# block 1

block_1/class_map.png
The bar under the picture is 20 µm long.
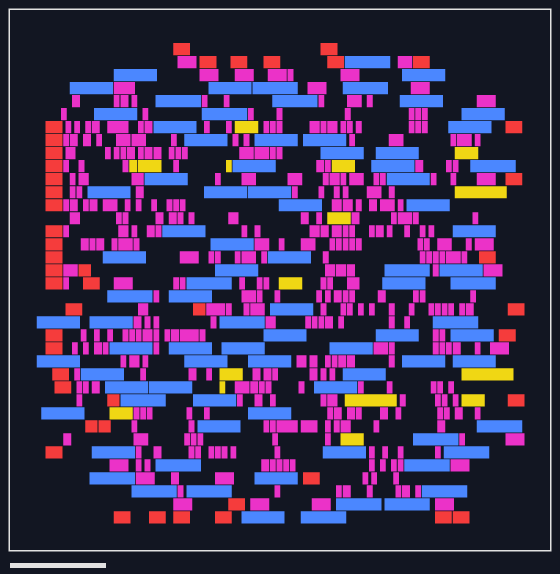

**src/rtl/slow_clock_ctrl.sv**
```systemverilog
// Run/stop/burst controller for a divided slow clock with a glitch-free ratio update path.
// State | meaning
// IDLE  | counter parked at 0, clkOut low, ratio updates applied immediately
// RUN   | free-running divide until a requested stop reaches a falling toggle
// BURST | divide for burstLen full clkOut periods, then return to IDLE
module slow_clock_ctrl #(
    parameter int              WIDTH  = 23,
    parameter logic [WIDTH-1:0] CYCLES = 23'd4999999,
    parameter int              BURSTW = 8
) (
    input  logic              clkIn,
    input  logic              rst,
    input  logic              start,
    input  logic              stop,
    input  logic              burst,
    input  logic [BURSTW-1:0] burstLen,
    input  logic              cfgReq,
    input  logic [WIDTH-1:0]  cfgCycles,
    output logic              cfgAck,
    output logic              clkOut,
    output logic              tick,
    output logic              busy
);

    localparam logic [1:0] IDLE  = 2'd0;
    localparam logic [1:0] RUN   = 2'd1;
    localparam logic [1:0] BURST = 2'd2;

    logic [1:0]        state;
    logic [1:0]        nextState;
    logic [WIDTH-1:0]  delay;
    logic [WIDTH-1:0]  ratio;
    logic [WIDTH-1:0]  shadow;
    logic [BURSTW-1:0] remain;
    logic              pend;
    logic              applied;
    logic              stopPend;

    logic termCount;
    logic fallEdge;
    logic applyNow;
    logic acceptNow;

    assign termCount = (state != IDLE) && (delay == ratio);
    assign fallEdge  = termCount && clkOut;
    // Ratio only moves while delay is 0 in IDLE or exactly at terminal count.
    assign applyNow  = pend && ((state == IDLE) || termCount);
    assign acceptNow = cfgReq && !cfgAck && !pend && !applied;

    always_comb begin
        nextState = state;
        case (state)
            IDLE: begin
                if (start) begin
                    nextState = RUN;
                end else if (burst && (burstLen != '0)) begin
                    nextState = BURST;
                end
            end
            RUN: begin
                if (fallEdge && stopPend) begin
                    nextState = IDLE;
                end
            end
            BURST: begin
                if (fallEdge && (stopPend || (remain == BURSTW'(1)))) begin
                    nextState = IDLE;
                end
            end
            default: nextState = IDLE;
        endcase
    end

    always_ff @(posedge clkIn or posedge rst) begin
        if (rst) begin
            state    <= IDLE;
            busy     <= 1'b0;
            delay    <= '0;
            ratio    <= CYCLES;
            shadow   <= CYCLES;
            clkOut   <= 1'b0;
            tick     <= 1'b0;
            remain   <= '0;
            stopPend <= 1'b0;
            pend     <= 1'b0;
            applied  <= 1'b0;
            cfgAck   <= 1'b0;
        end else begin
            state <= nextState;
            busy  <= (nextState != IDLE);
            tick  <= termCount;

            if (state == IDLE) begin
                delay  <= '0;
                clkOut <= 1'b0;
            end else if (termCount) begin
                delay  <= '0;
                clkOut <= ~clkOut;
            end else begin
                delay <= delay + WIDTH'(1);
            end

            if ((state == IDLE) && (nextState == BURST)) begin
                remain <= burstLen;
            end else if ((state == BURST) && fallEdge) begin
                remain <= remain - BURSTW'(1);
            end

            // A stop coinciding with a falling toggle is held for the next one.
            if (nextState == IDLE) begin
                stopPend <= 1'b0;
            end else if ((state != IDLE) && stop) begin
                stopPend <= 1'b1;
            end

            if (acceptNow) begin
                shadow <= cfgCycles;
                pend   <= 1'b1;
            end else if (applyNow) begin
                ratio <= shadow;
                pend  <= 1'b0;
            end

            applied <= applyNow;
            if (applied) begin
                cfgAck <= 1'b1;
            end else if (!cfgReq) begin
                cfgAck <= 1'b0;
            end
        end
    end

endmodule
```
**config.mk**
```make
export PLATFORM = sky130hd
export DESIGN_NAME = slow_clock_ctrl
export DESIGN_NICKNAME = d
export VERILOG_FILES = /design/src/rtl/slow_clock_ctrl.sv
export SDC_FILE = /design/constraint.sdc
export NUM_CORES = 1
export LEC_CHECK = 0
export ABC_AREA = 1
export CAP_MARGIN = 0
export CELL_PAD_IN_SITES_DETAIL_PLACEMENT = 0
export CELL_PAD_IN_SITES_GLOBAL_PLACEMENT = 1
export CORE_MARGIN = 5
export CORE_UTILIZATION = 40
export DETAILED_ROUTE_END_ITERATION = 12
export PLACE_DENSITY = 0.7
export REMOVE_ABC_BUFFERS = 1
export SYNTH_ARGS = -nofsm -noshare
export SYNTH_HDL_FRONTEND = slang
export SYNTH_SLANG_ARGS = --single-unit
```
**constraint.sdc**
```tcl
create_clock -name clkIn -period 3.2 [get_ports clkIn]
set_clock_uncertainty 0.15 [all_clocks]
set_input_delay 0.32 -clock clkIn [delete_from_list [all_inputs] [get_ports clkIn]]
set_output_delay 0.32 -clock clkIn [all_outputs]
set_load 0.01 [all_outputs]
```
# block 2

--- src/rtl/clock_period_meter.sv ---
// ============================================================================
// clock_period_meter
//
// Receive-side companion to the programmable clock divider. Samples a slow,
// asynchronous square wave on sig_in and measures it against clk_in. Each
// complete period (rising edge to rising edge) produces a new period /
// high_time pair, announced by a one-cycle meas_valid pulse. Loss of signal
// raises timeout. A run of matching periods raises stable.
//
// Ports
//   clk_in     in   1          system clock, all logic on the rising edge
//   nrst       in   1          synchronous active-low reset
//   sig_in     in   1          asynchronous signal under measurement
//   enable     in   1          measurement enable (low forces IDLE)
//   period     out  CNT_WIDTH  last complete period in clk_in cycles
//   high_time  out  CNT_WIDTH  high-phase length of that same period
//   meas_valid out  1          one-cycle pulse when period/high_time update
//   stable     out  1          period matched within TOL for STABLE_COUNT
//                              consecutive measurements
//   timeout    out  1          no rising edge within TIMEOUT_CYCLES
//
// Inputs faster than clk_in/2 alias. In particular a sig_in that is clk_in
// itself is sampled at the same phase every cycle, reads constant and ends in
// timeout. Glitches shorter than a clk_in cycle may be missed.
// ============================================================================
module clock_period_meter #(
    parameter int CNT_WIDTH      = 32,
    parameter int SYNC_STAGES    = 2,
    parameter int TIMEOUT_CYCLES = 200000000,
    parameter int STABLE_COUNT   = 4,
    parameter int TOL            = 0
) (
    input  logic                 clk_in,
    input  logic                 nrst,
    input  logic                 sig_in,
    input  logic                 enable,
    output logic [CNT_WIDTH-1:0] period,
    output logic [CNT_WIDTH-1:0] high_time,
    output logic                 meas_valid,
    output logic                 stable,
    output logic                 timeout
);

    localparam logic [CNT_WIDTH-1:0] CNT_ONE   = CNT_WIDTH'(1);
    localparam logic [CNT_WIDTH-1:0] TOL_C     = CNT_WIDTH'(TOL);
    localparam logic [CNT_WIDTH-1:0] TO_LAST   = CNT_WIDTH'(TIMEOUT_CYCLES - 1);
    localparam logic [3:0]           MATCH_MAX = 4'(STABLE_COUNT);

    typedef enum logic [1:0] {
        IDLE    = 2'd0,
        ARM     = 2'd1,
        MEASURE = 2'd2
    } state_t;

    // ------------------------------------------------------------------
    // Helper functions
    // ------------------------------------------------------------------
    function automatic logic [CNT_WIDTH-1:0] abs_diff(
        input logic [CNT_WIDTH-1:0] a,
        input logic [CNT_WIDTH-1:0] b
    );
        return (a >= b) ? (a - b) : (b - a);
    endfunction

    function automatic logic [3:0] sat_inc(input logic [3:0] c);
        return (c >= MATCH_MAX) ? MATCH_MAX : (c + 4'd1);
    endfunction

    // ------------------------------------------------------------------
    // Stage p0: synchroniser chain, stage p1: previous-value flop
    // ------------------------------------------------------------------
    logic [SYNC_STAGES-1:0] sync_p0;
    logic                   prev_p1;
    logic                   rise;
    logic                   fall;

    always_ff @(posedge clk_in) begin
        if (!nrst) begin
            sync_p0 <= '0;
            prev_p1 <= 1'b0;
        end else begin
            sync_p0 <= {sync_p0[SYNC_STAGES-2:0], sig_in};
            prev_p1 <= sync_p0[SYNC_STAGES-1];
        end
    end

    assign rise = sync_p0[SYNC_STAGES-1] & ~prev_p1;
    assign fall = ~sync_p0[SYNC_STAGES-1] & prev_p1;

    // ------------------------------------------------------------------
    // Stage p2: measurement FSM and result registers
    // ------------------------------------------------------------------
    state_t                 state;
    logic [CNT_WIDTH-1:0]   run_cnt;
    logic [CNT_WIDTH-1:0]   high_cnt;
    logic [CNT_WIDTH-1:0]   prev_period;
    logic [3:0]             match_cnt;
    logic                   first_meas;

    logic [CNT_WIDTH-1:0]   meas_now;
    logic [3:0]             match_next;
    logic                   at_terminal;

    // Period that would be latched if a rise is seen this cycle, and the
    // match count that measurement would produce. The very first
    // measurement after ARM has no meaningful predecessor, so it starts the
    // run at zero.
    always_comb begin
        meas_now    = run_cnt + CNT_ONE;
        at_terminal = (run_cnt == TO_LAST);
        match_next  = 4'd0;
        if (!first_meas && (abs_diff(meas_now, prev_period) <= TOL_C)) begin
            match_next = sat_inc(match_cnt);
        end
    end

    always_ff @(posedge clk_in) begin
        if (!nrst) begin
            state      <= IDLE;
            run_cnt    <= '0;
            high_cnt   <= '0;
            match_cnt  <= 4'd0;
            first_meas <= 1'b1;
            period     <= '0;
            high_time  <= '0;
            meas_valid <= 1'b0;
            stable     <= 1'b0;
            timeout    <= 1'b0;
        end else if (!enable) begin
            // Disable wins over everything but reset; results are held.
            state      <= IDLE;
            run_cnt    <= '0;
            high_cnt   <= '0;
            match_cnt  <= 4'd0;
            first_meas <= 1'b1;
            meas_valid <= 1'b0;
            stable     <= 1'b0;
            timeout    <= 1'b0;
        end else begin
            meas_valid <= 1'b0;
            case (state)
                IDLE: begin
                    state      <= ARM;
                    run_cnt    <= '0;
                    high_cnt   <= '0;
                    first_meas <= 1'b1;
                end

                ARM: begin
                    if (rise) begin
                        state    <= MEASURE;
                        run_cnt  <= '0;
                        high_cnt <= '0;
                    end else if (at_terminal) begin
                        timeout   <= 1'b1;
                        stable    <= 1'b0;
                        match_cnt <= 4'd0;
                        run_cnt   <= '0;
                    end else begin
                        run_cnt <= run_cnt + CNT_ONE;
                    end
                end

                MEASURE: begin
                    if (rise) begin
                        // A rise on the terminal count still counts as a
                        // measurement, so it is checked first.
                        period     <= meas_now;
                        high_time  <= high_cnt;
                        meas_valid <= 1'b1;
                        timeout    <= 1'b0;
                        run_cnt    <= '0;
                        high_cnt   <= '0;
                        match_cnt  <= match_next;
                        stable     <= (match_next == MATCH_MAX);
                        first_meas <= 1'b0;
                    end else if (at_terminal) begin
                        state      <= ARM;
                        timeout    <= 1'b1;
                        stable     <= 1'b0;
                        match_cnt  <= 4'd0;
                        run_cnt    <= '0;
                        high_cnt   <= '0;
                        first_meas <= 1'b1;
                    end else begin
                        run_cnt <= run_cnt + CNT_ONE;
                        if (fall) begin
                            high_cnt <= meas_now;
                        end
                    end
                end

                default: begin
                    state <= IDLE;
                end
            endcase
        end
    end

    // Reference period for the next comparison. Only read after a first
    // measurement has written it, so it carries no reset.
    always_ff @(posedge clk_in) begin
        if (enable && (state == MEASURE) && rise) begin
            prev_period <= meas_now;
        end
    end

endmodule

--- config.mk ---
export PLATFORM = sky130hd
export DESIGN_NAME = clock_period_meter
export DESIGN_NICKNAME = d
export VERILOG_FILES = /design/src/rtl/clock_period_meter.sv
export SDC_FILE = /design/constraint.sdc
export NUM_CORES = 1
export LEC_CHECK = 0
export CAP_MARGIN = 30
export CORE_ASPECT_RATIO = 1.2
export CORE_MARGIN = 2
export CORE_UTILIZATION = 60
export DETAILED_ROUTE_END_ITERATION = 10
export PLACE_DENSITY = 0.88
export SYNTH_ARGS = -nofsm -noshare
export SYNTH_HDL_FRONTEND = slang
export SYNTH_SLANG_ARGS = --single-unit
--- constraint.sdc ---
create_clock -name clk_in -period 6.1 [get_ports clk_in]
set_input_delay 0.915 -clock clk_in [delete_from_list [all_inputs] [get_ports clk_in]]
set_output_delay 0.915 -clock clk_in [all_outputs]
set_load 0.005 [all_outputs]
# block 3

==> src/rtl/mem_responder.sv <==
// mem_responder: memory-side responder for the instruction-fetch and load/store requesters.
// Both requesters share one single-port synchronous RAM. A data request wins over a
// simultaneous fetch, and a request in flight is never preempted. Programmable wait states
// are added after the RAM strobe. Store data is replicated across byte lanes with matching
// write enables. Load data is right-aligned so the core's sign/zero extension works on
// the low bits.
//
// Optional feature: define MISALIGN_TRAP_EN to report misaligned SH/SW/loads on
// mem_misaligned instead of forcing natural alignment. A reported access skips the RAM
// access entirely.
//
// Parameters:
//   ADDR_WIDTH  - RAM word-address width. Byte address bits [ADDR_WIDTH+1:2] are used.
//   WAIT_STATES - extra RAM cycles per access (0..7).
// Ports:
//   CLK, reset                      - clock, synchronous active-high reset
//   fetch_enable, PCfetch           - fetch request (level) and byte address
//   instr_fetch, fetch_valid        - fetched word (held) and its 1-cycle done pulse
//   memory_en, store_size           - data request (level); 00 SB, 01 SH, 10 SW, 11 load
//   mem_addr, mem_write_data        - data byte address and right-aligned store data
//   mem_read_data                   - right-aligned load word (held)
//   mem_read_data_valid             - 1-cycle load done pulse
//   mem_write_ready                 - 1-cycle store done pulse
//   ram_en, ram_we, ram_addr        - RAM strobe, byte write enables, word address
//   ram_wdata, ram_rdata            - RAM write/read data
//   mem_misaligned                  - misalignment flag (0 unless MISALIGN_TRAP_EN)

module mem_responder #(
    parameter int unsigned ADDR_WIDTH  = 10,
    parameter int unsigned WAIT_STATES = 0
) (
    input  logic                  CLK,
    input  logic                  reset,
    input  logic                  fetch_enable,
    input  logic [31:0]           PCfetch,
    output logic [31:0]           instr_fetch,
    output logic                  fetch_valid,
    input  logic                  memory_en,
    input  logic [1:0]            store_size,
    input  logic [31:0]           mem_addr,
    input  logic [31:0]           mem_write_data,
    output logic [31:0]           mem_read_data,
    output logic                  mem_read_data_valid,
    output logic                  mem_write_ready,
    output logic                  ram_en,
    output logic [3:0]            ram_we,
    output logic [ADDR_WIDTH-1:0] ram_addr,
    output logic [31:0]           ram_wdata,
    input  logic [31:0]           ram_rdata,
    output logic                  mem_misaligned
);

    localparam logic [2:0] WaitInit = 3'(WAIT_STATES);

    typedef enum logic [2:0] {
        StIdle,
        StIssue,
        StWait,
        StCapture,
        StResp
    } state_e;

    state_e     state;
    logic [2:0] wait_cnt;
    logic       req_fetch;
    logic       req_store;
    logic [1:0] req_off;

    // Decoded view of the data request currently on the inputs.
    logic [1:0]  off;
    logic        is_store;
    logic [3:0]  store_we;
    logic [31:0] store_wdata;
    logic        misaligned;

    // Address bits outside the RAM window are intentionally ignored (addresses wrap).
    logic unused_addr_bits;
    assign unused_addr_bits = ^{mem_addr[31:ADDR_WIDTH+2], PCfetch[31:ADDR_WIDTH+2],
                                PCfetch[1:0]};

    always_comb begin
        off         = mem_addr[1:0];
        is_store    = (store_size != 2'b11);
        store_we    = 4'b0000;
        store_wdata = mem_write_data;
        case (store_size)
            2'b00: begin
                store_we    = 4'b0001 << off;
                store_wdata = {4{mem_write_data[7:0]}};
            end
            2'b01: begin
                // Halfword lanes follow off[1] only, so off[0] is aligned away.
                store_we    = off[1] ? 4'b1100 : 4'b0011;
                store_wdata = {2{mem_write_data[15:0]}};
            end
            2'b10: begin
                store_we    = 4'b1111;
                store_wdata = mem_write_data;
            end
            default: begin
                store_we    = 4'b0000;
                store_wdata = mem_write_data;
            end
        endcase
`ifdef MISALIGN_TRAP_EN
        // Load width is not visible here, so any non-word-aligned load is reported.
        case (store_size)
            2'b01:   misaligned = off[0];
            2'b10:   misaligned = (off != 2'b00);
            2'b11:   misaligned = (off != 2'b00);
            default: misaligned = 1'b0;
        endcase
`else
        misaligned = 1'b0;
`endif
    end

    always_ff @(posedge CLK) begin
        if (reset) begin
            state               <= StIdle;
            wait_cnt            <= 3'd0;
            req_fetch           <= 1'b0;
            req_store           <= 1'b0;
            req_off             <= 2'b00;
            instr_fetch         <= 32'd0;
            fetch_valid         <= 1'b0;
            mem_read_data       <= 32'd0;
            mem_read_data_valid <= 1'b0;
            mem_write_ready     <= 1'b0;
            ram_en              <= 1'b0;
            ram_we              <= 4'b0000;
            ram_addr            <= '0;
            ram_wdata           <= 32'd0;
            mem_misaligned      <= 1'b0;
        end else begin
            // Strobes and done pulses last exactly one cycle.
            fetch_valid         <= 1'b0;
            mem_read_data_valid <= 1'b0;
            mem_write_ready     <= 1'b0;
            mem_misaligned      <= 1'b0;
            ram_en              <= 1'b0;
            ram_we              <= 4'b0000;

            case (state)
                StIdle: begin
                    if (memory_en) begin
                        req_fetch <= 1'b0;
                        req_store <= is_store;
                        req_off   <= off;
                        if (misaligned) begin
                            // No RAM access; report straight away.
                            mem_misaligned <= 1'b1;
                            if (is_store) begin
                                mem_write_ready <= 1'b1;
                            end else begin
                                mem_read_data_valid <= 1'b1;
                            end
                            state <= StResp;
                        end else begin
                            ram_en    <= 1'b1;
                            ram_we    <= store_we;
                            ram_addr  <= mem_addr[ADDR_WIDTH+1:2];
                            ram_wdata <= store_wdata;
                            state     <= StIssue;
                        end
                    end else if (fetch_enable) begin
                        req_fetch <= 1'b1;
                        req_store <= 1'b0;
                        req_off   <= 2'b00;
                        ram_en    <= 1'b1;
                        ram_addr  <= PCfetch[ADDR_WIDTH+1:2];
                        state     <= StIssue;
                    end
                end

                StIssue: begin
                    if (WAIT_STATES != 0) begin
                        wait_cnt <= WaitInit - 3'd1;
                        state    <= StWait;
                    end else if (req_store) begin
                        mem_write_ready <= 1'b1;
                        state           <= StResp;
                    end else begin
                        state <= StCapture;
                    end
                end

                StWait: begin
                    if (wait_cnt != 3'd0) begin
                        wait_cnt <= wait_cnt - 3'd1;
                    end else if (req_store) begin
                        mem_write_ready <= 1'b1;
                        state           <= StResp;
                    end else begin
                        state <= StCapture;
                    end
                end

                StCapture: begin
                    if (req_fetch) begin
                        instr_fetch <= ram_rdata;
                        fetch_valid <= 1'b1;
                    end else begin
                        mem_read_data       <= ram_rdata >> {req_off, 3'b000};
                        mem_read_data_valid <= 1'b1;
                    end
                    state <= StResp;
                end

                // Requests are not sampled here: the core drops them on the pulse edge.
                StResp: state <= StIdle;

                default: state <= StIdle;
            endcase
        end
    end

endmodule

==> config.mk <==
export PLATFORM = sky130hd
export DESIGN_NAME = mem_responder
export DESIGN_NICKNAME = d
export VERILOG_FILES = /design/src/rtl/mem_responder.sv
export SDC_FILE = /design/constraint.sdc
export NUM_CORES = 1
export LEC_CHECK = 0
export ABC_AREA = 1
export CELL_PAD_IN_SITES_DETAIL_PLACEMENT = 1
export CELL_PAD_IN_SITES_GLOBAL_PLACEMENT = 2
export CORE_ASPECT_RATIO = 1.25
export CORE_MARGIN = 8
export CORE_UTILIZATION = 24
export CTS_BUF_LIST = sky130_fd_sc_hd__clkbuf_4 sky130_fd_sc_hd__clkbuf_8
export CTS_CLUSTER_DIAMETER = 50
export DETAILED_ROUTE_END_ITERATION = 12
export PLACE_DENSITY = 0.89
export SKIP_CTS_REPAIR_TIMING = 1
export SYNTH_ARGS = -nofsm -noshare
export SYNTH_HDL_FRONTEND = slang
export SYNTH_SLANG_ARGS = --single-unit
==> constraint.sdc <==
create_clock -name CLK -period 3.7 [get_ports CLK]
set_clock_uncertainty 0.05 [all_clocks]
set_input_delay 0.37 -clock CLK [delete_from_list [all_inputs] [get_ports CLK]]
set_output_delay 0.37 -clock CLK [all_outputs]
set_load 0.05 [all_outputs]
# block 4

[src/rtl/flow_queue.sv]
// rtl/flow_queue.sv - parametrised val/rdy FIFO with normal, bypass and pipe flow modes
module flow_queue #(
    parameter int WIDTH     = 8,
    parameter int DEPTH     = 16,
    parameter int MODE      = 0,
    parameter int AF_THRESH = (DEPTH > 1) ? DEPTH - 1 : 1
) (
    input  logic                       clk,
    input  logic                       reset,
    input  logic                       clear,
    input  logic [WIDTH-1:0]           recv_msg,
    input  logic                       recv_val,
    output logic                       recv_rdy,
    output logic [WIDTH-1:0]           send_msg,
    output logic                       send_val,
    input  logic                       send_rdy,
    output logic [$clog2(DEPTH+1)-1:0] count,
    output logic                       almost_full
);

    localparam int PW = (DEPTH > 1) ? $clog2(DEPTH) : 1;
    localparam int CW = $clog2(DEPTH + 1);
    localparam logic [CW-1:0] DEPTH_C = CW'(DEPTH);
    localparam logic [CW-1:0] AF_C    = CW'(AF_THRESH);
    localparam logic [PW-1:0] LAST_P  = PW'(DEPTH - 1);

    // Reject configurations that have no defined behaviour
    generate
        if (MODE < 0 || MODE > 2) begin : g_bad_mode
            $error("flow_queue: MODE must be 0, 1 or 2");
        end
        if (DEPTH < 1 || WIDTH < 1) begin : g_bad_size
            $error("flow_queue: DEPTH and WIDTH must be >= 1");
        end
        if (AF_THRESH < 1 || AF_THRESH > DEPTH) begin : g_bad_af
            $error("flow_queue: AF_THRESH must lie in 1..DEPTH");
        end
    endgenerate

    logic [WIDTH-1:0] mem [0:DEPTH-1];
    logic [PW-1:0]    head;
    logic [PW-1:0]    tail;
    logic [WIDTH-1:0] head_data;

    logic full;
    logic empty;
    logic enq;
    logic deq;
    logic passthrough;
    logic write;
    logic read;

    assign full  = (count == DEPTH_C);
    assign empty = (count == '0);

    // Ready/valid: clear blocks both sides so nothing completes during a flush
    always_comb begin
        recv_rdy = 1'b0;
        send_val = 1'b0;
        if (!clear) begin
            recv_rdy = (MODE == 2) ? (!full || send_rdy) : !full;
            send_val = (MODE == 1) ? (!empty || recv_val) : !empty;
        end
    end

    // Head entry lookup; a compare-select keeps non-power-of-two depths in range
    always_comb begin
        head_data = mem[0];
        for (int i = 0; i < DEPTH; i++) begin
            if (head == PW'(i)) begin
                head_data = mem[i];
            end
        end
    end

    assign send_msg = (MODE == 1 && empty) ? recv_msg : head_data;

    assign enq         = recv_val && recv_rdy;
    assign deq         = send_val && send_rdy;
    // Bypass when empty: the message goes straight through and is never stored
    assign passthrough = (MODE == 1) && empty && enq && deq;
    assign write       = enq && !passthrough;
    assign read        = deq && !passthrough;

    assign almost_full = (count >= AF_C);

    function automatic logic [PW-1:0] ptr_inc(input logic [PW-1:0] p);
        return (p == LAST_P) ? '0 : p + 1'b1;
    endfunction

    // Payload storage, written at the tail slot on a stored enqueue
    always_ff @(posedge clk) begin
        for (int i = 0; i < DEPTH; i++) begin
            if (write && tail == PW'(i)) begin
                mem[i] <= recv_msg;
            end
        end
    end

    // Pointers and occupancy; clear flushes, reset dominates everything
    always_ff @(posedge clk or negedge reset) begin
        if (!reset) begin
            head  <= '0;
            tail  <= '0;
            count <= '0;
        end else if (clear) begin
            head  <= '0;
            tail  <= '0;
            count <= '0;
        end else begin
            if (write) begin
                tail <= ptr_inc(tail);
            end
            if (read) begin
                head <= ptr_inc(head);
            end
            count <= count + CW'(write) - CW'(read);
        end
    end

endmodule

[config.mk]
export PLATFORM = sky130hd
export DESIGN_NAME = flow_queue
export DESIGN_NICKNAME = d
export VERILOG_FILES = /design/src/rtl/flow_queue.sv
export SDC_FILE = /design/constraint.sdc
export NUM_CORES = 1
export LEC_CHECK = 0
export CORE_MARGIN = 5
export CORE_UTILIZATION = 55
export CTS_BUF_LIST = sky130_fd_sc_hd__clkbuf_4 sky130_fd_sc_hd__clkbuf_8 sky130_fd_sc_hd__clkbuf_16
export CTS_CLUSTER_DIAMETER = 150
export CTS_CLUSTER_SIZE = 20
export DETAILED_ROUTE_END_ITERATION = 10
export GPL_TIMING_DRIVEN = 0
export PLACE_DENSITY = 0.73
export SLEW_MARGIN = 15
export SYNTH_ARGS = -nofsm -noshare
export SYNTH_HDL_FRONTEND = slang
export SYNTH_SLANG_ARGS = --single-unit
export TNS_END_PERCENT = 5
[constraint.sdc]
create_clock -name clk -period 3.35 [get_ports clk]
set_clock_uncertainty 0.15 [all_clocks]
set_input_delay 0.8375 -clock clk [delete_from_list [all_inputs] [get_ports clk]]
set_output_delay 0.8375 -clock clk [all_outputs]
set_load 0.01 [all_outputs]
block_4/floorplan.png
The bar under the picture is 20 µm long. Pins as bars on the die edge. Tap cells in grey.
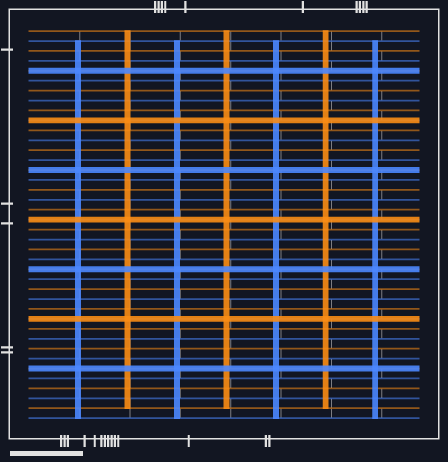
| net | colour |
|---|---|
| VDD | orange |
| VSS | blue |
met5 straps: 7
signal pins: 29
met4 straps: 7
met1 rails: 40
tap cells: 143
chip width: 117 µm
core area: 11400 µm²
Worst IR Drop VDD: 0.505 mV
Die H: 117 µm

==> flow_summary.yaml, block 4 <==
# physical design summary
run_status:
  status: "finished with violations"
  violations: "setup timing"
timing:
  finalSetupViolCount: 8
  timing.final.ws_setup_ns: -0.299
floorplanning:
  ios: 29
cells_and_area:
  lay_top_cells: "edfxtp_1 (128), a21oi_1 (35), nor2_1 (34)"
  utilization_pct: 70.2
  lay_top_count: "edfxtp_1"
  seq_area_um2: 4170
power_and_ir_drop:
  p_seq_uw: 2050
  power_combinational_uw: 1150
  p_seq_share_pct: 40.4
grt:
  met1_usage_pct: 31.5
  met3_usage_pct: 5.10
detailed_routing:
  drt-pass1-iter-count: 7
  met3WireLength_um: 1280
critical_path:
  cpPeakStageDelay_ns: 0.48
placement:
  placed_area_um2: 6810
clocking:
  ctsResizeCount: 97
  clkSlewWorstSetupHoldPaths_ns: 0.06
yosys:
  fp_nets: 524
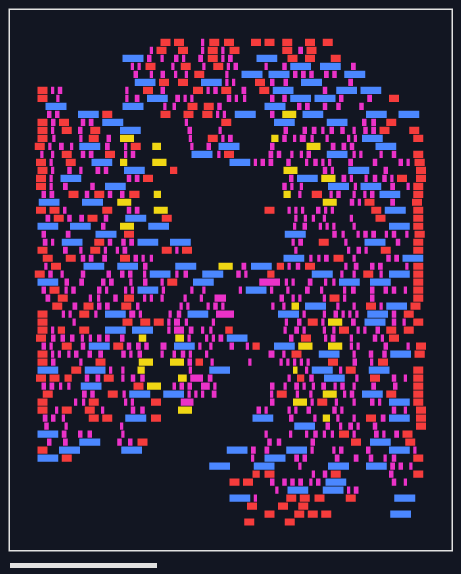
block_3/class_map.png
The bar under the picture is 50 µm long.
| class | colour | cells |
|---|---|---|
| registers | blue | 124 |
| remaining logic cells | magenta | 586 |
| clock drivers and dummy loads | yellow | 32 |
| remaining buffers and delay cells | red | 215 |

==> flow_summary.yaml, block 3 <==
# physical design summary
power_and_ir_drop:
  power_uw: 4340
  clk-power_uw: 1150
cells_and_area:
  fillers: 2738
  post_route_cells_drive_above_1_share_pct: 5.75
  n_all_inverters: 44
  finalInstanceArea_um2: 7950
yosys:
  yosys.area.top_type: "dfxtp_1"
  synth.distinct_cells: 24
  yosys_area_um2: 5400
timing:
  worst_pin_slew_ns: 0.883
  tns_ns: 0
  hold_slack_ns: 0.398
  final-max-slew-violation-count: 0
critical_path:
  ff2ff_path_depth: 5
  r2r-start: "state[0]$_SDFFE_PP0P_"
  critical_path_peak_fanout: 33
  cpPeakStageDelay_ns: 0.59
detailed_routing:
  wl_met2_um: 10700
  ant_nets: 0
  num_vias: 5779
grt:
  met3_usage_pct: 7.29
  met1_usage_pct: 18.1
clocking:
  cts_tree: "built"
placement:
  gp_congestion: 0.754
floorplanning:
  die_area_um2: 27600
run_status:
  status: "finished, final reports clean"
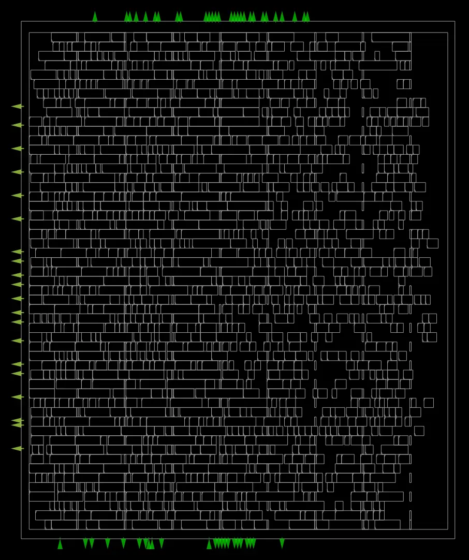
block_2/placed.png
flop share of the area: 30.9%
# fillers: 1345

==> flow_summary.yaml, block 2 <==
# physical design summary
run_status:
  status: "finished, final reports clean"
clocking:
  postCtsHoldBufs: 0
  cts_made_buffers: 17
cells_and_area:
  utilization_pct: 70.0
  syn2layout_area_growth_pct: 14.6
floorplanning:
  die_area_um2: 18900
grt:
  grtUsageTotal_pct: 34.8
  grt_overflow: 0
yosys:
  syn_inst: 1321
  ys_seq_share_pct: 35.4
  yosys-top-cells-count: "nor2_1 (151), nand2_1 (144), dfxtp_1 (141)"
  yosys.area.top_type: "dfxtp_1"
critical_path:
  r2r-start: "run_cnt[0]$_SDFFE_PN0N_"
  cp_num_buf_inv: 2
power_and_ir_drop:
  combPwrFrac_pct: 2.3
block_1/floorplan.png
The bar under the picture is 20 µm long. Pins as bars on the die edge. Tap cells in grey.
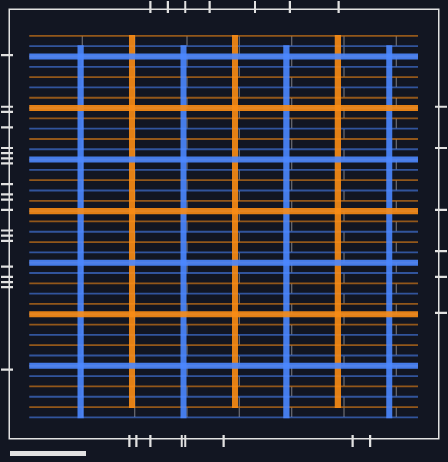
| net | colour |
|---|---|
| VDD | orange |
| VSS | blue |
met1 rails: 38
tap cells: 136
met5 straps: 7

block_1/placed.png
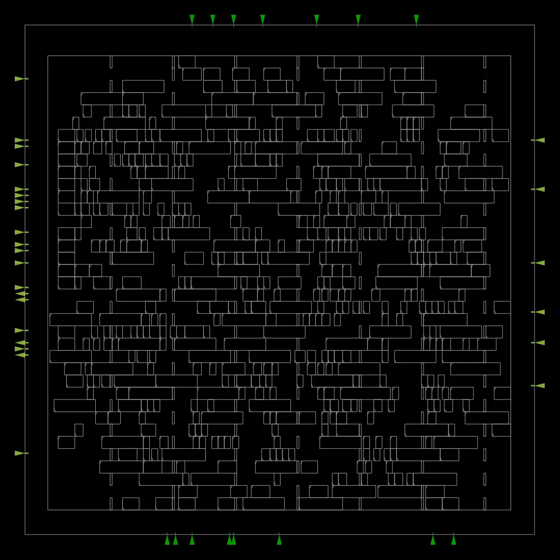
core area: 10300 µm²
# fillers: 1009

Notes on block_1/class_map.png above:
| class | colour | cells |
|---|---|---|
| clock drivers and dummy loads | yellow | 16 |
| remaining logic cells | magenta | 401 |
| remaining buffers and delay cells | red | 45 |
| registers | blue | 86 |

==> flow_summary.yaml, block 1 <==
# physical design summary
run_status:
  status: "finished, final reports clean"
cells_and_area:
  lay_top_count: "nand2_1"
  reg_top3: "delay x23, ratio x23, shadow x23"
  utilization_pct: 48.6
  layout.cells.non_filler: 684
  logic_gates: 326
  mi_logic_area_um2: 1700
critical_path:
  cp-endpoint: "ratio[4]$_DFFE_PP1P_"
  path_cells: "inv_1, nand2_1, nand2_1, nor2_1, nand2_1, nor2_1, nand2_1, nor2_2, inv_2, nand2_4, nand2_4, inv_4, nand2_1, o21ai_0"
  cp_num_buf_inv: 3
  r2r-end: "ratio[4]$_DFFE_PP1P_"
yosys:
  ys_sh_aoi_pct: 5.70
  ys_sh_xor_pct: 4.14
  ys_seq_share_pct: 51.6
  synth.distinct_cells: 28
detailed_routing:
  ant_nets: 0
  drt-pass1-iter-count: 4
grt:
  met1_usage_pct: 19.6
  grt_overflow: 0
  grtUsageTotal_pct: 15.1
power_and_ir_drop:
  maxPowerGroup: "registers"
clocking:
  cts_sinks: 86
  ctsResizeCount: 0
floorplanning:
  rows: 37
timing:
  timing.final.ws_setup_ns: 0.819
  final-max-slew-violation-count: 0
job:
  drv_cap: 0

# block 5

block_5/layers.png
The bar under the picture is 20 µm long. Two of the layers only.
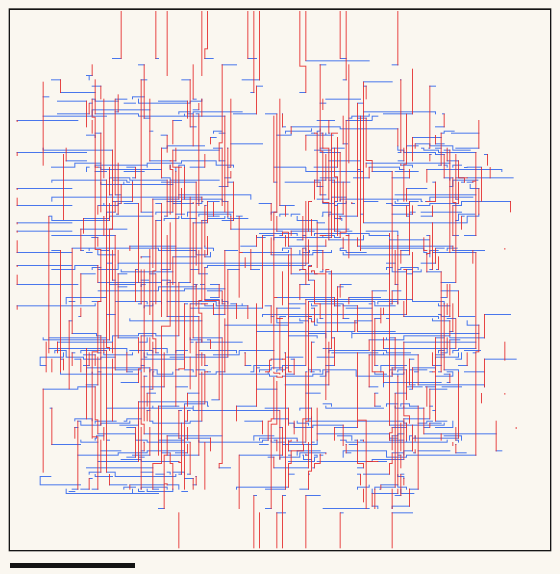

===== config.mk =====
export PLATFORM = sky130hd
export DESIGN_NAME = ic_7458_seq_flat
export DESIGN_NICKNAME = d
export VERILOG_FILES = /design/src/rtl/ic_7458_seq_if.sv /design/src/rtl/ic_7458_seq.sv /design/src/flat_wrapper.sv
export SDC_FILE = /design/constraint.sdc
export NUM_CORES = 1
export LEC_CHECK = 0
export ABC_AREA = 1
export ABC_CLOCK_PERIOD_IN_PS = 2400
export CORE_MARGIN = 5
export CORE_UTILIZATION = 40
export DETAILED_ROUTE_END_ITERATION = 7
export MAX_ROUTING_LAYER = met4
export PLACE_DENSITY_LB_ADDON = 0.05
export SLEW_MARGIN = 20
export SYNTH_ARGS = -nofsm -noshare
export SYNTH_HDL_FRONTEND = slang
export SYNTH_SLANG_ARGS = --single-unit

===== constraint.sdc =====
create_clock -name clk -period 2.4 [get_ports clk]
set_input_delay 0.36 -clock clk [delete_from_list [all_inputs] [get_ports clk]]
set_output_delay 0.36 -clock clk [all_outputs]
set_load 0.03 [all_outputs]

===== src/rtl/ic_7458_seq_if.sv =====
// ic_7458_seq_if
// Groups the control handshake, the stimulus bus driven to the 7458 under
// test, the 7458 outputs coming back and the sweep result signals.
//   master : the controller/fixture side (issues start/abort, returns the
//            7458 outputs, observes results)
//   slave  : the sweep sequencer (ic_7458_seq)
interface ic_7458_seq_if;
    logic        start;
    logic        abort;
    logic [5:0]  stim_p1;
    logic [3:0]  stim_p2;
    logic        dut_p1y;
    logic        dut_p2y;
    logic        busy;
    logic        done;
    logic        pass;
    logic [10:0] err_cnt;
    logic [9:0]  first_err_vec;
    logic        first_err_valid;

    modport master (
        output start, abort, dut_p1y, dut_p2y,
        input  stim_p1, stim_p2, busy, done, pass,
               err_cnt, first_err_vec, first_err_valid
    );

    modport slave (
        input  start, abort, dut_p1y, dut_p2y,
        output stim_p1, stim_p2, busy, done, pass,
               err_cnt, first_err_vec, first_err_valid
    );
endinterface


===== src/rtl/ic_7458_seq.sv =====
// ic_7458_seq
// Exhaustive functional tester for a 7458 (dual AND-OR) device. A 10-bit
// vector counter is swept from 0 to LAST_VEC and presented on the stimulus
// bus; each vector is held SETTLE_CYC cycles and then the device outputs are
// compared against the ideal 7458 function for one cycle.
// Ports:
//   clk   - single clock, rising edge
//   rst   - synchronous active-high reset
//   bus   - ic_7458_seq_if.slave: start/abort in, stim_p1/stim_p2 out,
//           dut_p1y/dut_p2y in, busy/done/pass/err_cnt/first_err_* out
// Parameters:
//   SETTLE_CYC - hold cycles per vector before checking (1..15)
//   LAST_VEC   - final vector index of the sweep (0..1023)
module ic_7458_seq #(
    parameter int SETTLE_CYC = 1,
    parameter int LAST_VEC   = 1023
) (
    input logic         clk,
    input logic         rst,
    ic_7458_seq_if.slave bus
);

    typedef enum logic [1:0] {
        IDLE,
        SETTLE,
        CHECK,
        DONE
    } state_t;

    localparam logic [3:0]  SETTLE_LAST = 4'(SETTLE_CYC - 1);
    localparam logic [9:0]  LAST_IDX    = 10'(LAST_VEC);
    localparam logic [10:0] ERR_MAX     = 11'd1024;

    state_t      state;
    logic [9:0]  vec;
    logic [3:0]  settle_cnt;
    logic [10:0] err_cnt;
    logic [9:0]  first_err_vec;
    logic        first_err_valid;
    logic        pass;
    logic        done;

    logic        exp_p1y;
    logic        exp_p2y;
    logic        mismatch;

    // The stimulus bus is the vector counter itself: the low six bits feed
    // section 1 (p1a..p1f) and the upper four bits feed section 2 (p2a..p2d).
    // Ideal 7458 responses are derived from the same bits so the expected
    // values always match what is currently driven.
    assign exp_p1y  = (vec[0] & vec[1] & vec[2]) | (vec[3] & vec[4] & vec[5]);
    assign exp_p2y  = (vec[6] & vec[7]) | (vec[8] & vec[9]);
    assign mismatch = (bus.dut_p1y != exp_p1y) || (bus.dut_p2y != exp_p2y);

    assign bus.stim_p1         = vec[5:0];
    assign bus.stim_p2         = vec[9:6];
    assign bus.busy            = (state == SETTLE) || (state == CHECK);
    assign bus.done            = done;
    assign bus.pass            = pass;
    assign bus.err_cnt         = err_cnt;
    assign bus.first_err_vec   = first_err_vec;
    assign bus.first_err_valid = first_err_valid;

    // Sweep sequencer. IDLE and DONE both wait for start; a start clears the
    // results and begins at vector 0. SETTLE counts hold cycles, CHECK samples
    // the device for exactly one cycle and either advances to the next vector
    // or finishes. Abort while busy returns to IDLE without touching the
    // result counters, even when it lands on a CHECK cycle. done is a
    // registered single-cycle pulse raised on the CHECK->DONE transition, and
    // pass folds in the verdict of that final CHECK.
    always_ff @(posedge clk) begin
        if (rst) begin
            state           <= IDLE;
            vec             <= '0;
            settle_cnt      <= '0;
            err_cnt         <= '0;
            first_err_vec   <= '0;
            first_err_valid <= 1'b0;
            pass            <= 1'b0;
            done            <= 1'b0;
        end else begin
            done <= 1'b0;
            case (state)
                IDLE, DONE: begin
                    if (bus.start) begin
                        vec             <= '0;
                        err_cnt         <= '0;
                        first_err_valid <= 1'b0;
                        pass            <= 1'b0;
                        settle_cnt      <= '0;
                        state           <= SETTLE;
                    end
                end
                SETTLE: begin
                    if (bus.abort) begin
                        pass  <= 1'b0;
                        state <= IDLE;
                    end else begin
                        settle_cnt <= settle_cnt + 4'd1;
                        if (settle_cnt == SETTLE_LAST) begin
                            state <= CHECK;
                        end
                    end
                end
                CHECK: begin
                    if (bus.abort) begin
                        pass  <= 1'b0;
                        state <= IDLE;
                    end else begin
                        if (mismatch) begin
                            if (err_cnt != ERR_MAX) begin
                                err_cnt <= err_cnt + 11'd1;
                            end
                            if (!first_err_valid) begin
                                first_err_vec   <= vec;
                                first_err_valid <= 1'b1;
                            end
                        end
                        if (vec == LAST_IDX) begin
                            done  <= 1'b1;
                            pass  <= (err_cnt == 11'd0) && !mismatch;
                            state <= DONE;
                        end else begin
                            vec        <= vec + 10'd1;
                            settle_cnt <= '0;
                            state      <= SETTLE;
                        end
                    end
                end
                default: begin
                    state <= IDLE;
                end
            endcase
        end
    end

endmodule


===== src/flat_wrapper.sv =====
// flat-port wrapper written by rule: the top's interface ports become plain ports
module ic_7458_seq_flat 
#(
    parameter int SETTLE_CYC = 1,
    parameter int LAST_VEC   = 1023
)
  (clk, rst, bus_start, bus_abort, bus_dut_p1y, bus_dut_p2y, bus_stim_p1, bus_stim_p2, bus_busy, bus_done, bus_pass, bus_err_cnt, bus_first_err_vec, bus_first_err_valid);
  ic_7458_seq_if bus_i ();
  input logic clk;
  input logic rst;
  input wire logic [$bits(bus_i.start)-1:0] bus_start;
  input wire logic [$bits(bus_i.abort)-1:0] bus_abort;
  input wire logic [$bits(bus_i.dut_p1y)-1:0] bus_dut_p1y;
  input wire logic [$bits(bus_i.dut_p2y)-1:0] bus_dut_p2y;
  output wire logic [$bits(bus_i.stim_p1)-1:0] bus_stim_p1;
  output wire logic [$bits(bus_i.stim_p2)-1:0] bus_stim_p2;
  output wire logic [$bits(bus_i.busy)-1:0] bus_busy;
  output wire logic [$bits(bus_i.done)-1:0] bus_done;
  output wire logic [$bits(bus_i.pass)-1:0] bus_pass;
  output wire logic [$bits(bus_i.err_cnt)-1:0] bus_err_cnt;
  output wire logic [$bits(bus_i.first_err_vec)-1:0] bus_first_err_vec;
  output wire logic [$bits(bus_i.first_err_valid)-1:0] bus_first_err_valid;
  assign bus_i.start = bus_start;
  assign bus_i.abort = bus_abort;
  assign bus_i.dut_p1y = bus_dut_p1y;
  assign bus_i.dut_p2y = bus_dut_p2y;
  assign bus_stim_p1 = bus_i.stim_p1;
  assign bus_stim_p2 = bus_i.stim_p2;
  assign bus_busy = bus_i.busy;
  assign bus_done = bus_i.done;
  assign bus_pass = bus_i.pass;
  assign bus_err_cnt = bus_i.err_cnt;
  assign bus_first_err_vec = bus_i.first_err_vec;
  assign bus_first_err_valid = bus_i.first_err_valid;
  ic_7458_seq #(.SETTLE_CYC(SETTLE_CYC), .LAST_VEC(LAST_VEC)) u_core (.clk(clk), .rst(rst), .bus(bus_i));
endmodule

# block 6

===== config.mk =====
export PLATFORM = sky130hd
export DESIGN_NAME = ram_block_mover
export DESIGN_NICKNAME = d
export VERILOG_FILES = /design/src/rtl/ram_block_mover.sv
export SDC_FILE = /design/constraint.sdc
export NUM_CORES = 1
export LEC_CHECK = 0
export CORE_MARGIN = 1
export CORE_UTILIZATION = 40
export CTS_CLUSTER_DIAMETER = 80
export DETAILED_ROUTE_END_ITERATION = 12
export PLACE_DENSITY_LB_ADDON = 0.08
export SLEW_MARGIN = 20
export SYNTH_ARGS = -nofsm -noshare
export SYNTH_HDL_FRONTEND = slang
export SYNTH_SLANG_ARGS = --single-unit
export TNS_END_PERCENT = 30

===== constraint.sdc =====
create_clock -name AClkA -period 2.9 [get_ports AClkA]
set_input_delay 0.29 -clock AClkA [delete_from_list [all_inputs] [get_ports AClkA]]
set_output_delay 0.29 -clock AClkA [all_outputs]
set_load 0.02 [all_outputs]

===== src/rtl/ram_block_mover.sv =====
// Purpose: command-driven fill / copy / check sequencer for one port of a RamDX_Fpga dual-port RAM.
// Latency: fill N+1, copy 2N+1, check N+2, no-op 1 enabled cycles from start to ADone.
// Backpressure: none; ACmdStart is ignored while busy and AClkAEn low freezes all state. Option: RAM_MOVER_CSUM_EN adds ACsum.
module ram_block_mover #(
    parameter int CAddrLen = 11,
    parameter int CDataLen = 8
) (
    input  logic                AClkA,
    input  logic                AResetAN,
    input  logic                AClkAEn,
    input  logic                ACmdStart,
    input  logic [1:0]          ACmdOp,
    input  logic [CAddrLen-1:0] ACmdSrc,
    input  logic [CAddrLen-1:0] ACmdDst,
    input  logic [CAddrLen:0]   ACmdLen,
    input  logic [CDataLen-1:0] ACmdData,
    output logic                ABusy,
    output logic                ADone,
    output logic                AErr,
`ifdef RAM_MOVER_CSUM_EN
    output logic [CDataLen-1:0] ACsum,
`endif
    output logic [CAddrLen-1:0] ARamAddr,
    output logic [CDataLen-1:0] ARamMosi,
    output logic                ARamWrEn,
    output logic                ARamRdEn,
    input  logic [CDataLen-1:0] ARamMiso
);

    typedef enum logic [2:0] {
        S_IDLE,
        S_FILL,
        S_CP_RD,
        S_CP_WR,
        S_CHK,
        S_CHK_LAST,
        S_DONE
    } state_t;

    state_t                state_q, state_d;
    logic [CAddrLen-1:0]   src_q, src_d;
    logic [CAddrLen-1:0]   dst_q, dst_d;
    logic [CAddrLen:0]     cnt_q, cnt_d;
    logic [CDataLen-1:0]   pat_q, pat_d;
    logic                  err_q, err_d;
    logic [CAddrLen-1:0]   addr_q, addr_d;
    logic                  rd_pend_q, rd_pend_d;
    logic                  accept;
    logic                  last_word;
`ifdef RAM_MOVER_CSUM_EN
    logic [CDataLen-1:0]   csum_q, csum_d;
`endif

    assign accept    = ACmdStart && (state_q == S_IDLE || state_q == S_DONE);
    assign last_word = (cnt_q == (CAddrLen+1)'(1));
    assign AErr      = err_q;
`ifdef RAM_MOVER_CSUM_EN
    assign ACsum     = csum_q;
`endif

    always_comb begin
        state_d   = state_q;
        src_d     = src_q;
        dst_d     = dst_q;
        cnt_d     = cnt_q;
        pat_d     = pat_q;
        err_d     = err_q;
        ABusy     = 1'b0;
        ADone     = 1'b0;
        ARamAddr  = addr_q;
        ARamMosi  = '0;
        ARamWrEn  = 1'b0;
        ARamRdEn  = 1'b0;

        case (state_q)
            S_FILL: begin
                ABusy    = 1'b1;
                ARamWrEn = 1'b1;
                ARamAddr = dst_q;
                ARamMosi = pat_q;
                dst_d    = dst_q + CAddrLen'(1);
                cnt_d    = cnt_q - (CAddrLen+1)'(1);
                if (last_word) state_d = S_DONE;
            end
            S_CP_RD: begin
                ABusy    = 1'b1;
                ARamRdEn = 1'b1;
                ARamAddr = src_q;
                state_d  = S_CP_WR;
            end
            S_CP_WR: begin
                ABusy    = 1'b1;
                ARamWrEn = 1'b1;
                ARamAddr = dst_q;
                ARamMosi = ARamMiso;
                src_d    = src_q + CAddrLen'(1);
                dst_d    = dst_q + CAddrLen'(1);
                cnt_d    = cnt_q - (CAddrLen+1)'(1);
                state_d  = last_word ? S_DONE : S_CP_RD;
            end
            S_CHK: begin
                ABusy    = 1'b1;
                ARamRdEn = 1'b1;
                ARamAddr = dst_q;
                dst_d    = dst_q + CAddrLen'(1);
                cnt_d    = cnt_q - (CAddrLen+1)'(1);
                state_d  = last_word ? S_CHK_LAST : S_CHK;
            end
            S_CHK_LAST: begin
                ABusy    = 1'b1;
                state_d  = S_DONE;
            end
            S_DONE: begin
                ADone    = 1'b1;
                state_d  = S_IDLE;
            end
            default: state_d = S_IDLE;
        endcase

        // A check read issued last cycle returns its word now; compare against the pattern.
        rd_pend_d = (state_q == S_CHK);
        if (rd_pend_q && (ARamMiso != pat_q)) err_d = 1'b1;
        addr_d = ARamAddr;

        if (accept) begin
            src_d = ACmdSrc;
            dst_d = ACmdDst;
            cnt_d = ACmdLen;
            pat_d = ACmdData;
            err_d = 1'b0;
            if (ACmdLen == '0 || ACmdOp == 2'b11) begin
                state_d = S_DONE;
            end else begin
                case (ACmdOp)
                    2'b00:   state_d = S_FILL;
                    2'b01:   state_d = S_CP_RD;
                    default: state_d = S_CHK;
                endcase
            end
        end
    end

`ifdef RAM_MOVER_CSUM_EN
    always_comb begin
        csum_d = csum_q;
        if (ARamWrEn)       csum_d = csum_q + ARamMosi;
        else if (rd_pend_q) csum_d = csum_q + ARamMiso;
        if (accept)         csum_d = '0;
    end

    always_ff @(posedge AClkA or negedge AResetAN) begin
        if (!AResetAN) begin
            csum_q <= '0;
        end else if (AClkAEn) begin
            csum_q <= csum_d;
        end
    end
`endif

    always_ff @(posedge AClkA or negedge AResetAN) begin
        if (!AResetAN) begin
            state_q   <= S_IDLE;
            src_q     <= '0;
            dst_q     <= '0;
            cnt_q     <= '0;
            pat_q     <= '0;
            err_q     <= 1'b0;
            addr_q    <= '0;
            rd_pend_q <= 1'b0;
        end else if (AClkAEn) begin
            state_q   <= state_d;
            src_q     <= src_d;
            dst_q     <= dst_d;
            cnt_q     <= cnt_d;
            pat_q     <= pat_d;
            err_q     <= err_d;
            addr_q    <= addr_d;
            rd_pend_q <= rd_pend_d;
        end
    end

endmodule

# block 7

File: src/rtl/uctl_ahb_rx_pkg.sv
// Shared types and constants for the AHB receive-side burst controller.
// State encodings, AHB HSIZE codes and the 1 KB burst boundary.
package uctl_ahb_rx_pkg;

  typedef enum logic [2:0] {
    IDLE   = 3'd0,
    THRESH = 3'd1,
    REQ    = 3'd2,
    ADDRWT = 3'd3,
    WTDDN  = 3'd4,
    ABRTWT = 3'd5
  } ctrlState_t;

  localparam logic [2:0] BYTE  = 3'b000;
  localparam logic [2:0] HWORD = 3'b001;
  localparam logic [2:0] WORD  = 3'b010;
  localparam logic [2:0] DWORD = 3'b011;

  localparam int unsigned AHB_BOUNDARY = 1024;

endpackage

File: src/rtl/uctl_ahb_rx_burst_calc.sv
// Combinational burst sizing: picks head/body/tail burst shape from the
// remaining byte count and the low address bits.
module uctl_ahb_rx_burst_calc
  import uctl_ahb_rx_pkg::*;
#(
  parameter int CNTR_WD   = 20,
  parameter int DATA_SIZE = 32,
  parameter int MAX_BEATS = 16,
  parameter int BEAT_WD   = $clog2(MAX_BEATS) + 1
) (
  input  logic [CNTR_WD-1:0] nB,
  input  logic [9:0]         addrLo,
  output logic [BEAT_WD-1:0] beats,
  output logic [2:0]         hSize,
  output logic [CNTR_WD-1:0] consumed,
  output logic [BEAT_WD-1:0] wordsNeeded
);

  localparam int BPW    = DATA_SIZE / 8;
  localparam int OFF_WD = $clog2(BPW);
  localparam logic [CNTR_WD-1:0] BPW_C   = CNTR_WD'(BPW);
  localparam logic [CNTR_WD-1:0] MAXB_C  = CNTR_WD'(MAX_BEATS);
  localparam logic [CNTR_WD-1:0] BOUND_C = CNTR_WD'(AHB_BOUNDARY);
  localparam logic [2:0] BODY_HSIZE = (DATA_SIZE == 64) ? DWORD : WORD;

  logic [CNTR_WD-1:0] off_s;
  logic [CNTR_WD-1:0] headRoom_s;
  logic [CNTR_WD-1:0] bodyWords_s;
  logic [CNTR_WD-1:0] bndWords_s;
  logic [CNTR_WD-1:0] beatsFull_s;

  function automatic logic [CNTR_WD-1:0] minOf(input logic [CNTR_WD-1:0] a,
                                               input logic [CNTR_WD-1:0] b);
    return (a < b) ? a : b;
  endfunction

  assign off_s       = CNTR_WD'(addrLo[OFF_WD-1:0]);
  assign headRoom_s  = BPW_C - off_s;
  assign bodyWords_s = nB >> OFF_WD;
  // Words left before the next 1 KB boundary; address is word aligned here.
  assign bndWords_s  = (BOUND_C - CNTR_WD'(addrLo)) >> OFF_WD;

  // Select head, body or tail burst shape.
  always_comb begin
    beatsFull_s = nB;
    hSize       = BYTE;
    consumed    = nB;
    wordsNeeded = BEAT_WD'(1'b1);
    if (off_s != '0) begin
      beatsFull_s = minOf(nB, headRoom_s);
      hSize       = BYTE;
      consumed    = beatsFull_s;
      wordsNeeded = BEAT_WD'(1'b1);
    end else if (nB >= BPW_C) begin
      beatsFull_s = minOf(minOf(bodyWords_s, MAXB_C), bndWords_s);
      hSize       = BODY_HSIZE;
      consumed    = beatsFull_s << OFF_WD;
      wordsNeeded = beatsFull_s[BEAT_WD-1:0];
    end else begin
      beatsFull_s = nB;
      hSize       = BYTE;
      consumed    = nB;
      wordsNeeded = BEAT_WD'(1'b1);
    end
    beats = beatsFull_s[BEAT_WD-1:0];
  end

endmodule

File: src/rtl/uctl_ahb_rx_burst_ctrl.sv
// AHB receive-side transfer controller: splits a DMA request into
// FIFO-gated AHB sub-bursts, with clean abort and completion pulses.
module uctl_ahb_rx_burst_ctrl
  import uctl_ahb_rx_pkg::*;
#(
  parameter int CNTR_WD   = 20,
  parameter int ADDR_SIZE = 32,
  parameter int DATA_SIZE = 32,
  parameter int MAX_BEATS = 16,
  parameter int FIFO_WD   = 6,
  parameter int BEAT_WD   = $clog2(MAX_BEATS) + 1
) (
  input  logic                 uctl_sysClk,
  input  logic                 uctl_sysRst_n,
  input  logic [CNTR_WD-1:0]   dmaRx2ctrl_len,
  input  logic                 dmaRx2ctrl_sRdWr,
  input  logic                 dmaRx2ctrl_stransEn,
  input  logic [ADDR_SIZE-1:0] dmaRx2ctrl_sWrAddr,
  input  logic                 dmaRx2ctrl_abort,
  output logic                 ctrl2dmaRx_dn,
  output logic                 ctrl2dmaRx_aborted,
  output logic                 ctrl2dmaRx_busy,
  input  logic [FIFO_WD-1:0]   words_inFifo,
  input  logic                 ahbc2ctrl_ack,
  input  logic                 ahbc2ctrl_addrDn,
  input  logic                 ahbc2ctrl_dataDn,
  output logic                 ctrl2ahbc_trEn,
  output logic [BEAT_WD-1:0]   ctrl2ahbc_beats,
  output logic [2:0]           ctrl2ahbc_hSize,
  output logic [ADDR_SIZE-1:0] ctrl2ahbc_sWrAddr,
  output logic                 ctrl2ahbc_sRdWr
);

  ctrlState_t state_r, state_s;
  logic [CNTR_WD-1:0]   nB_r, nB_s;
  logic [ADDR_SIZE-1:0] addr_r, addr_s;
  logic                 rdWr_r, rdWr_s;
  logic                 issued_r, issued_s;
  logic                 abortPend_r, abortPend_s;
  logic                 trEn_r, trEn_s;
  logic [BEAT_WD-1:0]   beats_r, beats_s;
  logic [2:0]           hSize_r, hSize_s;
  logic [ADDR_SIZE-1:0] sWrAddr_r, sWrAddr_s;
  logic                 dn_r, dn_s;
  logic                 aborted_r, aborted_s;
  logic                 busy_r;

  logic [BEAT_WD-1:0] calcBeats_s;
  logic [2:0]         calcHSize_s;
  logic [CNTR_WD-1:0] consumed_s;
  logic [BEAT_WD-1:0] wordsNeeded_s;
  logic               threshold_s;

  uctl_ahb_rx_burst_calc #(
    .CNTR_WD   (CNTR_WD),
    .DATA_SIZE (DATA_SIZE),
    .MAX_BEATS (MAX_BEATS),
    .BEAT_WD   (BEAT_WD)
  ) u_calc (
    .nB          (nB_r),
    .addrLo      (addr_r[9:0]),
    .beats       (calcBeats_s),
    .hSize       (calcHSize_s),
    .consumed    (consumed_s),
    .wordsNeeded (wordsNeeded_s)
  );

  assign threshold_s = (32'(words_inFifo) >= 32'(wordsNeeded_s));

  // Next-state and next-register values for the transfer FSM.
  always_comb begin
    state_s     = state_r;
    nB_s        = nB_r;
    addr_s      = addr_r;
    rdWr_s      = rdWr_r;
    issued_s    = issued_r;
    abortPend_s = abortPend_r;
    trEn_s      = trEn_r;
    beats_s     = beats_r;
    hSize_s     = hSize_r;
    sWrAddr_s   = sWrAddr_r;
    dn_s        = 1'b0;
    aborted_s   = 1'b0;
    case (state_r)
      IDLE: begin
        if (dmaRx2ctrl_stransEn) begin
          nB_s        = dmaRx2ctrl_len;
          addr_s      = dmaRx2ctrl_sWrAddr;
          rdWr_s      = dmaRx2ctrl_sRdWr;
          issued_s    = 1'b0;
          abortPend_s = 1'b0;
          state_s     = THRESH;
        end else begin
          state_s = IDLE;
        end
      end
      THRESH: begin
        if (abortPend_r || dmaRx2ctrl_abort) begin
          state_s = ABRTWT;
        end else if (nB_r == '0) begin
          // Done only once the data phase of the last burst has drained.
          if (!issued_r || ahbc2ctrl_dataDn) begin
            dn_s    = 1'b1;
            state_s = IDLE;
          end else begin
            state_s = WTDDN;
          end
        end else if (threshold_s) begin
          trEn_s    = 1'b1;
          beats_s   = calcBeats_s;
          hSize_s   = calcHSize_s;
          sWrAddr_s = addr_r;
          state_s   = REQ;
        end else begin
          state_s = THRESH;
        end
      end
      REQ: begin
        if (dmaRx2ctrl_abort) begin
          abortPend_s = 1'b1;
        end else begin
          abortPend_s = abortPend_r;
        end
        if (ahbc2ctrl_ack) begin
          trEn_s   = 1'b0;
          nB_s     = nB_r - consumed_s;
          addr_s   = addr_r + ADDR_SIZE'(consumed_s);
          issued_s = 1'b1;
          state_s  = ahbc2ctrl_addrDn ? THRESH : ADDRWT;
        end else begin
          state_s = REQ;
        end
      end
      ADDRWT: begin
        if (dmaRx2ctrl_abort) begin
          abortPend_s = 1'b1;
        end else begin
          abortPend_s = abortPend_r;
        end
        if (ahbc2ctrl_addrDn) begin
          state_s = THRESH;
        end else begin
          state_s = ADDRWT;
        end
      end
      WTDDN: begin
        if (ahbc2ctrl_dataDn) begin
          dn_s    = 1'b1;
          state_s = IDLE;
        end else begin
          state_s = WTDDN;
        end
      end
      ABRTWT: begin
        trEn_s = 1'b0;
        if (!issued_r || ahbc2ctrl_dataDn) begin
          aborted_s   = 1'b1;
          nB_s        = '0;
          abortPend_s = 1'b0;
          state_s     = IDLE;
        end else begin
          state_s = ABRTWT;
        end
      end
      default: begin
        trEn_s  = 1'b0;
        state_s = IDLE;
      end
    endcase
  end

  // State and datapath registers with synchronous active-low reset.
  always_ff @(posedge uctl_sysClk) begin
    if (!uctl_sysRst_n) begin
      state_r     <= IDLE;
      nB_r        <= '0;
      addr_r      <= '0;
      rdWr_r      <= 1'b0;
      issued_r    <= 1'b0;
      abortPend_r <= 1'b0;
      trEn_r      <= 1'b0;
      beats_r     <= '0;
      hSize_r     <= 3'b000;
      sWrAddr_r   <= '0;
      dn_r        <= 1'b0;
      aborted_r   <= 1'b0;
      busy_r      <= 1'b0;
    end else begin
      state_r     <= state_s;
      nB_r        <= nB_s;
      addr_r      <= addr_s;
      rdWr_r      <= rdWr_s;
      issued_r    <= issued_s;
      abortPend_r <= abortPend_s;
      trEn_r      <= trEn_s;
      beats_r     <= beats_s;
      hSize_r     <= hSize_s;
      sWrAddr_r   <= sWrAddr_s;
      dn_r        <= dn_s;
      aborted_r   <= aborted_s;
      busy_r      <= (state_s != IDLE);
    end
  end

  assign ctrl2dmaRx_dn      = dn_r;
  assign ctrl2dmaRx_aborted = aborted_r;
  assign ctrl2dmaRx_busy    = busy_r;
  assign ctrl2ahbc_trEn     = trEn_r;
  assign ctrl2ahbc_beats    = beats_r;
  assign ctrl2ahbc_hSize    = hSize_r;
  assign ctrl2ahbc_sWrAddr  = sWrAddr_r;
  assign ctrl2ahbc_sRdWr    = rdWr_r;

endmodule

File: config.mk
export PLATFORM = sky130hd
export DESIGN_NAME = uctl_ahb_rx_burst_ctrl
export DESIGN_NICKNAME = d
export VERILOG_FILES = /design/src/rtl/uctl_ahb_rx_pkg.sv /design/src/rtl/uctl_ahb_rx_burst_calc.sv /design/src/rtl/uctl_ahb_rx_burst_ctrl.sv
export SDC_FILE = /design/constraint.sdc
export NUM_CORES = 1
export LEC_CHECK = 0
export ABC_AREA = 1
export CAP_MARGIN = 5
export CORE_MARGIN = 1.5
export CORE_UTILIZATION = 50
export CTS_BUF_LIST = sky130_fd_sc_hd__clkbuf_16
export CTS_CLUSTER_SIZE = 20
export DETAILED_ROUTE_END_ITERATION = 10
export PLACE_DENSITY = 0.79
export SLEW_MARGIN = 25
export SYNTH_ARGS = -nofsm -noshare
export SYNTH_HDL_FRONTEND = slang
export SYNTH_SLANG_ARGS = --single-unit
File: constraint.sdc
create_clock -name uctl_sysClk -period 10.71 [get_ports uctl_sysClk]
set_input_delay 2.142 -clock uctl_sysClk [delete_from_list [all_inputs] [get_ports uctl_sysClk]]
set_output_delay 2.142 -clock uctl_sysClk [all_outputs]
set_load 0.1 [all_outputs]
block_6/class_map.png
The bar under the picture is 20 µm long.
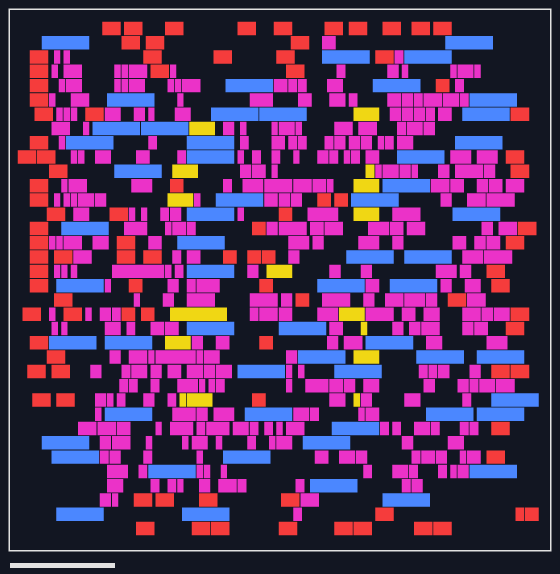
| class | colour | cells |
|---|---|---|
| registers | blue | 58 |
| remaining buffers and delay cells | red | 96 |
| clock drivers and dummy loads | yellow | 16 |
| remaining logic cells | magenta | 352 |

==> flow_summary.yaml, block 6 <==
# physical design summary
timing:
  fin_skew_ns: 0.00839
  max-slew-margin-rel_pct: 47.8
  min_period_ns: 2.70
  tns_ns: 0
  fin_crit_sh_pct: 93.2
cells_and_area:
  max_flop_register: "cnt_q"
  syn2layout_area_growth_pct: 27.0
  mi_logic_area_um2: 2380
  finalInstanceArea_um2: 5160
  logic_gates: 339
  nets: 577
  buffer_area_share_pct: 17.7
clocking:
  clock_path_buffers: 2
  clockRootBuffer: "clkbuf_8"
  clock_latency_ns: 0.33
  clkSlewWorstSetupHoldPaths_ns: 0.07
  h-tree-depth: 3
detailed_routing:
  num_vias: 3879
  wl_met2_um: 5720
  met1_length_um: 5610
  routedWlPerCell_um: 18.4
yosys:
  synthArstFlopShare_pct: 100
  synth_area_um2: 4060
  syn_inst: 449
  flop_cell: "dfrtp_1"
  ys_seq_share_pct: 35.7
  yosys_area_um2: 4060
  ys_sh_aoi_pct: 26.2
  synthMuxAreaShare_pct: 9.11
  fa_ha_area_share_pct: 1.23
  edf_count: 0
critical_path:
  crit_path_top_delay_cell: "clkdlybuf4s50_1"
  crit_required_ns: 2.61
  crit_arrival_ns: 2.41
  r2r_slack_ns: 0.68
  cp.depth: 5
floorplanning:
  taps: 133
  fp_util_pct: 41.4
  core_area_um2: 9820
grt:
  grt_max_degree: 59
  antenna_found_initial: 0
power_and_ir_drop:
  combPwrFrac_pct: 59.9
run_status:
  status: "finished, final reports clean"
job:
  drv_cap: 0
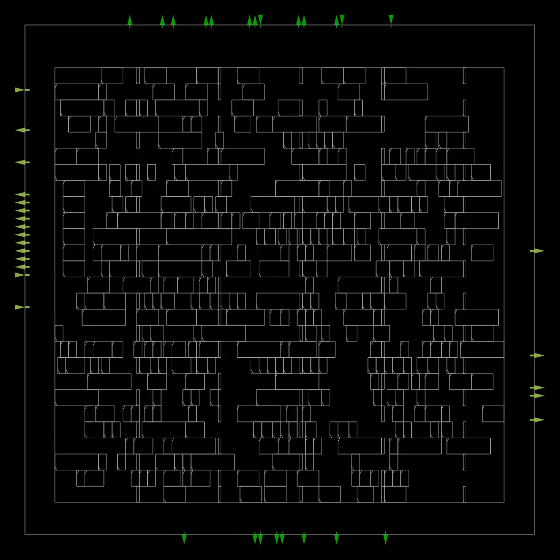
block_5/placed.png
fin cells: 455
row count: 27

Notes on block_5/layers.png above:
| layer | colour | wire length |
|---|---|---|
| M1 | blue | 2780 µm |
| M2 | red | 2900 µm |

==> flow_summary.yaml, block 5 <==
# physical design summary
yosys:
  edf_count: 0
  yosysTopAreaCellShare_pct: 34.6
  yosys_cells: 339
  synth_area_um2: 2320
  synth_flops: 40
  ys_top_cells_by_area: "dfxtp_1 (35%), nand2_1 (15%), nor2_1 (7.1%), a21oi_1 (5.8%), nand3_1 (5.6%)"
  yosys-top-cells-count: "nand2_1 (93), nor2_1 (44), dfxtp_1 (40)"
  most_common_cell: "nand2_1"
worst_hold_path:
  hold-path-cell-count: 2
  hold_end: "u_core.bus.first_err_vec[9]$_SDFFE_PP0P_"
placement:
  dpl.hpwl_um: 4430
  placed_area_um2: 2800
cells_and_area:
  post_route_cells_drive_above_1_share_pct: 11.2
  utilization_pct: 52.2
  clk_share_pct: 3.83
grt:
  grtUsageTotal_pct: 17.6
  top_usage_layer: "met2"
clocking:
  clockRootBuffer: "clkbuf_8"
  ctsResizeCount: 0
detailed_routing:
  drt-pass1-iter-count: 4
run_status:
  status: "finished, final reports clean"
critical_path:
  startpoint_type: "flop"
  critical_path_peak_fanout: 4
  cpPeakStageDelay_ns: 0.67
timing:
  final-max-slew-violation-count: 0
  fmax_mhz: 468
  fin_skew_ns: 0.00363
block_7/class_map.png
The bar under the picture is 50 µm long.
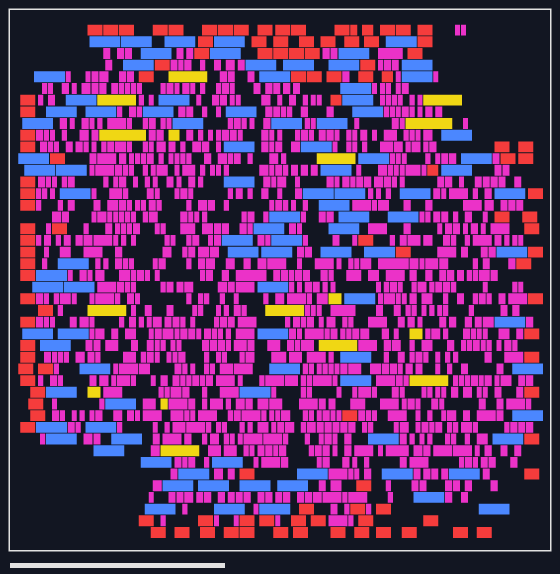
| class | colour | cells |
|---|---|---|
| registers | blue | 100 |
| remaining logic cells | magenta | 1057 |
| clock drivers and dummy loads | yellow | 16 |
| remaining buffers and delay cells | red | 112 |
row count: 44
Design Area, Final: 9060 µm²
Util after Layout: 61.9%

==> flow_summary.yaml, block 7 <==
# physical design summary
clocking:
  postCtsHoldBufs: 0
  cts_setup_buffers: 0
run_status:
  violations: "DRC"
  status: "finished with violations"
cells_and_area:
  layout.cells.non_filler: 1469
  num_antenna_cells: 0
  n_all_buffers: 112
grt:
  grtUsageTotal_pct: 28.0
  met1_usage_pct: 32.7
yosys:
  ys_sh_aoi_pct: 21.5
  flop_cell: "dfxtp_1"
detailed_routing:
  drcViolationCount: 7
  met3WireLength_um: 1090
  first_iter_violations: 698
critical_path:
  r2r_slack_ns: 5.34
  crit_path_frequent_cell: "nand2_1"
placement:
  dpl.hpwl_um: 16300
timing:
  grt_setup_unrepaired: "no"
floorplanning:
  chipHeight_um: 126
power_and_ir_drop:
  clk-power_uw: 368
worst_hold_path:
  hold_end: "issued_r$_SDFFE_PN0P_"

# block 8

==> src/rtl/vga_fb_scanner.sv <==
// VGA scan engine: pixel-rate enable, timing counters, framebuffer address
// generation one pixel period ahead, and aligned RGB/sync/blank to the DAC.
`timescale 1ns/1ps
module vga_fb_scanner #(
  parameter int          H_ACTIVE    = 640,
  parameter int          H_FP        = 16,
  parameter int          H_SYNC      = 96,
  parameter int          H_BP        = 48,
  parameter int          V_ACTIVE    = 480,
  parameter int          V_FP        = 10,
  parameter int          V_SYNC      = 2,
  parameter int          V_BP        = 33,
  parameter int          CLK_DIV     = 2,
  parameter int          SCALE_SHIFT = 0,
  parameter logic [31:0] BASE_ADDR   = 32'h0
) (
  input  logic        clk,
  input  logic        rst,
  input  logic        en,
  input  logic [31:0] datain,
  output logic [31:0] dir,
  output logic [7:0]  r,
  output logic [7:0]  g,
  output logic [7:0]  b,
  output logic        o_hs,
  output logic        o_vs,
  output logic        o_sync,
  output logic        o_blank,
  output logic        o_clk,
  output logic        frame_start
);

  localparam int H_TOTAL = H_ACTIVE + H_FP + H_SYNC + H_BP;
  localparam int V_TOTAL = V_ACTIVE + V_FP + V_SYNC + V_BP;
  localparam int HW = (H_TOTAL > 1) ? $clog2(H_TOTAL) : 1;
  localparam int VW = (V_TOTAL > 1) ? $clog2(V_TOTAL) : 1;
  localparam int DW = (CLK_DIV > 1) ? $clog2(CLK_DIV) : 1;

  localparam logic [HW-1:0] H_LAST   = HW'(H_TOTAL - 1);
  localparam logic [HW-1:0] H_ACT    = HW'(H_ACTIVE);
  localparam logic [HW-1:0] HS_START = HW'(H_ACTIVE + H_FP);
  localparam logic [HW-1:0] HS_END   = HW'(H_ACTIVE + H_FP + H_SYNC - 1);
  localparam logic [VW-1:0] V_LAST   = VW'(V_TOTAL - 1);
  localparam logic [VW-1:0] V_ACT    = VW'(V_ACTIVE);
  localparam logic [VW-1:0] VS_START = VW'(V_ACTIVE + V_FP);
  localparam logic [VW-1:0] VS_END   = VW'(V_ACTIVE + V_FP + V_SYNC - 1);
  localparam logic [DW-1:0] D_LAST   = DW'(CLK_DIV - 1);
  localparam logic [DW-1:0] D_HALF   = DW'(CLK_DIV / 2);
  localparam logic [31:0]   LINE_WORDS = 32'(H_ACTIVE >> SCALE_SHIFT);

  if ((CLK_DIV < 2) || ((CLK_DIV % 2) != 0)) begin : g_bad_clk_div
    $error("vga_fb_scanner: CLK_DIV must be even and >= 2");
  end
  if ((H_ACTIVE % (1 << SCALE_SHIFT)) != 0) begin : g_bad_scale
    $error("vga_fb_scanner: H_ACTIVE must be divisible by 2**SCALE_SHIFT");
  end

  logic [DW-1:0] d;
  logic [HW-1:0] hcount;
  logic [VW-1:0] vcount;
  logic          active_d, hsync_n_d, vsync_n_d;

  logic [DW-1:0] d_next;
  logic          tick, h_wrap, v_wrap;
  logic          active, hsync_n, vsync_n;
  logic [31:0]   fetch_addr;
  logic [7:0]    unused_hi;

  assign unused_hi = datain[31:24];
  assign o_sync    = 1'b0;

  assign tick    = (d == D_LAST);
  assign d_next  = tick ? '0 : d + DW'(1);
  assign h_wrap  = (hcount == H_LAST);
  assign v_wrap  = (vcount == V_LAST);
  assign active  = (hcount < H_ACT) && (vcount < V_ACT);
  assign hsync_n = !((hcount >= HS_START) && (hcount <= HS_END));
  assign vsync_n = !((vcount >= VS_START) && (vcount <= VS_END));

  // Counter position is the fetch stage; the display stage consumes the
  // word one pixel period later, so both pipelines stay in lockstep.
  assign fetch_addr = active
      ? BASE_ADDR + ((32'(vcount) >> SCALE_SHIFT) * LINE_WORDS) + (32'(hcount) >> SCALE_SHIFT)
      : BASE_ADDR;

  always_ff @(posedge clk or posedge rst) begin
    if (rst) begin
      d <= '0; hcount <= '0; vcount <= '0;
      active_d <= 1'b0; hsync_n_d <= 1'b1; vsync_n_d <= 1'b1;
      dir <= BASE_ADDR; r <= '0; g <= '0; b <= '0;
      o_hs <= 1'b1; o_vs <= 1'b1; o_blank <= 1'b0; o_clk <= 1'b0;
      frame_start <= 1'b0;
    end else if (!en) begin
      d <= '0; hcount <= '0; vcount <= '0;
      active_d <= 1'b0; hsync_n_d <= 1'b1; vsync_n_d <= 1'b1;
      dir <= BASE_ADDR; r <= '0; g <= '0; b <= '0;
      o_hs <= 1'b1; o_vs <= 1'b1; o_blank <= 1'b0; o_clk <= 1'b0;
      frame_start <= 1'b0;
    end else begin
      d           <= d_next;
      o_clk       <= (d_next >= D_HALF);
      // The reset already parks the counters at (0,0), so only a wrap pulses.
      frame_start <= tick && h_wrap && v_wrap;
      if (tick) begin
        hcount <= h_wrap ? '0 : hcount + HW'(1);
        if (h_wrap) vcount <= v_wrap ? '0 : vcount + VW'(1);
        dir       <= fetch_addr;
        active_d  <= active;
        hsync_n_d <= hsync_n;
        vsync_n_d <= vsync_n;
        r       <= active_d ? datain[23:16] : 8'h00;
        g       <= active_d ? datain[15:8]  : 8'h00;
        b       <= active_d ? datain[7:0]   : 8'h00;
        o_blank <= active_d;
        o_hs    <= hsync_n_d;
        o_vs    <= vsync_n_d;
      end
    end
  end

endmodule
==> config.mk <==
export PLATFORM = sky130hd
export DESIGN_NAME = vga_fb_scanner
export DESIGN_NICKNAME = d
export VERILOG_FILES = /design/src/rtl/vga_fb_scanner.sv
export SDC_FILE = /design/constraint.sdc
export NUM_CORES = 1
export LEC_CHECK = 0
export CAP_MARGIN = 10
export CELL_PAD_IN_SITES_DETAIL_PLACEMENT = 1
export CELL_PAD_IN_SITES_GLOBAL_PLACEMENT = 1
export CORE_ASPECT_RATIO = 0.8
export CORE_UTILIZATION = 38
export CTS_CLUSTER_DIAMETER = 200
export DETAILED_ROUTE_END_ITERATION = 6
export PLACE_DENSITY = 0.78
export SLEW_MARGIN = 25
export SYNTH_ARGS = -nofsm -noshare
export SYNTH_HDL_FRONTEND = slang
export SYNTH_SLANG_ARGS = --single-unit
==> constraint.sdc <==
create_clock -name clk -period 3.4 [get_ports clk]
set_input_delay 0.68 -clock clk [delete_from_list [all_inputs] [get_ports clk]]
set_output_delay 0.68 -clock clk [all_outputs]
set_load 0.01 [all_outputs]
# block 9

### config.mk
export PLATFORM = sky130hd
export DESIGN_NAME = detector_jogada
export DESIGN_NICKNAME = d
export VERILOG_FILES = /design/src/rtl/detector_jogada.sv
export SDC_FILE = /design/constraint.sdc
export NUM_CORES = 1
export LEC_CHECK = 0
export CORE_ASPECT_RATIO = 2
export CORE_MARGIN = 2
export CORE_UTILIZATION = 25
export CTS_BUF_LIST = sky130_fd_sc_hd__clkbuf_4
export DETAILED_ROUTE_END_ITERATION = 10
export PLACE_DENSITY_LB_ADDON = 0.25
export SYNTH_ARGS = -nofsm -noshare
export SYNTH_HDL_FRONTEND = slang
export SYNTH_SLANG_ARGS = --single-unit
### constraint.sdc
create_clock -name clock -period 2.21 [get_ports clock]
set_input_delay 0.442 -clock clock [delete_from_list [all_inputs] [get_ports clock]]
set_output_delay 0.442 -clock clock [all_outputs]
set_load 0.05 [all_outputs]
### src/rtl/detector_jogada.sv
// Key conditioning for the game datapath: two-flop synchronizer, press/release debounce FSM,
// and a registered one-hot play with single-cycle "new play" / "multiple keys" pulses.
module detector_jogada #(
  parameter int DEBOUNCE_CICLOS = 50000,
  parameter int LARGURA         = 4
) (
  input  logic               clock,
  input  logic               reset,
  input  logic [LARGURA-1:0] chaves,
  input  logic               habilita,
  input  logic               zera,
  output logic [LARGURA-1:0] jogada,
  output logic               jogada_valida,
  output logic               multipla,
  output logic [3:0]         db_estado
);

  localparam int CW = $clog2(DEBOUNCE_CICLOS);
  localparam logic [CW-1:0] CONT_MAX = CW'(DEBOUNCE_CICLOS - 1);

  typedef enum logic [1:0] {
    INATIVO  = 2'd0,
    CONTANDO = 2'd1,
    REGISTRA = 2'd2,
    SOLTURA  = 2'd3
  } estado_t;

  estado_t            estado, estado_prox;
  logic [CW-1:0]      contador, contador_prox;
  logic [LARGURA-1:0] candidato, candidato_prox;
  logic [LARGURA-1:0] chaves_meta, chaves_sync;
  logic               um_quente;
  logic               carrega_jogada;

  always_ff @(posedge clock) begin
    if (!reset) begin
      chaves_meta <= '0;
      chaves_sync <= '0;
    end else begin
      chaves_meta <= chaves;
      chaves_sync <= chaves_meta;
    end
  end

  assign um_quente = (candidato != '0) && ((candidato & (candidato - 1'b1)) == '0);

  // State register
  always_ff @(posedge clock) begin
    if (!reset) begin
      estado    <= INATIVO;
      contador  <= '0;
      candidato <= '0;
    end else begin
      estado    <= estado_prox;
      contador  <= contador_prox;
      candidato <= candidato_prox;
    end
  end

  // Next-state logic; the counter is cleared on every state change so it never wraps.
  always_comb begin
    estado_prox    = estado;
    contador_prox  = contador;
    candidato_prox = candidato;
    carrega_jogada = 1'b0;
    case (estado)
      INATIVO: begin
        if (habilita && (chaves_sync != '0)) begin
          candidato_prox = chaves_sync;
          contador_prox  = '0;
          estado_prox    = CONTANDO;
        end
      end
      CONTANDO: begin
        if (!habilita || (chaves_sync != candidato)) begin
          contador_prox = '0;
          estado_prox   = INATIVO;
        end else if (contador == CONT_MAX) begin
          contador_prox  = '0;
          estado_prox    = REGISTRA;
          carrega_jogada = um_quente;
        end else begin
          contador_prox = contador + CW'(1);
        end
      end
      REGISTRA: begin
        contador_prox = '0;
        estado_prox   = SOLTURA;
      end
      SOLTURA: begin
        // Any key activity restarts the release window; habilita is deliberately ignored.
        if (chaves_sync != '0) begin
          contador_prox = '0;
        end else if (contador == CONT_MAX) begin
          contador_prox = '0;
          estado_prox   = INATIVO;
        end else begin
          contador_prox = contador + CW'(1);
        end
      end
      default: begin
        contador_prox = '0;
        estado_prox   = INATIVO;
      end
    endcase
  end

  // zera wins over a simultaneous load so the control unit can always clear the play.
  always_ff @(posedge clock) begin
    if (!reset) begin
      jogada <= '0;
    end else if (zera) begin
      jogada <= '0;
    end else if (carrega_jogada) begin
      jogada <= candidato;
    end
  end

  // Pulse semantics: jogada_valida/multipla are high for exactly the one REGISTRA cycle,
  // mutually exclusive, with no back-pressure; jogada is already updated in that cycle.
  always_comb begin
    jogada_valida = (estado == REGISTRA) && um_quente;
    multipla      = (estado == REGISTRA) && !um_quente;
    db_estado     = {2'b00, estado};
  end

endmodule

# block 10

**config.mk**
```make
export PLATFORM = sky130hd
export DESIGN_NAME = ev22_fetch_queue
export DESIGN_NICKNAME = d
export VERILOG_FILES = /design/src/rtl/ev22_pkg.sv /design/src/rtl/ev22_fetchq_fifo.sv /design/src/rtl/ev22_fetch_queue.sv
export SDC_FILE = /design/constraint.sdc
export NUM_CORES = 1
export LEC_CHECK = 0
export CORE_MARGIN = 5
export CORE_UTILIZATION = 60
export CTS_BUF_LIST = sky130_fd_sc_hd__clkbuf_8
export DETAILED_ROUTE_END_ITERATION = 8
export PLACE_DENSITY_LB_ADDON = 0.1
export SYNTH_ARGS = -nofsm -noshare
export SYNTH_HDL_FRONTEND = slang
export SYNTH_SLANG_ARGS = --single-unit
export TNS_END_PERCENT = 30
```
**constraint.sdc**
```tcl
create_clock -name clk -period 13.13 [get_ports clk]
set_input_delay 2.626 -clock clk [delete_from_list [all_inputs] [get_ports clk]]
set_output_delay 2.626 -clock clk [all_outputs]
set_load 0.02 [all_outputs]
```
**src/rtl/ev22_pkg.sv**
```systemverilog
// EV22 fetch-queue defaults and fetch state encoding shared by the queue and its FIFO.
package ev22_pkg;

  localparam int unsigned EV22_IW       = 20;
  localparam int unsigned EV22_AW       = 16;
  localparam logic [15:0] EV22_RESET_PC = 16'h0000;

  typedef enum logic [1:0] {
    ST_IDLE,
    ST_REQ,
    ST_DISCARD
  } fetch_state_e;

endpackage

```
**src/rtl/ev22_fetchq_fifo.sv**
```systemverilog
// Synchronous FIFO for fetched {instruction, pc} entries; wrap-around pointers
// carry one extra bit to tell full from empty. Clear has priority over push/pop.
module ev22_fetchq_fifo #(
  parameter int unsigned DEPTH = 4,
  parameter int unsigned WIDTH = 36
) (
  input  logic                       clk,
  input  logic                       rst,
  input  logic                       push_i,
  input  logic                       pop_i,
  input  logic                       clear_i,
  input  logic [WIDTH-1:0]           wdata_i,
  output logic [WIDTH-1:0]           rdata_o,
  output logic [$clog2(DEPTH):0]     count_o,
  output logic                       full_o,
  output logic                       empty_o
);

  localparam int unsigned PW  = $clog2(DEPTH);
  localparam logic [PW:0] ONE = 1;

  logic [WIDTH-1:0] mem_q [DEPTH];
  logic [PW:0]      wr_q, rd_q;

  always_ff @(posedge clk or posedge rst) begin
    if (rst) begin
      wr_q <= '0;
      rd_q <= '0;
      for (int unsigned i = 0; i < DEPTH; i++) begin
        mem_q[i] <= '0;
      end
    end else if (clear_i) begin
      wr_q <= '0;
      rd_q <= '0;
    end else begin
      if (push_i) begin
        mem_q[wr_q[PW-1:0]] <= wdata_i;
        wr_q                <= wr_q + ONE;
      end
      if (pop_i) begin
        rd_q <= rd_q + ONE;
      end
    end
  end

  assign rdata_o = mem_q[rd_q[PW-1:0]];
  assign count_o = wr_q - rd_q;
  assign empty_o = (wr_q == rd_q);
  assign full_o  = (wr_q[PW-1:0] == rd_q[PW-1:0]) && (wr_q[PW] != rd_q[PW]);

endmodule

```
**src/rtl/ev22_fetch_queue.sv**
```systemverilog
// EV22 instruction fetch queue: owns the PC, issues one outstanding program-memory read,
// buffers returned instructions for decode. Define FETCHQ_BYPASS_EN for same-cycle empty-queue bypass.
module ev22_fetch_queue
  import ev22_pkg::*;
#(
  parameter int unsigned   DEPTH    = 4,
  parameter int unsigned   IW       = EV22_IW,
  parameter int unsigned   AW       = EV22_AW,
  parameter logic [AW-1:0] RESET_PC = AW'(EV22_RESET_PC)
) (
  input  logic          clk,
  input  logic          rst,
  output logic          pmem_req,
  output logic [AW-1:0] pmem_addr,
  input  logic          pmem_ack,
  input  logic [IW-1:0] pmem_data,
  input  logic          flush,
  input  logic [AW-1:0] flush_pc,
  output logic [IW-1:0] inst,
  output logic [AW-1:0] inst_pc,
  output logic          inst_valid,
  input  logic          inst_ready
);

  localparam int unsigned   CW   = $clog2(DEPTH) + 1;
  localparam logic [CW-1:0] LAST = CW'(DEPTH - 1);

  fetch_state_e     state_q;
  logic             req_q;
  logic [AW-1:0]    addr_q, pc_q, pc_inc_d;
  logic             ack_req, bypass;
  logic             fifo_push, fifo_pop, fifo_full, fifo_empty;
  logic [CW-1:0]    fifo_count;
  logic [IW+AW-1:0] fifo_rdata;

  assign ack_req  = pmem_ack && (state_q == ST_REQ);
  assign pc_inc_d = pc_q + AW'(1);

`ifdef FETCHQ_BYPASS_EN
  assign bypass     = fifo_empty && ack_req && !flush;
  assign inst       = bypass ? pmem_data : fifo_rdata[IW+AW-1:AW];
  assign inst_pc    = bypass ? pc_q : fifo_rdata[AW-1:0];
  assign inst_valid = bypass || !fifo_empty;
`else
  assign bypass     = 1'b0;
  assign inst       = fifo_rdata[IW+AW-1:AW];
  assign inst_pc    = fifo_rdata[AW-1:0];
  assign inst_valid = !fifo_empty;
`endif

  assign fifo_push = ack_req && !flush && !(bypass && inst_ready);
  assign fifo_pop  = !fifo_empty && inst_ready && !flush;

  ev22_fetchq_fifo #(
    .DEPTH (DEPTH),
    .WIDTH (IW + AW)
  ) u_fifo (
    .clk     (clk),
    .rst     (rst),
    .push_i  (fifo_push),
    .pop_i   (fifo_pop),
    .clear_i (flush),
    .wdata_i ({pmem_data, pc_q}),
    .rdata_o (fifo_rdata),
    .count_o (fifo_count),
    .full_o  (fifo_full),
    .empty_o (fifo_empty)
  );

  always_ff @(posedge clk or posedge rst) begin
    if (rst) begin
      state_q <= ST_IDLE;
      req_q   <= 1'b0;
      addr_q  <= RESET_PC;
      pc_q    <= RESET_PC;
    end else begin
      unique case (state_q)
        ST_IDLE: begin
          if (flush || !fifo_full) begin
            state_q <= ST_REQ;
            req_q   <= 1'b1;
            addr_q  <= flush ? flush_pc : pc_q;
          end
          if (flush) pc_q <= flush_pc;
        end
        ST_REQ: begin
          if (flush) begin
            pc_q <= flush_pc;
            if (pmem_ack) addr_q  <= flush_pc;
            else          state_q <= ST_DISCARD;
          end else if (pmem_ack) begin
            pc_q <= pc_inc_d;
            // Pre-pop count: the slot just filled must leave room, so full never overlaps a request
            if (fifo_count < LAST) begin
              addr_q <= pc_inc_d;
            end else begin
              state_q <= ST_IDLE;
              req_q   <= 1'b0;
            end
          end
        end
        ST_DISCARD: begin
          if (flush) pc_q <= flush_pc;
          if (pmem_ack) begin
            state_q <= ST_REQ;
            addr_q  <= flush ? flush_pc : pc_q;
          end
        end
        default: begin
          state_q <= ST_IDLE;
          req_q   <= 1'b0;
        end
      endcase
    end
  end

  assign pmem_req  = req_q;
  assign pmem_addr = addr_q;

endmodule
```
block_9/class_map.png
The bar under the picture is 20 µm long.
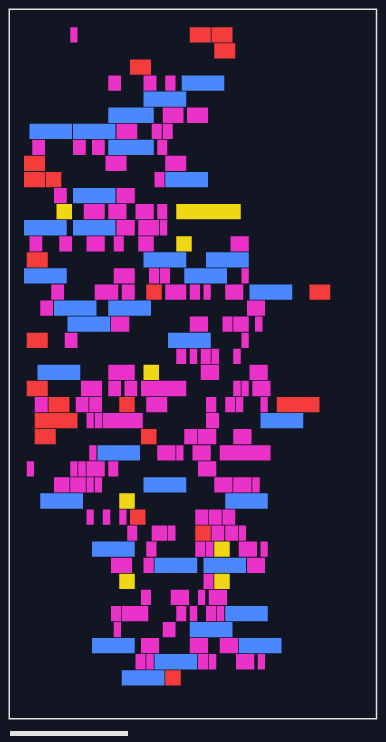
| class | colour | cells |
|---|---|---|
| remaining logic cells | magenta | 141 |
| registers | blue | 34 |
| clock drivers and dummy loads | yellow | 8 |
| remaining buffers and delay cells | red | 21 |

block_9/placed.png
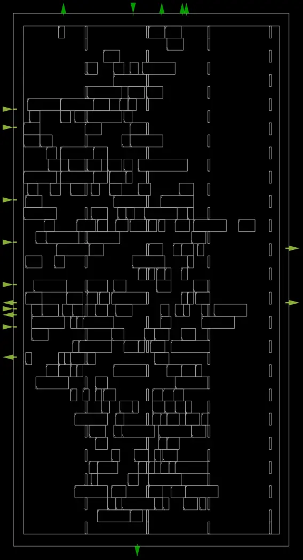
row count: 42
flop count: 34
core area: 6570 µm²
flop share of the area: 33.6%
Util after Layout: 30.9%

==> flow_summary.yaml, block 9 <==
# physical design summary
run_status:
  status: "finished, final reports clean"
critical_path:
  endpoint_kind: "primary output"
  crit_path_top_delay_cell: "dfxtp_2"
power_and_ir_drop:
  p_seq_share_pct: 52.5
  p_sw_share_pct: 24.8
detailed_routing:
  drt-pass1-iter-count: 4
  topRoutingLayerUsed: "met4"
clocking:
  cts_setup_buffers: 0
  clock_path_buffers: 2
  ctsResizeCount: 1
timing:
  worst_pin_slew_ns: 0.495
cells_and_area:
  buffer_area_share_pct: 10.5
  seq_area_um2: 683
  n_all_inverters: 1
yosys:
  fa_ha_area_share_pct: 0.746
  most_common_cell: "dfxtp_1"
  yosys.area.top_type: "dfxtp_1"
  ys_warn_count: 0
floorplanning:
  die_area_um2: 7420
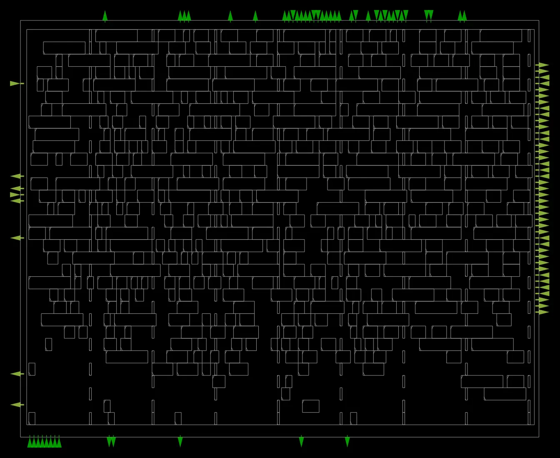
block_8/placed.png
flop count: 73
# fillers: 1079
Tap Cells: 136
row count: 32

==> flow_summary.yaml, block 8 <==
# physical design summary
yosys:
  synth.distinct_cells: 52
  most_common_cell: "dfrtp_1"
  ys_sh_aoi_pct: 17.9
power_and_ir_drop:
  p_seq_uw: 901
  p_sw_share_pct: 21.7
  p_per_area_nw_per_um2: 423
  cellLeakagePower_uw: 0.00233
  power_uw: 2130
  maxPowerGroup: "the clock network"
cells_and_area:
  biggestCellCategory: "multi-input combinational cells"
  largest_reg_flops: 21
  mi_logic_area_um2: 1840
  sh_seq_area_pct: 36.4
  post_route_cells_drive_above_1_share_pct: 8.22
  num_antenna_cells: 0
  clk_share_pct: 6.81
  layout.cells.non_filler: 574
detailed_routing:
  num_vias: 3091
  met3WireLength_um: 443
  topRoutingLayerUsed: "met4"
  first_iter_violations: 140
critical_path:
  critical_path_peak_fanout: 6
  cp.depth: 11
  cp_top_family: "adder cells"
  startpoint_type: "flop"
  crit_type: "flop to flop"
  path_cells: "ha_1, ha_1, inv_1, fa_1, nor2b_1, o221ai_1, a21oi_1, o21ai_1, nor3b_1, xor2_1, a22o_1"
  r2r-end: "dir[17]$_DFFE_PP0N_"
run_status:
  status: "finished, final reports clean"
clocking:
  cts_setup_buffers: 0
  h-tree-depth: 3
  ctsResizeCount: 0
timing:
  max-slew-margin-rel_pct: 62.3
grt:
  grt_pass1_vias: 3209
floorplanning:
  core_area_um2: 9730
block_10/floorplan.png
The bar under the picture is 50 µm long. Pins as bars on the die edge. Tap cells in grey.
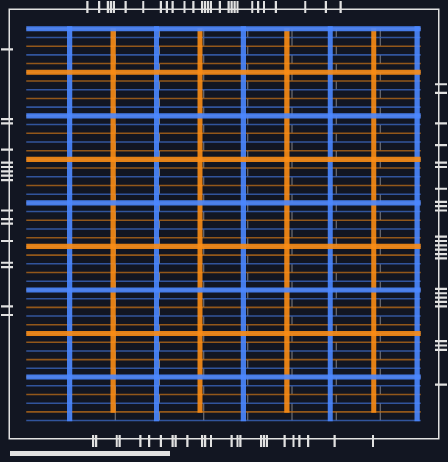
| net | colour |
|---|---|
| VDD | orange |
| VSS | blue |
met4 straps: 9
met1 rails: 46
Worst IR Drop VDD: 0.160 mV
Die H: 134 µm
core area: 15100 µm²
chip width: 134 µm

==> flow_summary.yaml, block 10 <==
# physical design summary
cells_and_area:
  biggestCellCategory: "flip-flops and latches"
  syn2layout_area_growth_pct: 15.5
  layout.cells.non_filler: 958
  num_antenna_cells: 0
  largest_reg_flops: 144
placement:
  gp_congestion: 0.955
  port_buffers: 94
critical_path:
  cp_num_buf_inv: 2
  crit_path_top_delay_cell: "dfrtp_2"
  crit_arrival_ns: 2.90
  startpoint_type: "flop"
run_status:
  status: "finished, final reports clean"
detailed_routing:
  topRoutingLayerUsed: "met4"
  ant_nets: 0
power_and_ir_drop:
  maxPowerGroup: "combinational logic"
  combPwrFrac_pct: 42.4
clocking:
  clkSlewWorstSetupHoldPaths_ns: 0.09
  cts_setup_buffers: 0
yosys:
  synthArstFlopShare_pct: 100
  fa_ha_area_share_pct: 1.31
  yosysTopAreaCellShare_pct: 50.4
  syn_area_per_cell_um2: 13.2
grt:
  grt_pass1_wl_um: 33700
floorplanning:
  taps: 188
job:
  drv_cap: 0
timing:
  grt_setup_unrepaired: "no"

# block 11

block_11/class_map.png
The bar under the picture is 20 µm long.
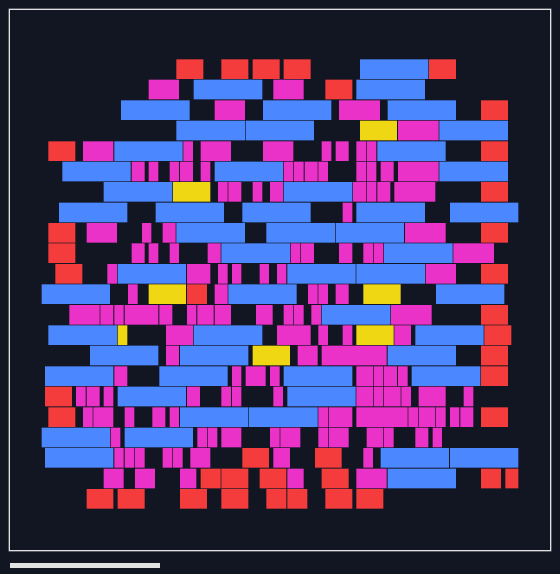

### src/rtl/serial_acc_ctrl_pkg.sv
`default_nettype none
// ============================================================================
// Module      : serial_acc_ctrl_pkg
// Description : Shared definitions for the bit-serial accumulator controller.
//               Holds the FSM state encoding, the default operand and
//               accumulator widths, and the bit-counter width helper.
// Revision    : 1.0 - initial release
// ============================================================================
package serial_acc_ctrl_pkg;

  localparam int C_DATA_W = 8;
  localparam int C_ACC_W  = 16;

  typedef enum logic [1:0] {
    ST_IDLE = 2'd0,
    ST_ADD  = 2'd1,
    ST_DONE = 2'd2
  } state_t;

  // The counter must be able to hold ACC_W itself, not just ACC_W-1.
  function automatic int cnt_w(input int acc_w);
    return $clog2(acc_w + 1);
  endfunction

endpackage
`default_nettype wire

### src/rtl/serial_shift_reg.sv
`default_nettype none
// ============================================================================
// Module      : serial_shift_reg
// Description : LSB-first shift register. The LSB is presented on q[0] and a
//               new bit enters at the MSB on every shift. Used for both the
//               accumulator and the operand of the bit-serial adder.
// Revision    : 1.0 - initial release
// Ports       : clk, rst_n     - clock, async active-low reset
//               clr            - synchronous clear (highest priority)
//               load, load_val - parallel load
//               shift,shift_in - shift right, shift_in enters at the MSB
//               q              - register contents
// ============================================================================
module serial_shift_reg #(
  parameter int WIDTH = 16
) (
  input  logic             clk,
  input  logic             rst_n,
  input  logic             clr,
  input  logic             load,
  input  logic [WIDTH-1:0] load_val,
  input  logic             shift,
  input  logic             shift_in,
  output logic [WIDTH-1:0] q
);

  logic [WIDTH-1:0] r_q;

  always_ff @(posedge clk or negedge rst_n) begin
    if (!rst_n) begin
      r_q <= '0;
    end else if (clr) begin
      r_q <= '0;
    end else if (load) begin
      r_q <= load_val;
    end else if (shift) begin
      r_q <= {shift_in, r_q[WIDTH-1:1]};
    end
  end

  assign q = r_q;

endmodule
`default_nettype wire

### src/rtl/serial_acc_ctrl.sv
`default_nettype none
// ============================================================================
// Module      : serial_acc_ctrl
// Description : Bit-serial accumulator controller. Drives one external 1-bit
//               full-adder cell LSB-first to add each accepted operand into
//               an ACC_W-bit running sum; the sum is presented when the row's
//               last operand (in_last) has been added.
//               Optional macro SERIAL_ACC_SAT_EN: saturate out_data to all
//               ones when the row overflowed (internal sum still wraps).
// Revision    : 1.0 - initial release
// Ports       : clk, rst_n                  - clock, async active-low reset
//               in_valid/in_ready/in_data/in_last - operand stream
//               out_valid/out_ready/out_data/out_ovf - result stream
//               busy                        - controller not idle
//               fa_a/fa_b/fa_cin            - to the external adder cell
//               fa_s/fa_cout                - combinational adder return
// ============================================================================
module serial_acc_ctrl
  import serial_acc_ctrl_pkg::*;
#(
  parameter int DATA_W = C_DATA_W,
  parameter int ACC_W  = C_ACC_W
) (
  input  logic              clk,
  input  logic              rst_n,
  input  logic              in_valid,
  output logic              in_ready,
  input  logic [DATA_W-1:0] in_data,
  input  logic              in_last,
  output logic              out_valid,
  input  logic              out_ready,
  output logic [ACC_W-1:0]  out_data,
  output logic              out_ovf,
  output logic              busy,
  output logic              fa_a,
  output logic              fa_b,
  output logic              fa_cin,
  input  logic              fa_s,
  input  logic              fa_cout
);

  localparam int CNT_W = cnt_w(ACC_W);

  state_t             r_state;
  logic [CNT_W-1:0]   r_bit_cnt;
  logic               r_carry;
  logic               r_last_q;
  logic               r_ovf;
  logic               r_out_valid;
  logic [ACC_W-1:0]   r_out_data;
  logic               r_out_ovf;
  logic               r_busy;

  logic [ACC_W-1:0]   w_acc;
  logic [ACC_W-1:0]   w_opnd;
  logic [ACC_W-1:0]   w_acc_next;
  logic [ACC_W-1:0]   w_result;
  logic               w_accept;
  logic               w_in_add;
  logic               w_last_bit;
  logic               w_out_fire;
  logic               w_ovf_next;

  assign w_accept   = in_valid && (r_state == ST_IDLE);
  assign w_in_add   = (r_state == ST_ADD);
  assign w_last_bit = w_in_add && (r_bit_cnt == CNT_W'(ACC_W - 1));
  // out_valid is only ever high in DONE, so this is the DONE handshake.
  assign w_out_fire = r_out_valid && out_ready;
  assign w_ovf_next = r_ovf | fa_cout;
  // Value the accumulator takes at the end of this ADD cycle; on the final
  // bit this is the completed sum, captured straight into out_data.
  assign w_acc_next = {fa_s, w_acc[ACC_W-1:1]};

`ifdef SERIAL_ACC_SAT_EN
  assign w_result = w_ovf_next ? {ACC_W{1'b1}} : w_acc_next;
`else
  assign w_result = w_acc_next;
`endif

  // Accumulator: rotates the sum bit in at the MSB; cleared once the row's
  // result has been handed downstream.
  serial_shift_reg #(.WIDTH(ACC_W)) u_acc (
    .clk      (clk),
    .rst_n    (rst_n),
    .clr      (w_out_fire),
    .load     (1'b0),
    .load_val ({ACC_W{1'b0}}),
    .shift    (w_in_add),
    .shift_in (fa_s),
    .q        (w_acc)
  );

  // Operand: loaded zero-extended at acceptance, drained LSB-first.
  serial_shift_reg #(.WIDTH(ACC_W)) u_opnd (
    .clk      (clk),
    .rst_n    (rst_n),
    .clr      (1'b0),
    .load     (w_accept),
    .load_val (ACC_W'(in_data)),
    .shift    (w_in_add),
    .shift_in (1'b0),
    .q        (w_opnd)
  );

  always_ff @(posedge clk or negedge rst_n) begin
    if (!rst_n) begin
      r_state     <= ST_IDLE;
      r_bit_cnt   <= '0;
      r_carry     <= 1'b0;
      r_last_q    <= 1'b0;
      r_ovf       <= 1'b0;
      r_out_valid <= 1'b0;
      r_out_data  <= '0;
      r_out_ovf   <= 1'b0;
      r_busy      <= 1'b0;
    end else begin
      case (r_state)
        ST_IDLE: begin
          if (in_valid) begin
            r_last_q  <= in_last;
            r_carry   <= 1'b0;
            r_bit_cnt <= '0;
            r_busy    <= 1'b1;
            r_state   <= ST_ADD;
          end
        end
        ST_ADD: begin
          r_carry   <= fa_cout;
          r_bit_cnt <= r_bit_cnt + CNT_W'(1);
          if (w_last_bit) begin
            r_ovf <= w_ovf_next;
            if (r_last_q) begin
              r_out_valid <= 1'b1;
              r_out_data  <= w_result;
              r_out_ovf   <= w_ovf_next;
              r_state     <= ST_DONE;
            end else begin
              r_busy  <= 1'b0;
              r_state <= ST_IDLE;
            end
          end
        end
        ST_DONE: begin
          if (out_ready) begin
            r_ovf       <= 1'b0;
            r_out_valid <= 1'b0;
            r_busy      <= 1'b0;
            r_state     <= ST_IDLE;
          end
        end
        default: begin
          r_out_valid <= 1'b0;
          r_busy      <= 1'b0;
          r_state     <= ST_IDLE;
        end
      endcase
    end
  end

  assign in_ready  = (r_state == ST_IDLE);
  assign out_valid = r_out_valid;
  assign out_data  = r_out_data;
  assign out_ovf   = r_out_ovf;
  assign busy      = r_busy;

  // Adder inputs are only live during ADD so the cell sees zeros otherwise.
  assign fa_a   = w_in_add & w_acc[0];
  assign fa_b   = w_in_add & w_opnd[0];
  assign fa_cin = w_in_add & r_carry;

endmodule
`default_nettype wire

### config.mk
export PLATFORM = sky130hd
export DESIGN_NAME = serial_acc_ctrl
export DESIGN_NICKNAME = d
export VERILOG_FILES = /design/src/rtl/serial_acc_ctrl_pkg.sv /design/src/rtl/serial_shift_reg.sv /design/src/rtl/serial_acc_ctrl.sv
export SDC_FILE = /design/constraint.sdc
export NUM_CORES = 1
export LEC_CHECK = 0
export CAP_MARGIN = 20
export CORE_MARGIN = 4
export CORE_UTILIZATION = 56
export DETAILED_ROUTE_END_ITERATION = 8
export PLACE_DENSITY = 0.82
export SLEW_MARGIN = 25
export SYNTH_ARGS = -nofsm -noshare
export SYNTH_HDL_FRONTEND = slang
export SYNTH_SLANG_ARGS = --single-unit
### constraint.sdc
create_clock -name clk -period 4 [get_ports clk]
set_clock_uncertainty 0.15 [all_clocks]
set_input_delay 0.4 -clock clk [delete_from_list [all_inputs] [get_ports clk]]
set_output_delay 0.4 -clock clk [all_outputs]
set_load 0.1 [all_outputs]
# block 12

`src/rtl/complementer_pkg.sv`:
```
// Shared width, word type and overflow-operand helper for the conditional negator.
// Used by twos_complementer, which has an optional COMPLEMENTER_REG_OUT_EN build.
package complementer_pkg;

    localparam int CMP_WIDTH = 32;

    typedef logic [CMP_WIDTH-1:0] cmp_word_t;

    // The single operand whose negation cannot be represented (most negative value).
    function automatic cmp_word_t min_neg(input int unsigned width);
        return cmp_word_t'(1) << (width - 1);
    endfunction

endpackage

```
`src/rtl/twos_negate_core.sv`:
```
// Purely combinational conditional two's-complement negate with overflow and zero flags.
module twos_negate_core #(
    parameter int WIDTH = 32
) (
    input  logic [WIDTH-1:0] A,
    input  logic             NEG,
    output logic [WIDTH-1:0] Y,
    output logic             V,
    output logic             Z
);

    logic w_is_min;

    // NOTE: negate as (A ^ {NEG}) + NEG instead of NEG ? ~A+1 : A, so an X on NEG
    // spreads through the adder to Y rather than being merged away where both arms agree.
    assign Y = (A ^ {WIDTH{NEG}}) + {{(WIDTH-1){1'b0}}, NEG};

    assign w_is_min = A[WIDTH-1] && (A[WIDTH-2:0] == '0);
    assign V        = NEG && w_is_min;
    assign Z        = (Y == '0);

endmodule

```
`src/rtl/twos_complementer.sv`:
```
// EX-stage conditional negator with sticky overflow status.
// Define COMPLEMENTER_REG_OUT_EN to register OUT/OVF/ZERO (latency 1); default is combinational.
module twos_complementer
    import complementer_pkg::*;
#(
    parameter int WIDTH = CMP_WIDTH
) (
    input  logic             CLK,
    input  logic             RESET,
    input  logic [WIDTH-1:0] IN,
    input  logic             COMP_SEL_IDEX,
    input  logic             OVF_CLR,
    output logic [WIDTH-1:0] OUT,
    output logic             OVF,
    output logic             ZERO,
    output logic             OVF_STICKY
);

    logic [WIDTH-1:0] w_y;
    logic             w_ovf;
    logic             w_zero;
    logic             r_ovf_sticky;

    twos_negate_core #(.WIDTH(WIDTH)) u_core (
        .A   (IN),
        .NEG (COMP_SEL_IDEX),
        .Y   (w_y),
        .V   (w_ovf),
        .Z   (w_zero)
    );

    // Sticky flag watches the pre-register overflow so both builds set it on the same edge.
    // NOTE: sequential state uses non-blocking assignments only; blocking here would race
    // against any other clocked block reading r_ovf_sticky on the same edge.
    always_ff @(posedge CLK or negedge RESET) begin
        if (!RESET) begin
            r_ovf_sticky <= 1'b0;
        end else if (OVF_CLR) begin
            r_ovf_sticky <= 1'b0;
        end else if (w_ovf) begin
            r_ovf_sticky <= 1'b1;
        end
    end

    assign OVF_STICKY = r_ovf_sticky;

`ifdef COMPLEMENTER_REG_OUT_EN
    logic [WIDTH-1:0] r_out;
    logic             r_ovf;
    logic             r_zero;

    // Reset value describes a zero result: OUT=0 implies ZERO=1.
    always_ff @(posedge CLK or negedge RESET) begin
        if (!RESET) begin
            r_out  <= '0;
            r_ovf  <= 1'b0;
            r_zero <= 1'b1;
        end else begin
            r_out  <= w_y;
            r_ovf  <= w_ovf;
            r_zero <= w_zero;
        end
    end

    assign OUT  = r_out;
    assign OVF  = r_ovf;
    assign ZERO = r_zero;
`else
    assign OUT  = w_y;
    assign OVF  = w_ovf;
    assign ZERO = w_zero;
`endif

endmodule

```
`config.mk`:
```
export PLATFORM = sky130hd
export DESIGN_NAME = twos_complementer
export DESIGN_NICKNAME = d
export VERILOG_FILES = /design/src/rtl/complementer_pkg.sv /design/src/rtl/twos_negate_core.sv /design/src/rtl/twos_complementer.sv
export SDC_FILE = /design/constraint.sdc
export NUM_CORES = 1
export LEC_CHECK = 0
export CAP_MARGIN = 20
export CORE_ASPECT_RATIO = 2
export CORE_UTILIZATION = 40
export CTS_CLUSTER_SIZE = 30
export DETAILED_ROUTE_END_ITERATION = 6
export PLACE_DENSITY = 0.77
export SYNTH_ARGS = -nofsm -noshare
export SYNTH_HDL_FRONTEND = slang
export SYNTH_SLANG_ARGS = --single-unit
```
`constraint.sdc`:
```
create_clock -name CLK -period 9.79 [get_ports CLK]
set_input_delay 1.958 -clock CLK [delete_from_list [all_inputs] [get_ports CLK]]
set_output_delay 1.958 -clock CLK [all_outputs]
set_load 0.005 [all_outputs]
```
# block 13

### src/rtl/fifo_uart_pkg.sv
// Shared types and constants for the FIFO-fed UART transmitter.
`timescale 1ns/1ps
package fifo_uart_pkg;

  typedef enum logic [2:0] {
    IDLE,
    START,
    DATA,
    PARITY,
    STOP
  } tx_state_e;

  localparam logic PAR_EVEN  = 1'b0;
  localparam logic PAR_ODD   = 1'b1;
  localparam logic LINE_IDLE = 1'b1;
  localparam logic START_BIT = 1'b0;

endpackage

### src/rtl/uart_parity_calc.sv
// Combinational parity generator: even or odd parity over one data word.
`timescale 1ns/1ps
module uart_parity_calc
  import fifo_uart_pkg::*;
#(
  parameter int DATA_WIDTH = 8
) (
  input  logic [DATA_WIDTH-1:0] i_data,
  input  logic                  i_par_typ,
  output logic                  o_par
);

  assign o_par = (^i_data) ^ (i_par_typ == PAR_ODD);

endmodule

### src/rtl/fifo_uart_tx.sv
// FIFO read-side UART transmitter: pops one byte per frame, sends back-to-back frames.
// Optional parity bit is built only when UART_TX_PARITY_EN is defined.
`timescale 1ns/1ps
module fifo_uart_tx
  import fifo_uart_pkg::*;
#(
  parameter int DATA_WIDTH = 8
) (
  input  logic                  i_clk,
  input  logic                  i_rst_n,
  input  logic [DATA_WIDTH-1:0] i_rdata,
  input  logic                  i_empty,
`ifdef UART_TX_PARITY_EN
  input  logic                  i_par_en,
  input  logic                  i_par_typ,
`endif
  output logic                  o_rinc,
  output logic                  o_tx,
  output logic                  o_busy
);

  localparam int CNT_W = (DATA_WIDTH > 1) ? $clog2(DATA_WIDTH) : 1;
  localparam logic [CNT_W-1:0] CNT_LAST = CNT_W'(DATA_WIDTH - 1);

  tx_state_e             state_q, state_d;
  logic [CNT_W-1:0]      cnt_q, cnt_d;
  logic [DATA_WIDTH-1:0] shift_q, shift_d;
  logic                  tx_q, tx_d;
  logic                  run_q;
  logic                  load;

`ifdef UART_TX_PARITY_EN
  logic par_en_q, par_en_d;
  logic par_bit_q, par_bit_d;
  logic par_calc;

  uart_parity_calc #(
    .DATA_WIDTH(DATA_WIDTH)
  ) u_parity (
    .i_data   (i_rdata),
    .i_par_typ(i_par_typ),
    .o_par    (par_calc)
  );
`endif

  // NOTE: run_q keeps o_rinc low until the first clock after reset release, so a
  // non-empty FIFO is never popped while this block is held in reset.
  assign load = run_q && !i_empty && ((state_q == IDLE) || (state_q == STOP));

  // NOTE: every signal gets its hold value first so no path leaves it unassigned (no latches).
  always_comb begin
    state_d = state_q;
    cnt_d   = cnt_q;
    shift_d = shift_q;
    tx_d    = tx_q;
`ifdef UART_TX_PARITY_EN
    par_en_d  = par_en_q;
    par_bit_d = par_bit_q;
`endif
    unique case (state_q)
      IDLE: tx_d = LINE_IDLE;
      START: begin
        state_d = DATA;
        cnt_d   = '0;
        tx_d    = shift_q[0];
        shift_d = shift_q >> 1;
      end
      DATA: begin
        if (cnt_q == CNT_LAST) begin
`ifdef UART_TX_PARITY_EN
          if (par_en_q) begin
            state_d = PARITY;
            tx_d    = par_bit_q;
          end else begin
            state_d = STOP;
            tx_d    = LINE_IDLE;
          end
`else
          state_d = STOP;
          tx_d    = LINE_IDLE;
`endif
        end else begin
          cnt_d   = cnt_q + CNT_W'(1);
          tx_d    = shift_q[0];
          shift_d = shift_q >> 1;
        end
      end
`ifdef UART_TX_PARITY_EN
      PARITY: begin
        state_d = STOP;
        tx_d    = LINE_IDLE;
      end
`endif
      STOP: begin
        state_d = IDLE;
        tx_d    = LINE_IDLE;
      end
      default: begin
        state_d = IDLE;
        tx_d    = LINE_IDLE;
      end
    endcase

    // A load overrides the per-state decision, giving a start bit right after STOP.
    if (load) begin
      state_d = START;
      cnt_d   = '0;
      shift_d = i_rdata;
      tx_d    = START_BIT;
`ifdef UART_TX_PARITY_EN
      par_en_d  = i_par_en;
      par_bit_d = par_calc;
`endif
    end
  end

  // NOTE: sequential state uses non-blocking assignments so every register samples pre-edge values.
  always_ff @(posedge i_clk or negedge i_rst_n) begin
    if (!i_rst_n) begin
      state_q <= IDLE;
      cnt_q   <= '0;
      shift_q <= '0;
      tx_q    <= LINE_IDLE;
      run_q   <= 1'b0;
`ifdef UART_TX_PARITY_EN
      par_en_q  <= 1'b0;
      par_bit_q <= 1'b0;
`endif
    end else begin
      state_q <= state_d;
      cnt_q   <= cnt_d;
      shift_q <= shift_d;
      tx_q    <= tx_d;
      run_q   <= 1'b1;
`ifdef UART_TX_PARITY_EN
      par_en_q  <= par_en_d;
      par_bit_q <= par_bit_d;
`endif
    end
  end

  assign o_rinc = load;
  assign o_tx   = tx_q;
  assign o_busy = (state_q != IDLE);

endmodule

### config.mk
export PLATFORM = sky130hd
export DESIGN_NAME = fifo_uart_tx
export DESIGN_NICKNAME = d
export VERILOG_FILES = /design/src/rtl/fifo_uart_pkg.sv /design/src/rtl/uart_parity_calc.sv /design/src/rtl/fifo_uart_tx.sv
export SDC_FILE = /design/constraint.sdc
export NUM_CORES = 1
export LEC_CHECK = 0
export CORE_MARGIN = 2
export CORE_UTILIZATION = 30
export DETAILED_ROUTE_END_ITERATION = 12
export PLACE_DENSITY = 0.53
export RECOVER_POWER = 25
export SETUP_SLACK_MARGIN = 0.2
export SYNTH_ARGS = -nofsm -noshare
export SYNTH_HDL_FRONTEND = slang
export SYNTH_SLANG_ARGS = --single-unit
### constraint.sdc
create_clock -name i_clk -period 4.9 [get_ports i_clk]
set_input_delay 1.225 -clock i_clk [delete_from_list [all_inputs] [get_ports i_clk]]
set_output_delay 1.225 -clock i_clk [all_outputs]
set_load 0.1 [all_outputs]
block_13/clock_wires.png
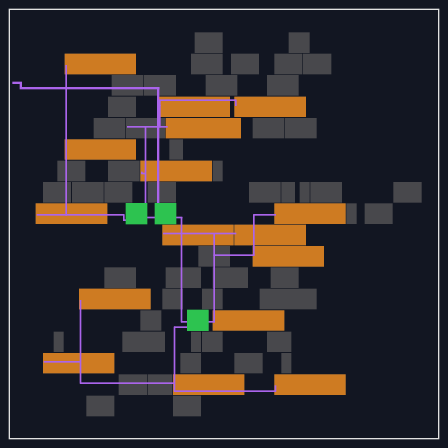
[clock wires] purple | length: 205 µm
[flip-flops] orange | count: 16
[clock-net drivers] green | count: 3
routed clock nets: 4
clk pwr: 84.9 µW
Setup Skew: 0.00776 ns
Latency at later pin: 0.28 ns

==> flow_summary.yaml, block 13 <==
# physical design summary
run_status:
  status: "finished, final reports clean"
floorplanning:
  chipHeight_um: 54.5
  taps: 30
  rows: 18
cells_and_area:
  sh_seq_area_pct: 42.3
critical_path:
  crit_arrival_ns: 2.60
  cp-startpoint: "i_empty"
  crit_path_top_delay_cell: "dlygate4sd3_1"
  ff2ff_path_depth: 5
  crit_path_frequent_cell: "buf_4"
timing:
  timing.final.ws_setup_ns: 1.07
detailed_routing:
  ant_nets: 0
  met1_length_um: 561
yosys:
  synth_area_um2: 764
  ys_sh_aoi_pct: 1.31
grt:
  met1_usage_pct: 12.2
clocking:
  cts_made_buffers: 3
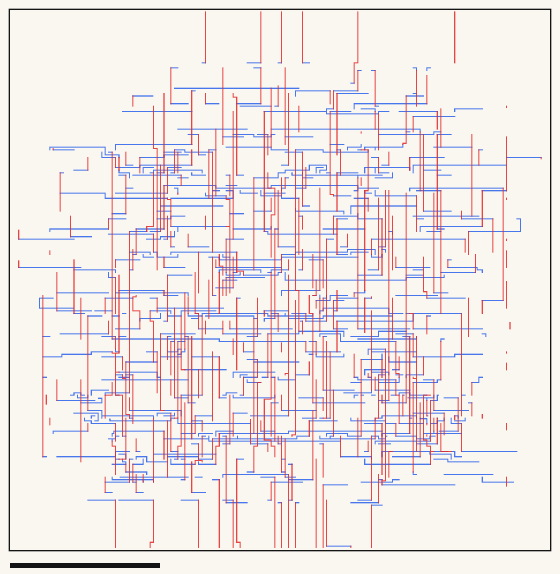
block_11/layers.png
The bar under the picture is 20 µm long. Two of the layers only.
| layer | colour | wire length |
|---|---|---|
| M1 | blue | 1820 µm |
| M2 | red | 1910 µm |
DR WL/cell: 13.9 µm
Via Count: 1566
final WL: 4000 µm
Total GRT Usage: 16.7%

About block_11/class_map.png:
| class | colour | cells |
|---|---|---|
| registers | blue | 53 |
| remaining logic cells | magenta | 141 |
| clock drivers and dummy loads | yellow | 7 |
| remaining buffers and delay cells | red | 39 |

==> flow_summary.yaml, block 11 <==
# physical design summary
critical_path:
  path_cells: "nor2_1, clkdlybuf4s50_1"
  cp_top_family: "buffers and inverters"
  cp-startpoint: "r_state[0]$_DFFE_PN0P_"
  r2r-end: "out_data[5]$_DFFE_PN0P_"
yosys:
  ys_warn_count: 0
  fa_ha_area_share_pct: 1.10
  fp_nets: 224
  synth.cellmix.simpleShare_pct: 15.1
  ys_sh_aoi_pct: 10.7
  synth_flops: 53
  yosys_area_um2: 2280
  edf_count: 0
cells_and_area:
  syn2layout_area_growth_pct: 18.5
  comb_share_pct: 31.1
  seq_cells: 53
  utilization_pct: 71.1
  sh_seq_area_pct: 49.1
  lay_top_count: "nand2_1"
worst_hold_path:
  hold_path_class: "input port to async pin"
power_and_ir_drop:
  clk-power_uw: 293
  vdd.ir_drop.worst_mv: 0.592
  power_combinational_uw: 1130
run_status:
  status: "finished, final reports clean"
timing:
  tns_ns: 0
  final-max-slew-violation-count: 0
  timing.final.ws_setup_ns: 1.34
  finalSetupViolCount: 0
  hold_slack_ns: 0.0458
detailed_routing:
  first_iter_violations: 132
  ant_nets: 0
  drt-pass1-iter-count: 4
floorplanning:
  core_area_um2: 3800
  die_w_um: 71.8
  chipHeight_um: 71.8
grt:
  met1_usage_pct: 24.0
  top_usage_layer: "met2"
  grt_overflow: 0
placement:
  dp_slack_ns: 1.65
block_12/floorplan.png
The bar under the picture is 20 µm long. Pins as bars on the die edge. Tap cells in grey.
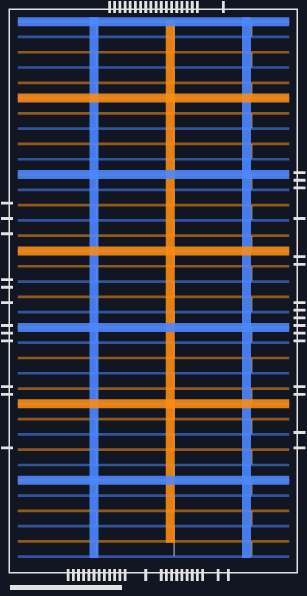
| net | colour |
|---|---|
| VSS | blue |
| VDD | orange |
signal pins: 71
tap cells: 55
met1 rails: 36
met5 straps: 7
core area: 4600 µm²
Die H: 100 µm
chip width: 51.0 µm
Worst IR Drop VDD: 0.0400 mV

==> flow_summary.yaml, block 12 <==
# physical design summary
cells_and_area:
  lay_top_count: "clkdlybuf4s50_1"
  num_antenna_cells: 0
placement:
  gp_congestion: 0.957
  port_buffers: 70
  dpl.hpwl_um: 5550
critical_path:
  ff2ff_path_depth: 2
  crit_path_top_delay_cell: "clkdlybuf4s50_1"
worst_hold_path:
  hold_path_class: "flop to flop"
  hold_start: "OVF_STICKY$_DFFE_PN0P_"
power_and_ir_drop:
  p_seq_uw: 4.21
  clk-power_uw: 0
  maxPowerGroup: "combinational logic"
  power_combinational_uw: 117
yosys:
  ys_sh_aoi_pct: 22.7
detailed_routing:
  num_vias: 2415
timing:
  timing.final.ws_setup_ns: 1.72
grt:
  antenna_found_initial: 0
run_status:
  status: "finished, final reports clean"

# block 14

<file path="config.mk">
export PLATFORM = sky130hd
export DESIGN_NAME = multi_switch_xor
export DESIGN_NICKNAME = d
export VERILOG_FILES = /design/src/rtl/multi_switch_xor.sv
export SDC_FILE = /design/constraint.sdc
export NUM_CORES = 1
export LEC_CHECK = 0
export ABC_AREA = 1
export CAP_MARGIN = 15
export CORE_UTILIZATION = 44
export DETAILED_ROUTE_END_ITERATION = 10
export GPL_TIMING_DRIVEN = 0
export MAX_ROUTING_LAYER = met4
export PLACE_DENSITY = 0.74
export SLEW_MARGIN = 20
export SYNTH_ARGS = -nofsm -noshare
export SYNTH_HDL_FRONTEND = slang
export SYNTH_SLANG_ARGS = --single-unit
export TNS_END_PERCENT = 5
</file>
<file path="constraint.sdc">
create_clock -name clk -period 1.05 [get_ports clk]
set_input_delay 0.1575 -clock clk [delete_from_list [all_inputs] [get_ports clk]]
set_output_delay 0.1575 -clock clk [all_outputs]
set_load 0.005 [all_outputs]
</file>
<file path="src/rtl/multi_switch_xor.sv">
// ============================================================================
// Module      : multi_switch_xor
// Description : N-channel switch synchroniser and debouncer with a registered
//               parity output, a one-cycle parity-change pulse and an optional
//               saturating parity-change counter.
//               Optional feature macro: MULTI_SWITCH_XOR_CHGCNT_EN
// Revision    : 1.0 - initial release
// ============================================================================
`default_nettype none

module multi_switch_xor #(
    parameter int N          = 2,
    parameter int DEB_CYCLES = 4,
    parameter int CNT_W      = 8
) (
    input  logic             clk,
    input  logic             rst,
    input  logic [N-1:0]     sw,
    output logic [N-1:0]     sw_db,
    output logic             f,
    output logic             f_chg,
    output logic [CNT_W-1:0] chg_cnt
);

    localparam int c_DW = $clog2(DEB_CYCLES + 1);
    localparam logic [c_DW-1:0] c_LAST = c_DW'(DEB_CYCLES - 1);

    logic [N-1:0] r_s1;
    logic [N-1:0] r_s2;
    logic [N-1:0] w_db;
    logic         w_par;
    logic         r_f;
    logic         r_f_chg;

    always_ff @(posedge clk) begin
        if (rst) begin
            r_s1 <= '0;
            r_s2 <= '0;
        end else begin
            r_s1 <= sw;
            r_s2 <= r_s1;
        end
    end

    // Each channel owns its counter and debounced bit; any agreement between
    // the synchronised level and the debounced level restarts the count.
    generate
        for (genvar i = 0; i < N; i++) begin : g_deb
            logic [c_DW-1:0] r_cnt;
            logic            r_db;

            always_ff @(posedge clk) begin
                if (rst) begin
                    r_cnt <= '0;
                    r_db  <= 1'b0;
                end else if (r_s2[i] == r_db) begin
                    r_cnt <= '0;
                end else if (r_cnt == c_LAST) begin
                    r_db  <= r_s2[i];
                    r_cnt <= '0;
                end else begin
                    r_cnt <= r_cnt + 1'b1;
                end
            end

            assign w_db[i] = r_db;
        end
    endgenerate

    assign w_par = ^w_db;

    always_ff @(posedge clk) begin
        if (rst) begin
            r_f     <= 1'b0;
            r_f_chg <= 1'b0;
        end else begin
            r_f     <= w_par;
            r_f_chg <= (w_par != r_f);
        end
    end

`ifdef MULTI_SWITCH_XOR_CHGCNT_EN
    logic [CNT_W-1:0] r_chg_cnt;

    // Counts on the same edge that registers the change pulse.
    always_ff @(posedge clk) begin
        if (rst) begin
            r_chg_cnt <= '0;
        end else if ((w_par != r_f) && (r_chg_cnt != {CNT_W{1'b1}})) begin
            r_chg_cnt <= r_chg_cnt + 1'b1;
        end
    end

    assign chg_cnt = r_chg_cnt;
`else
    assign chg_cnt = '0;
`endif

    assign sw_db = w_db;
    assign f     = r_f;
    assign f_chg = r_f_chg;

endmodule

`default_nettype wire
</file>
block_14/floorplan.png
The bar under the picture is 10 µm long. Pins as bars on the die edge. Tap cells in grey.
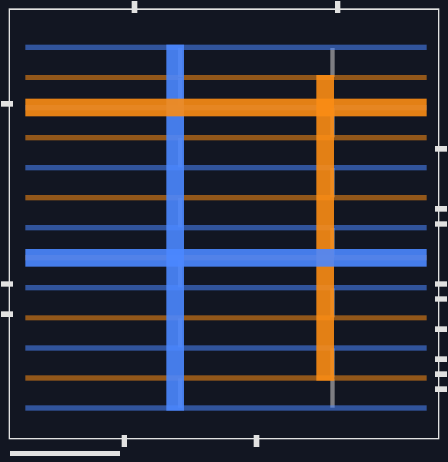
| net | colour |
|---|---|
| VSS | blue |
| VDD | orange |
met5 straps: 2
rows: 12
signal pins: 16
tap cells: 14
Die H: 38.8 µm
core area: 1190 µm²
chip width: 38.8 µm

block_14/class_map.png
The bar under the picture is 10 µm long.
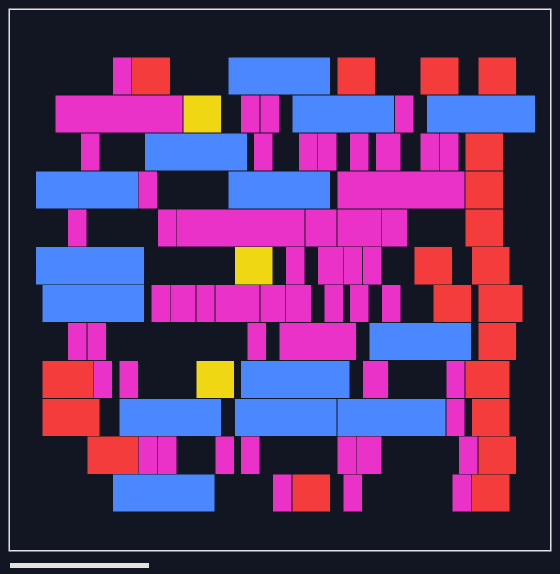
| class | colour | cells |
|---|---|---|
| remaining buffers and delay cells | red | 20 |
| remaining logic cells | magenta | 53 |
| clock-net drivers | yellow | 3 |
| registers | blue | 14 |

==> flow_summary.yaml <==
# physical design summary
run_status:
  status: "finished, final reports clean"
placement:
  dp_cells: 98
floorplanning:
  fp_util_pct: 50.1
yosys:
  yosys.area.top_type: "dfxtp_1"
  yosys-top-cells-count: "dfxtp_1 (14), inv_1 (13), nor2_1 (12)"
  topCombFamilyByArea: "buffers and inverters"
  ys_sh_aoi_pct: 8.84
clocking:
  cts_sinks: 14
  clock_latency_ns: 0.27
  cts_setup_buffers: 3
  cts_made_buffers: 3
  clkSlewWorstSetupHoldPaths_ns: 0.08
critical_path:
  cp_top_family: "flip-flops"
  startpoint_type: "flop"
  cp_num_buf_inv: 0
  crit_required_ns: 1.25
  r2r-start: "g_deb[0].r_cnt[1]$_SDFF_PP0_"
detailed_routing:
  routed_wl_um: 951
cells_and_area:
  seq_cells: 14
  logic_gates: 40
  num_antenna_cells: 0
  buffer_area_share_pct: 20.6
grt:
  top_usage_layer: "met2"
worst_hold_path:
  hold_start: "rst"
  hold_end: "f$_SDFF_PP0_"
  hold_path_class: "input port to flop"
job:
  drv_cap: 0
timing:
  fin_skew_ns: 0.00286
  hold_viol: 0
power_and_ir_drop:
  p_seq_uw: 545
block_14/clock_wires.png
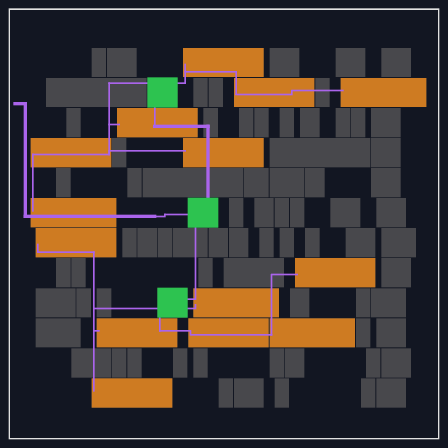
[clock-net drivers] green | count: 3
[clock wires] purple | length: 155 µm
[flip-flops] orange | count: 14
routed clock nets: 4



==> layout pictures side by side <==
Routed metal, one colour a layer.
Plate I
The bar under the picture is 10 µm long. Two of the layers only.
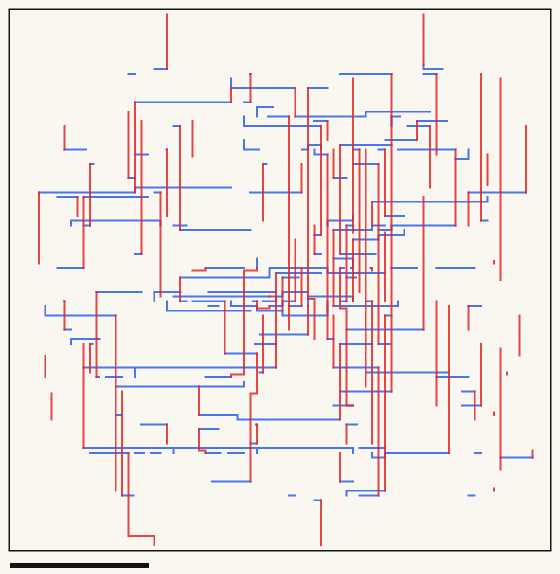
Plate II
The bar under the picture is 50 µm long. Two of the layers only.
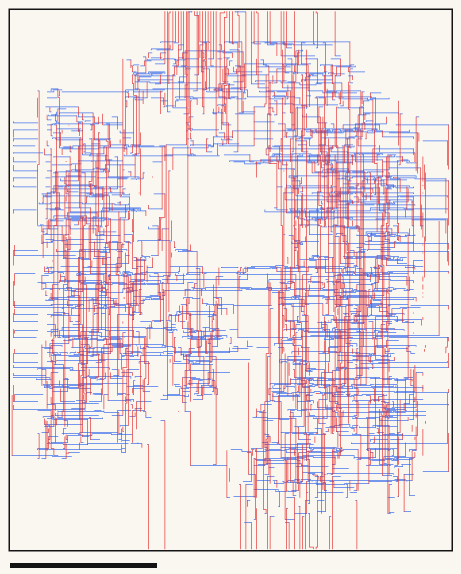
Plate III
The bar under the picture is 50 µm long. Two of the layers only.
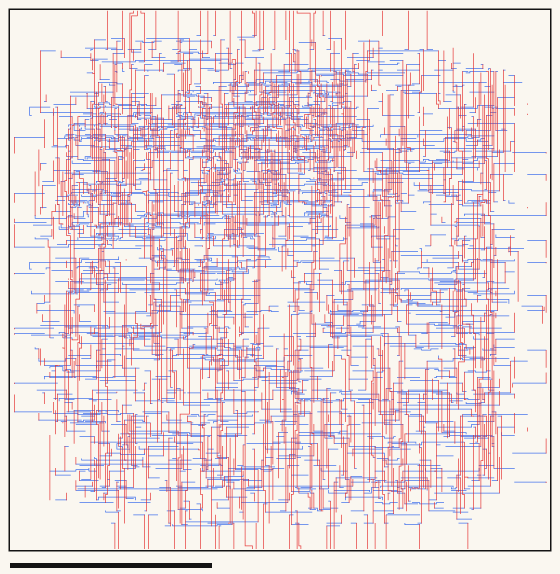
Plate IV
The bar under the picture is 20 µm long. Two of the layers only.
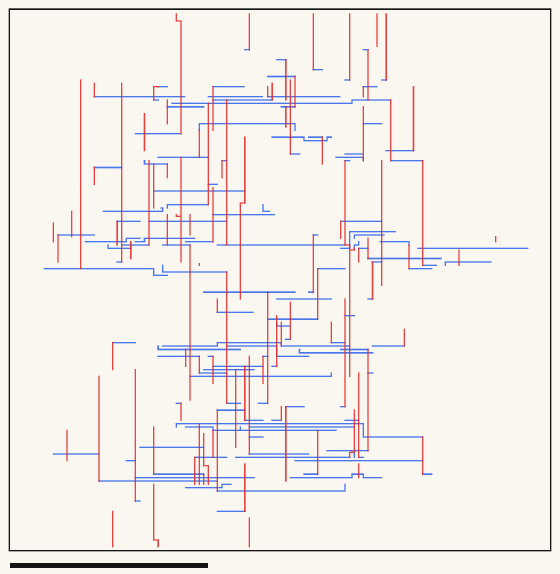
Plate V
The bar under the picture is 20 µm long. Two of the layers only.
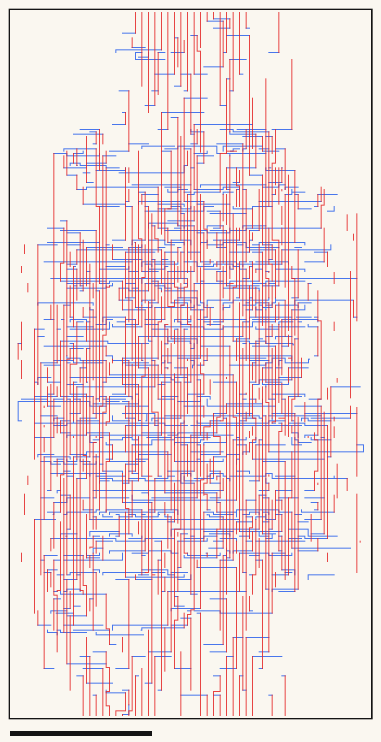
Plate VI
The bar under the picture is 20 µm long. Two of the layers only.
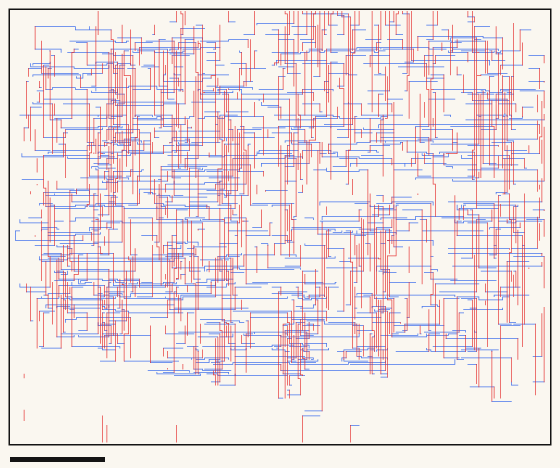
block 14: Plate I
block 12: Plate V
block 13: Plate IV
block 8: Plate VI
block 3: Plate II
block 10: Plate III
The one with the least wire is Plate I.
The one with the smallest die is Plate I.

Key to Plate V:
| layer | colour | wire length |
|---|---|---|
| M1 | blue | 2340 µm |
| M2 | red | 3930 µm |


==> gallery <==
Supply network.
shot_01.png
The bar under the picture is 50 µm long. Pins as bars on the die edge. Tap cells in grey.
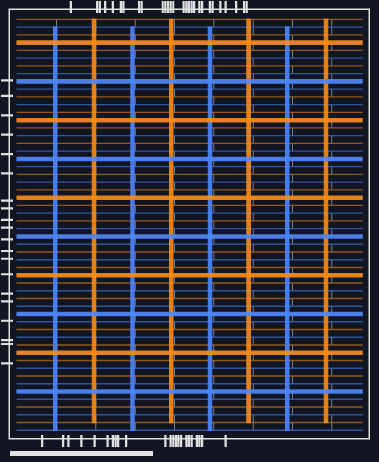
shot_02.png
The bar under the picture is 20 µm long. Pins as bars on the die edge. Tap cells in grey.
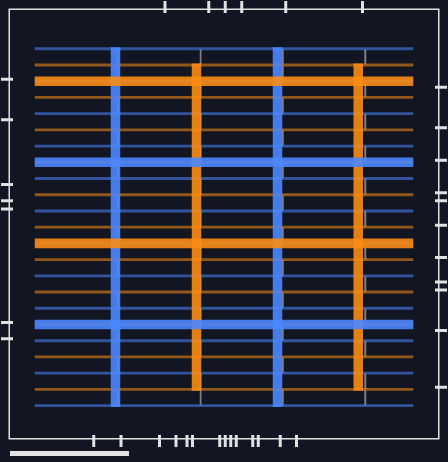
shot_03.png
The bar under the picture is 50 µm long. Pins as bars on the die edge. Tap cells in grey.
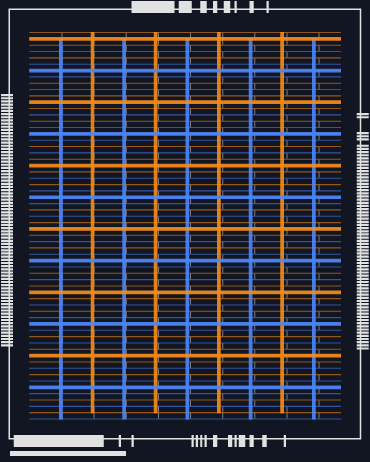
shot_04.png
The bar under the picture is 20 µm long. Pins as bars on the die edge. Tap cells in grey.
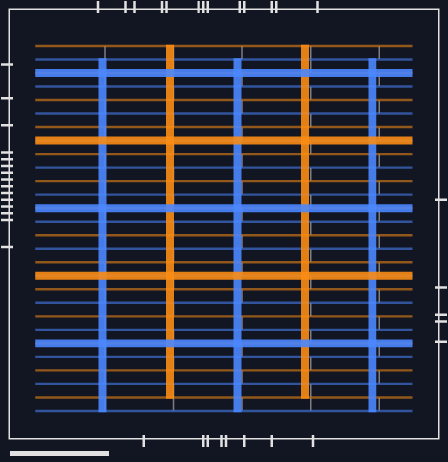
shot_05.png
The bar under the picture is 50 µm long. Pins as bars on the die edge. Tap cells in grey.
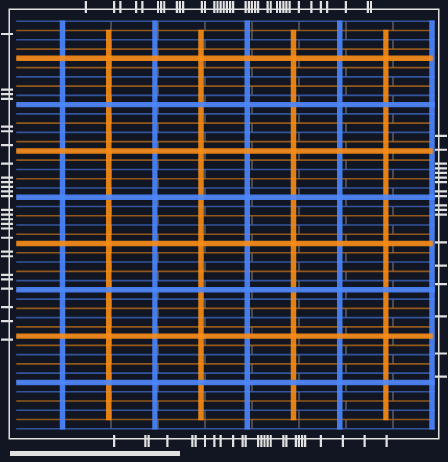
shot_06.png
The bar under the picture is 20 µm long. Pins as bars on the die edge. Tap cells in grey.
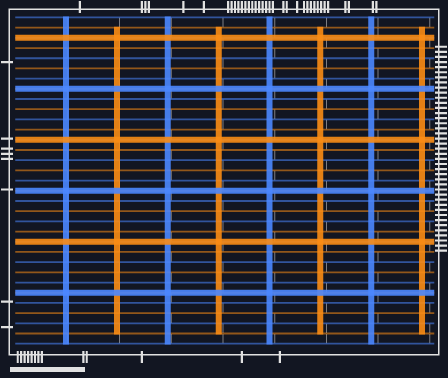
- largest die: shot_03.png
- most pins: shot_03.png
shot_02.png is block 11.
shot_03.png is block 3.
shot_06.png is block 8.
shot_04.png is block 5.
shot_01.png is block 2.
shot_05.png is block 7.

Key to shot_01.png:
| net | colour |
|---|---|
| VSS | blue |
| VDD | orange |
tap cells: 220
rows: 53
signal pins: 71

Power figures rest on the tool's default switching activity, not on a simulated workload.
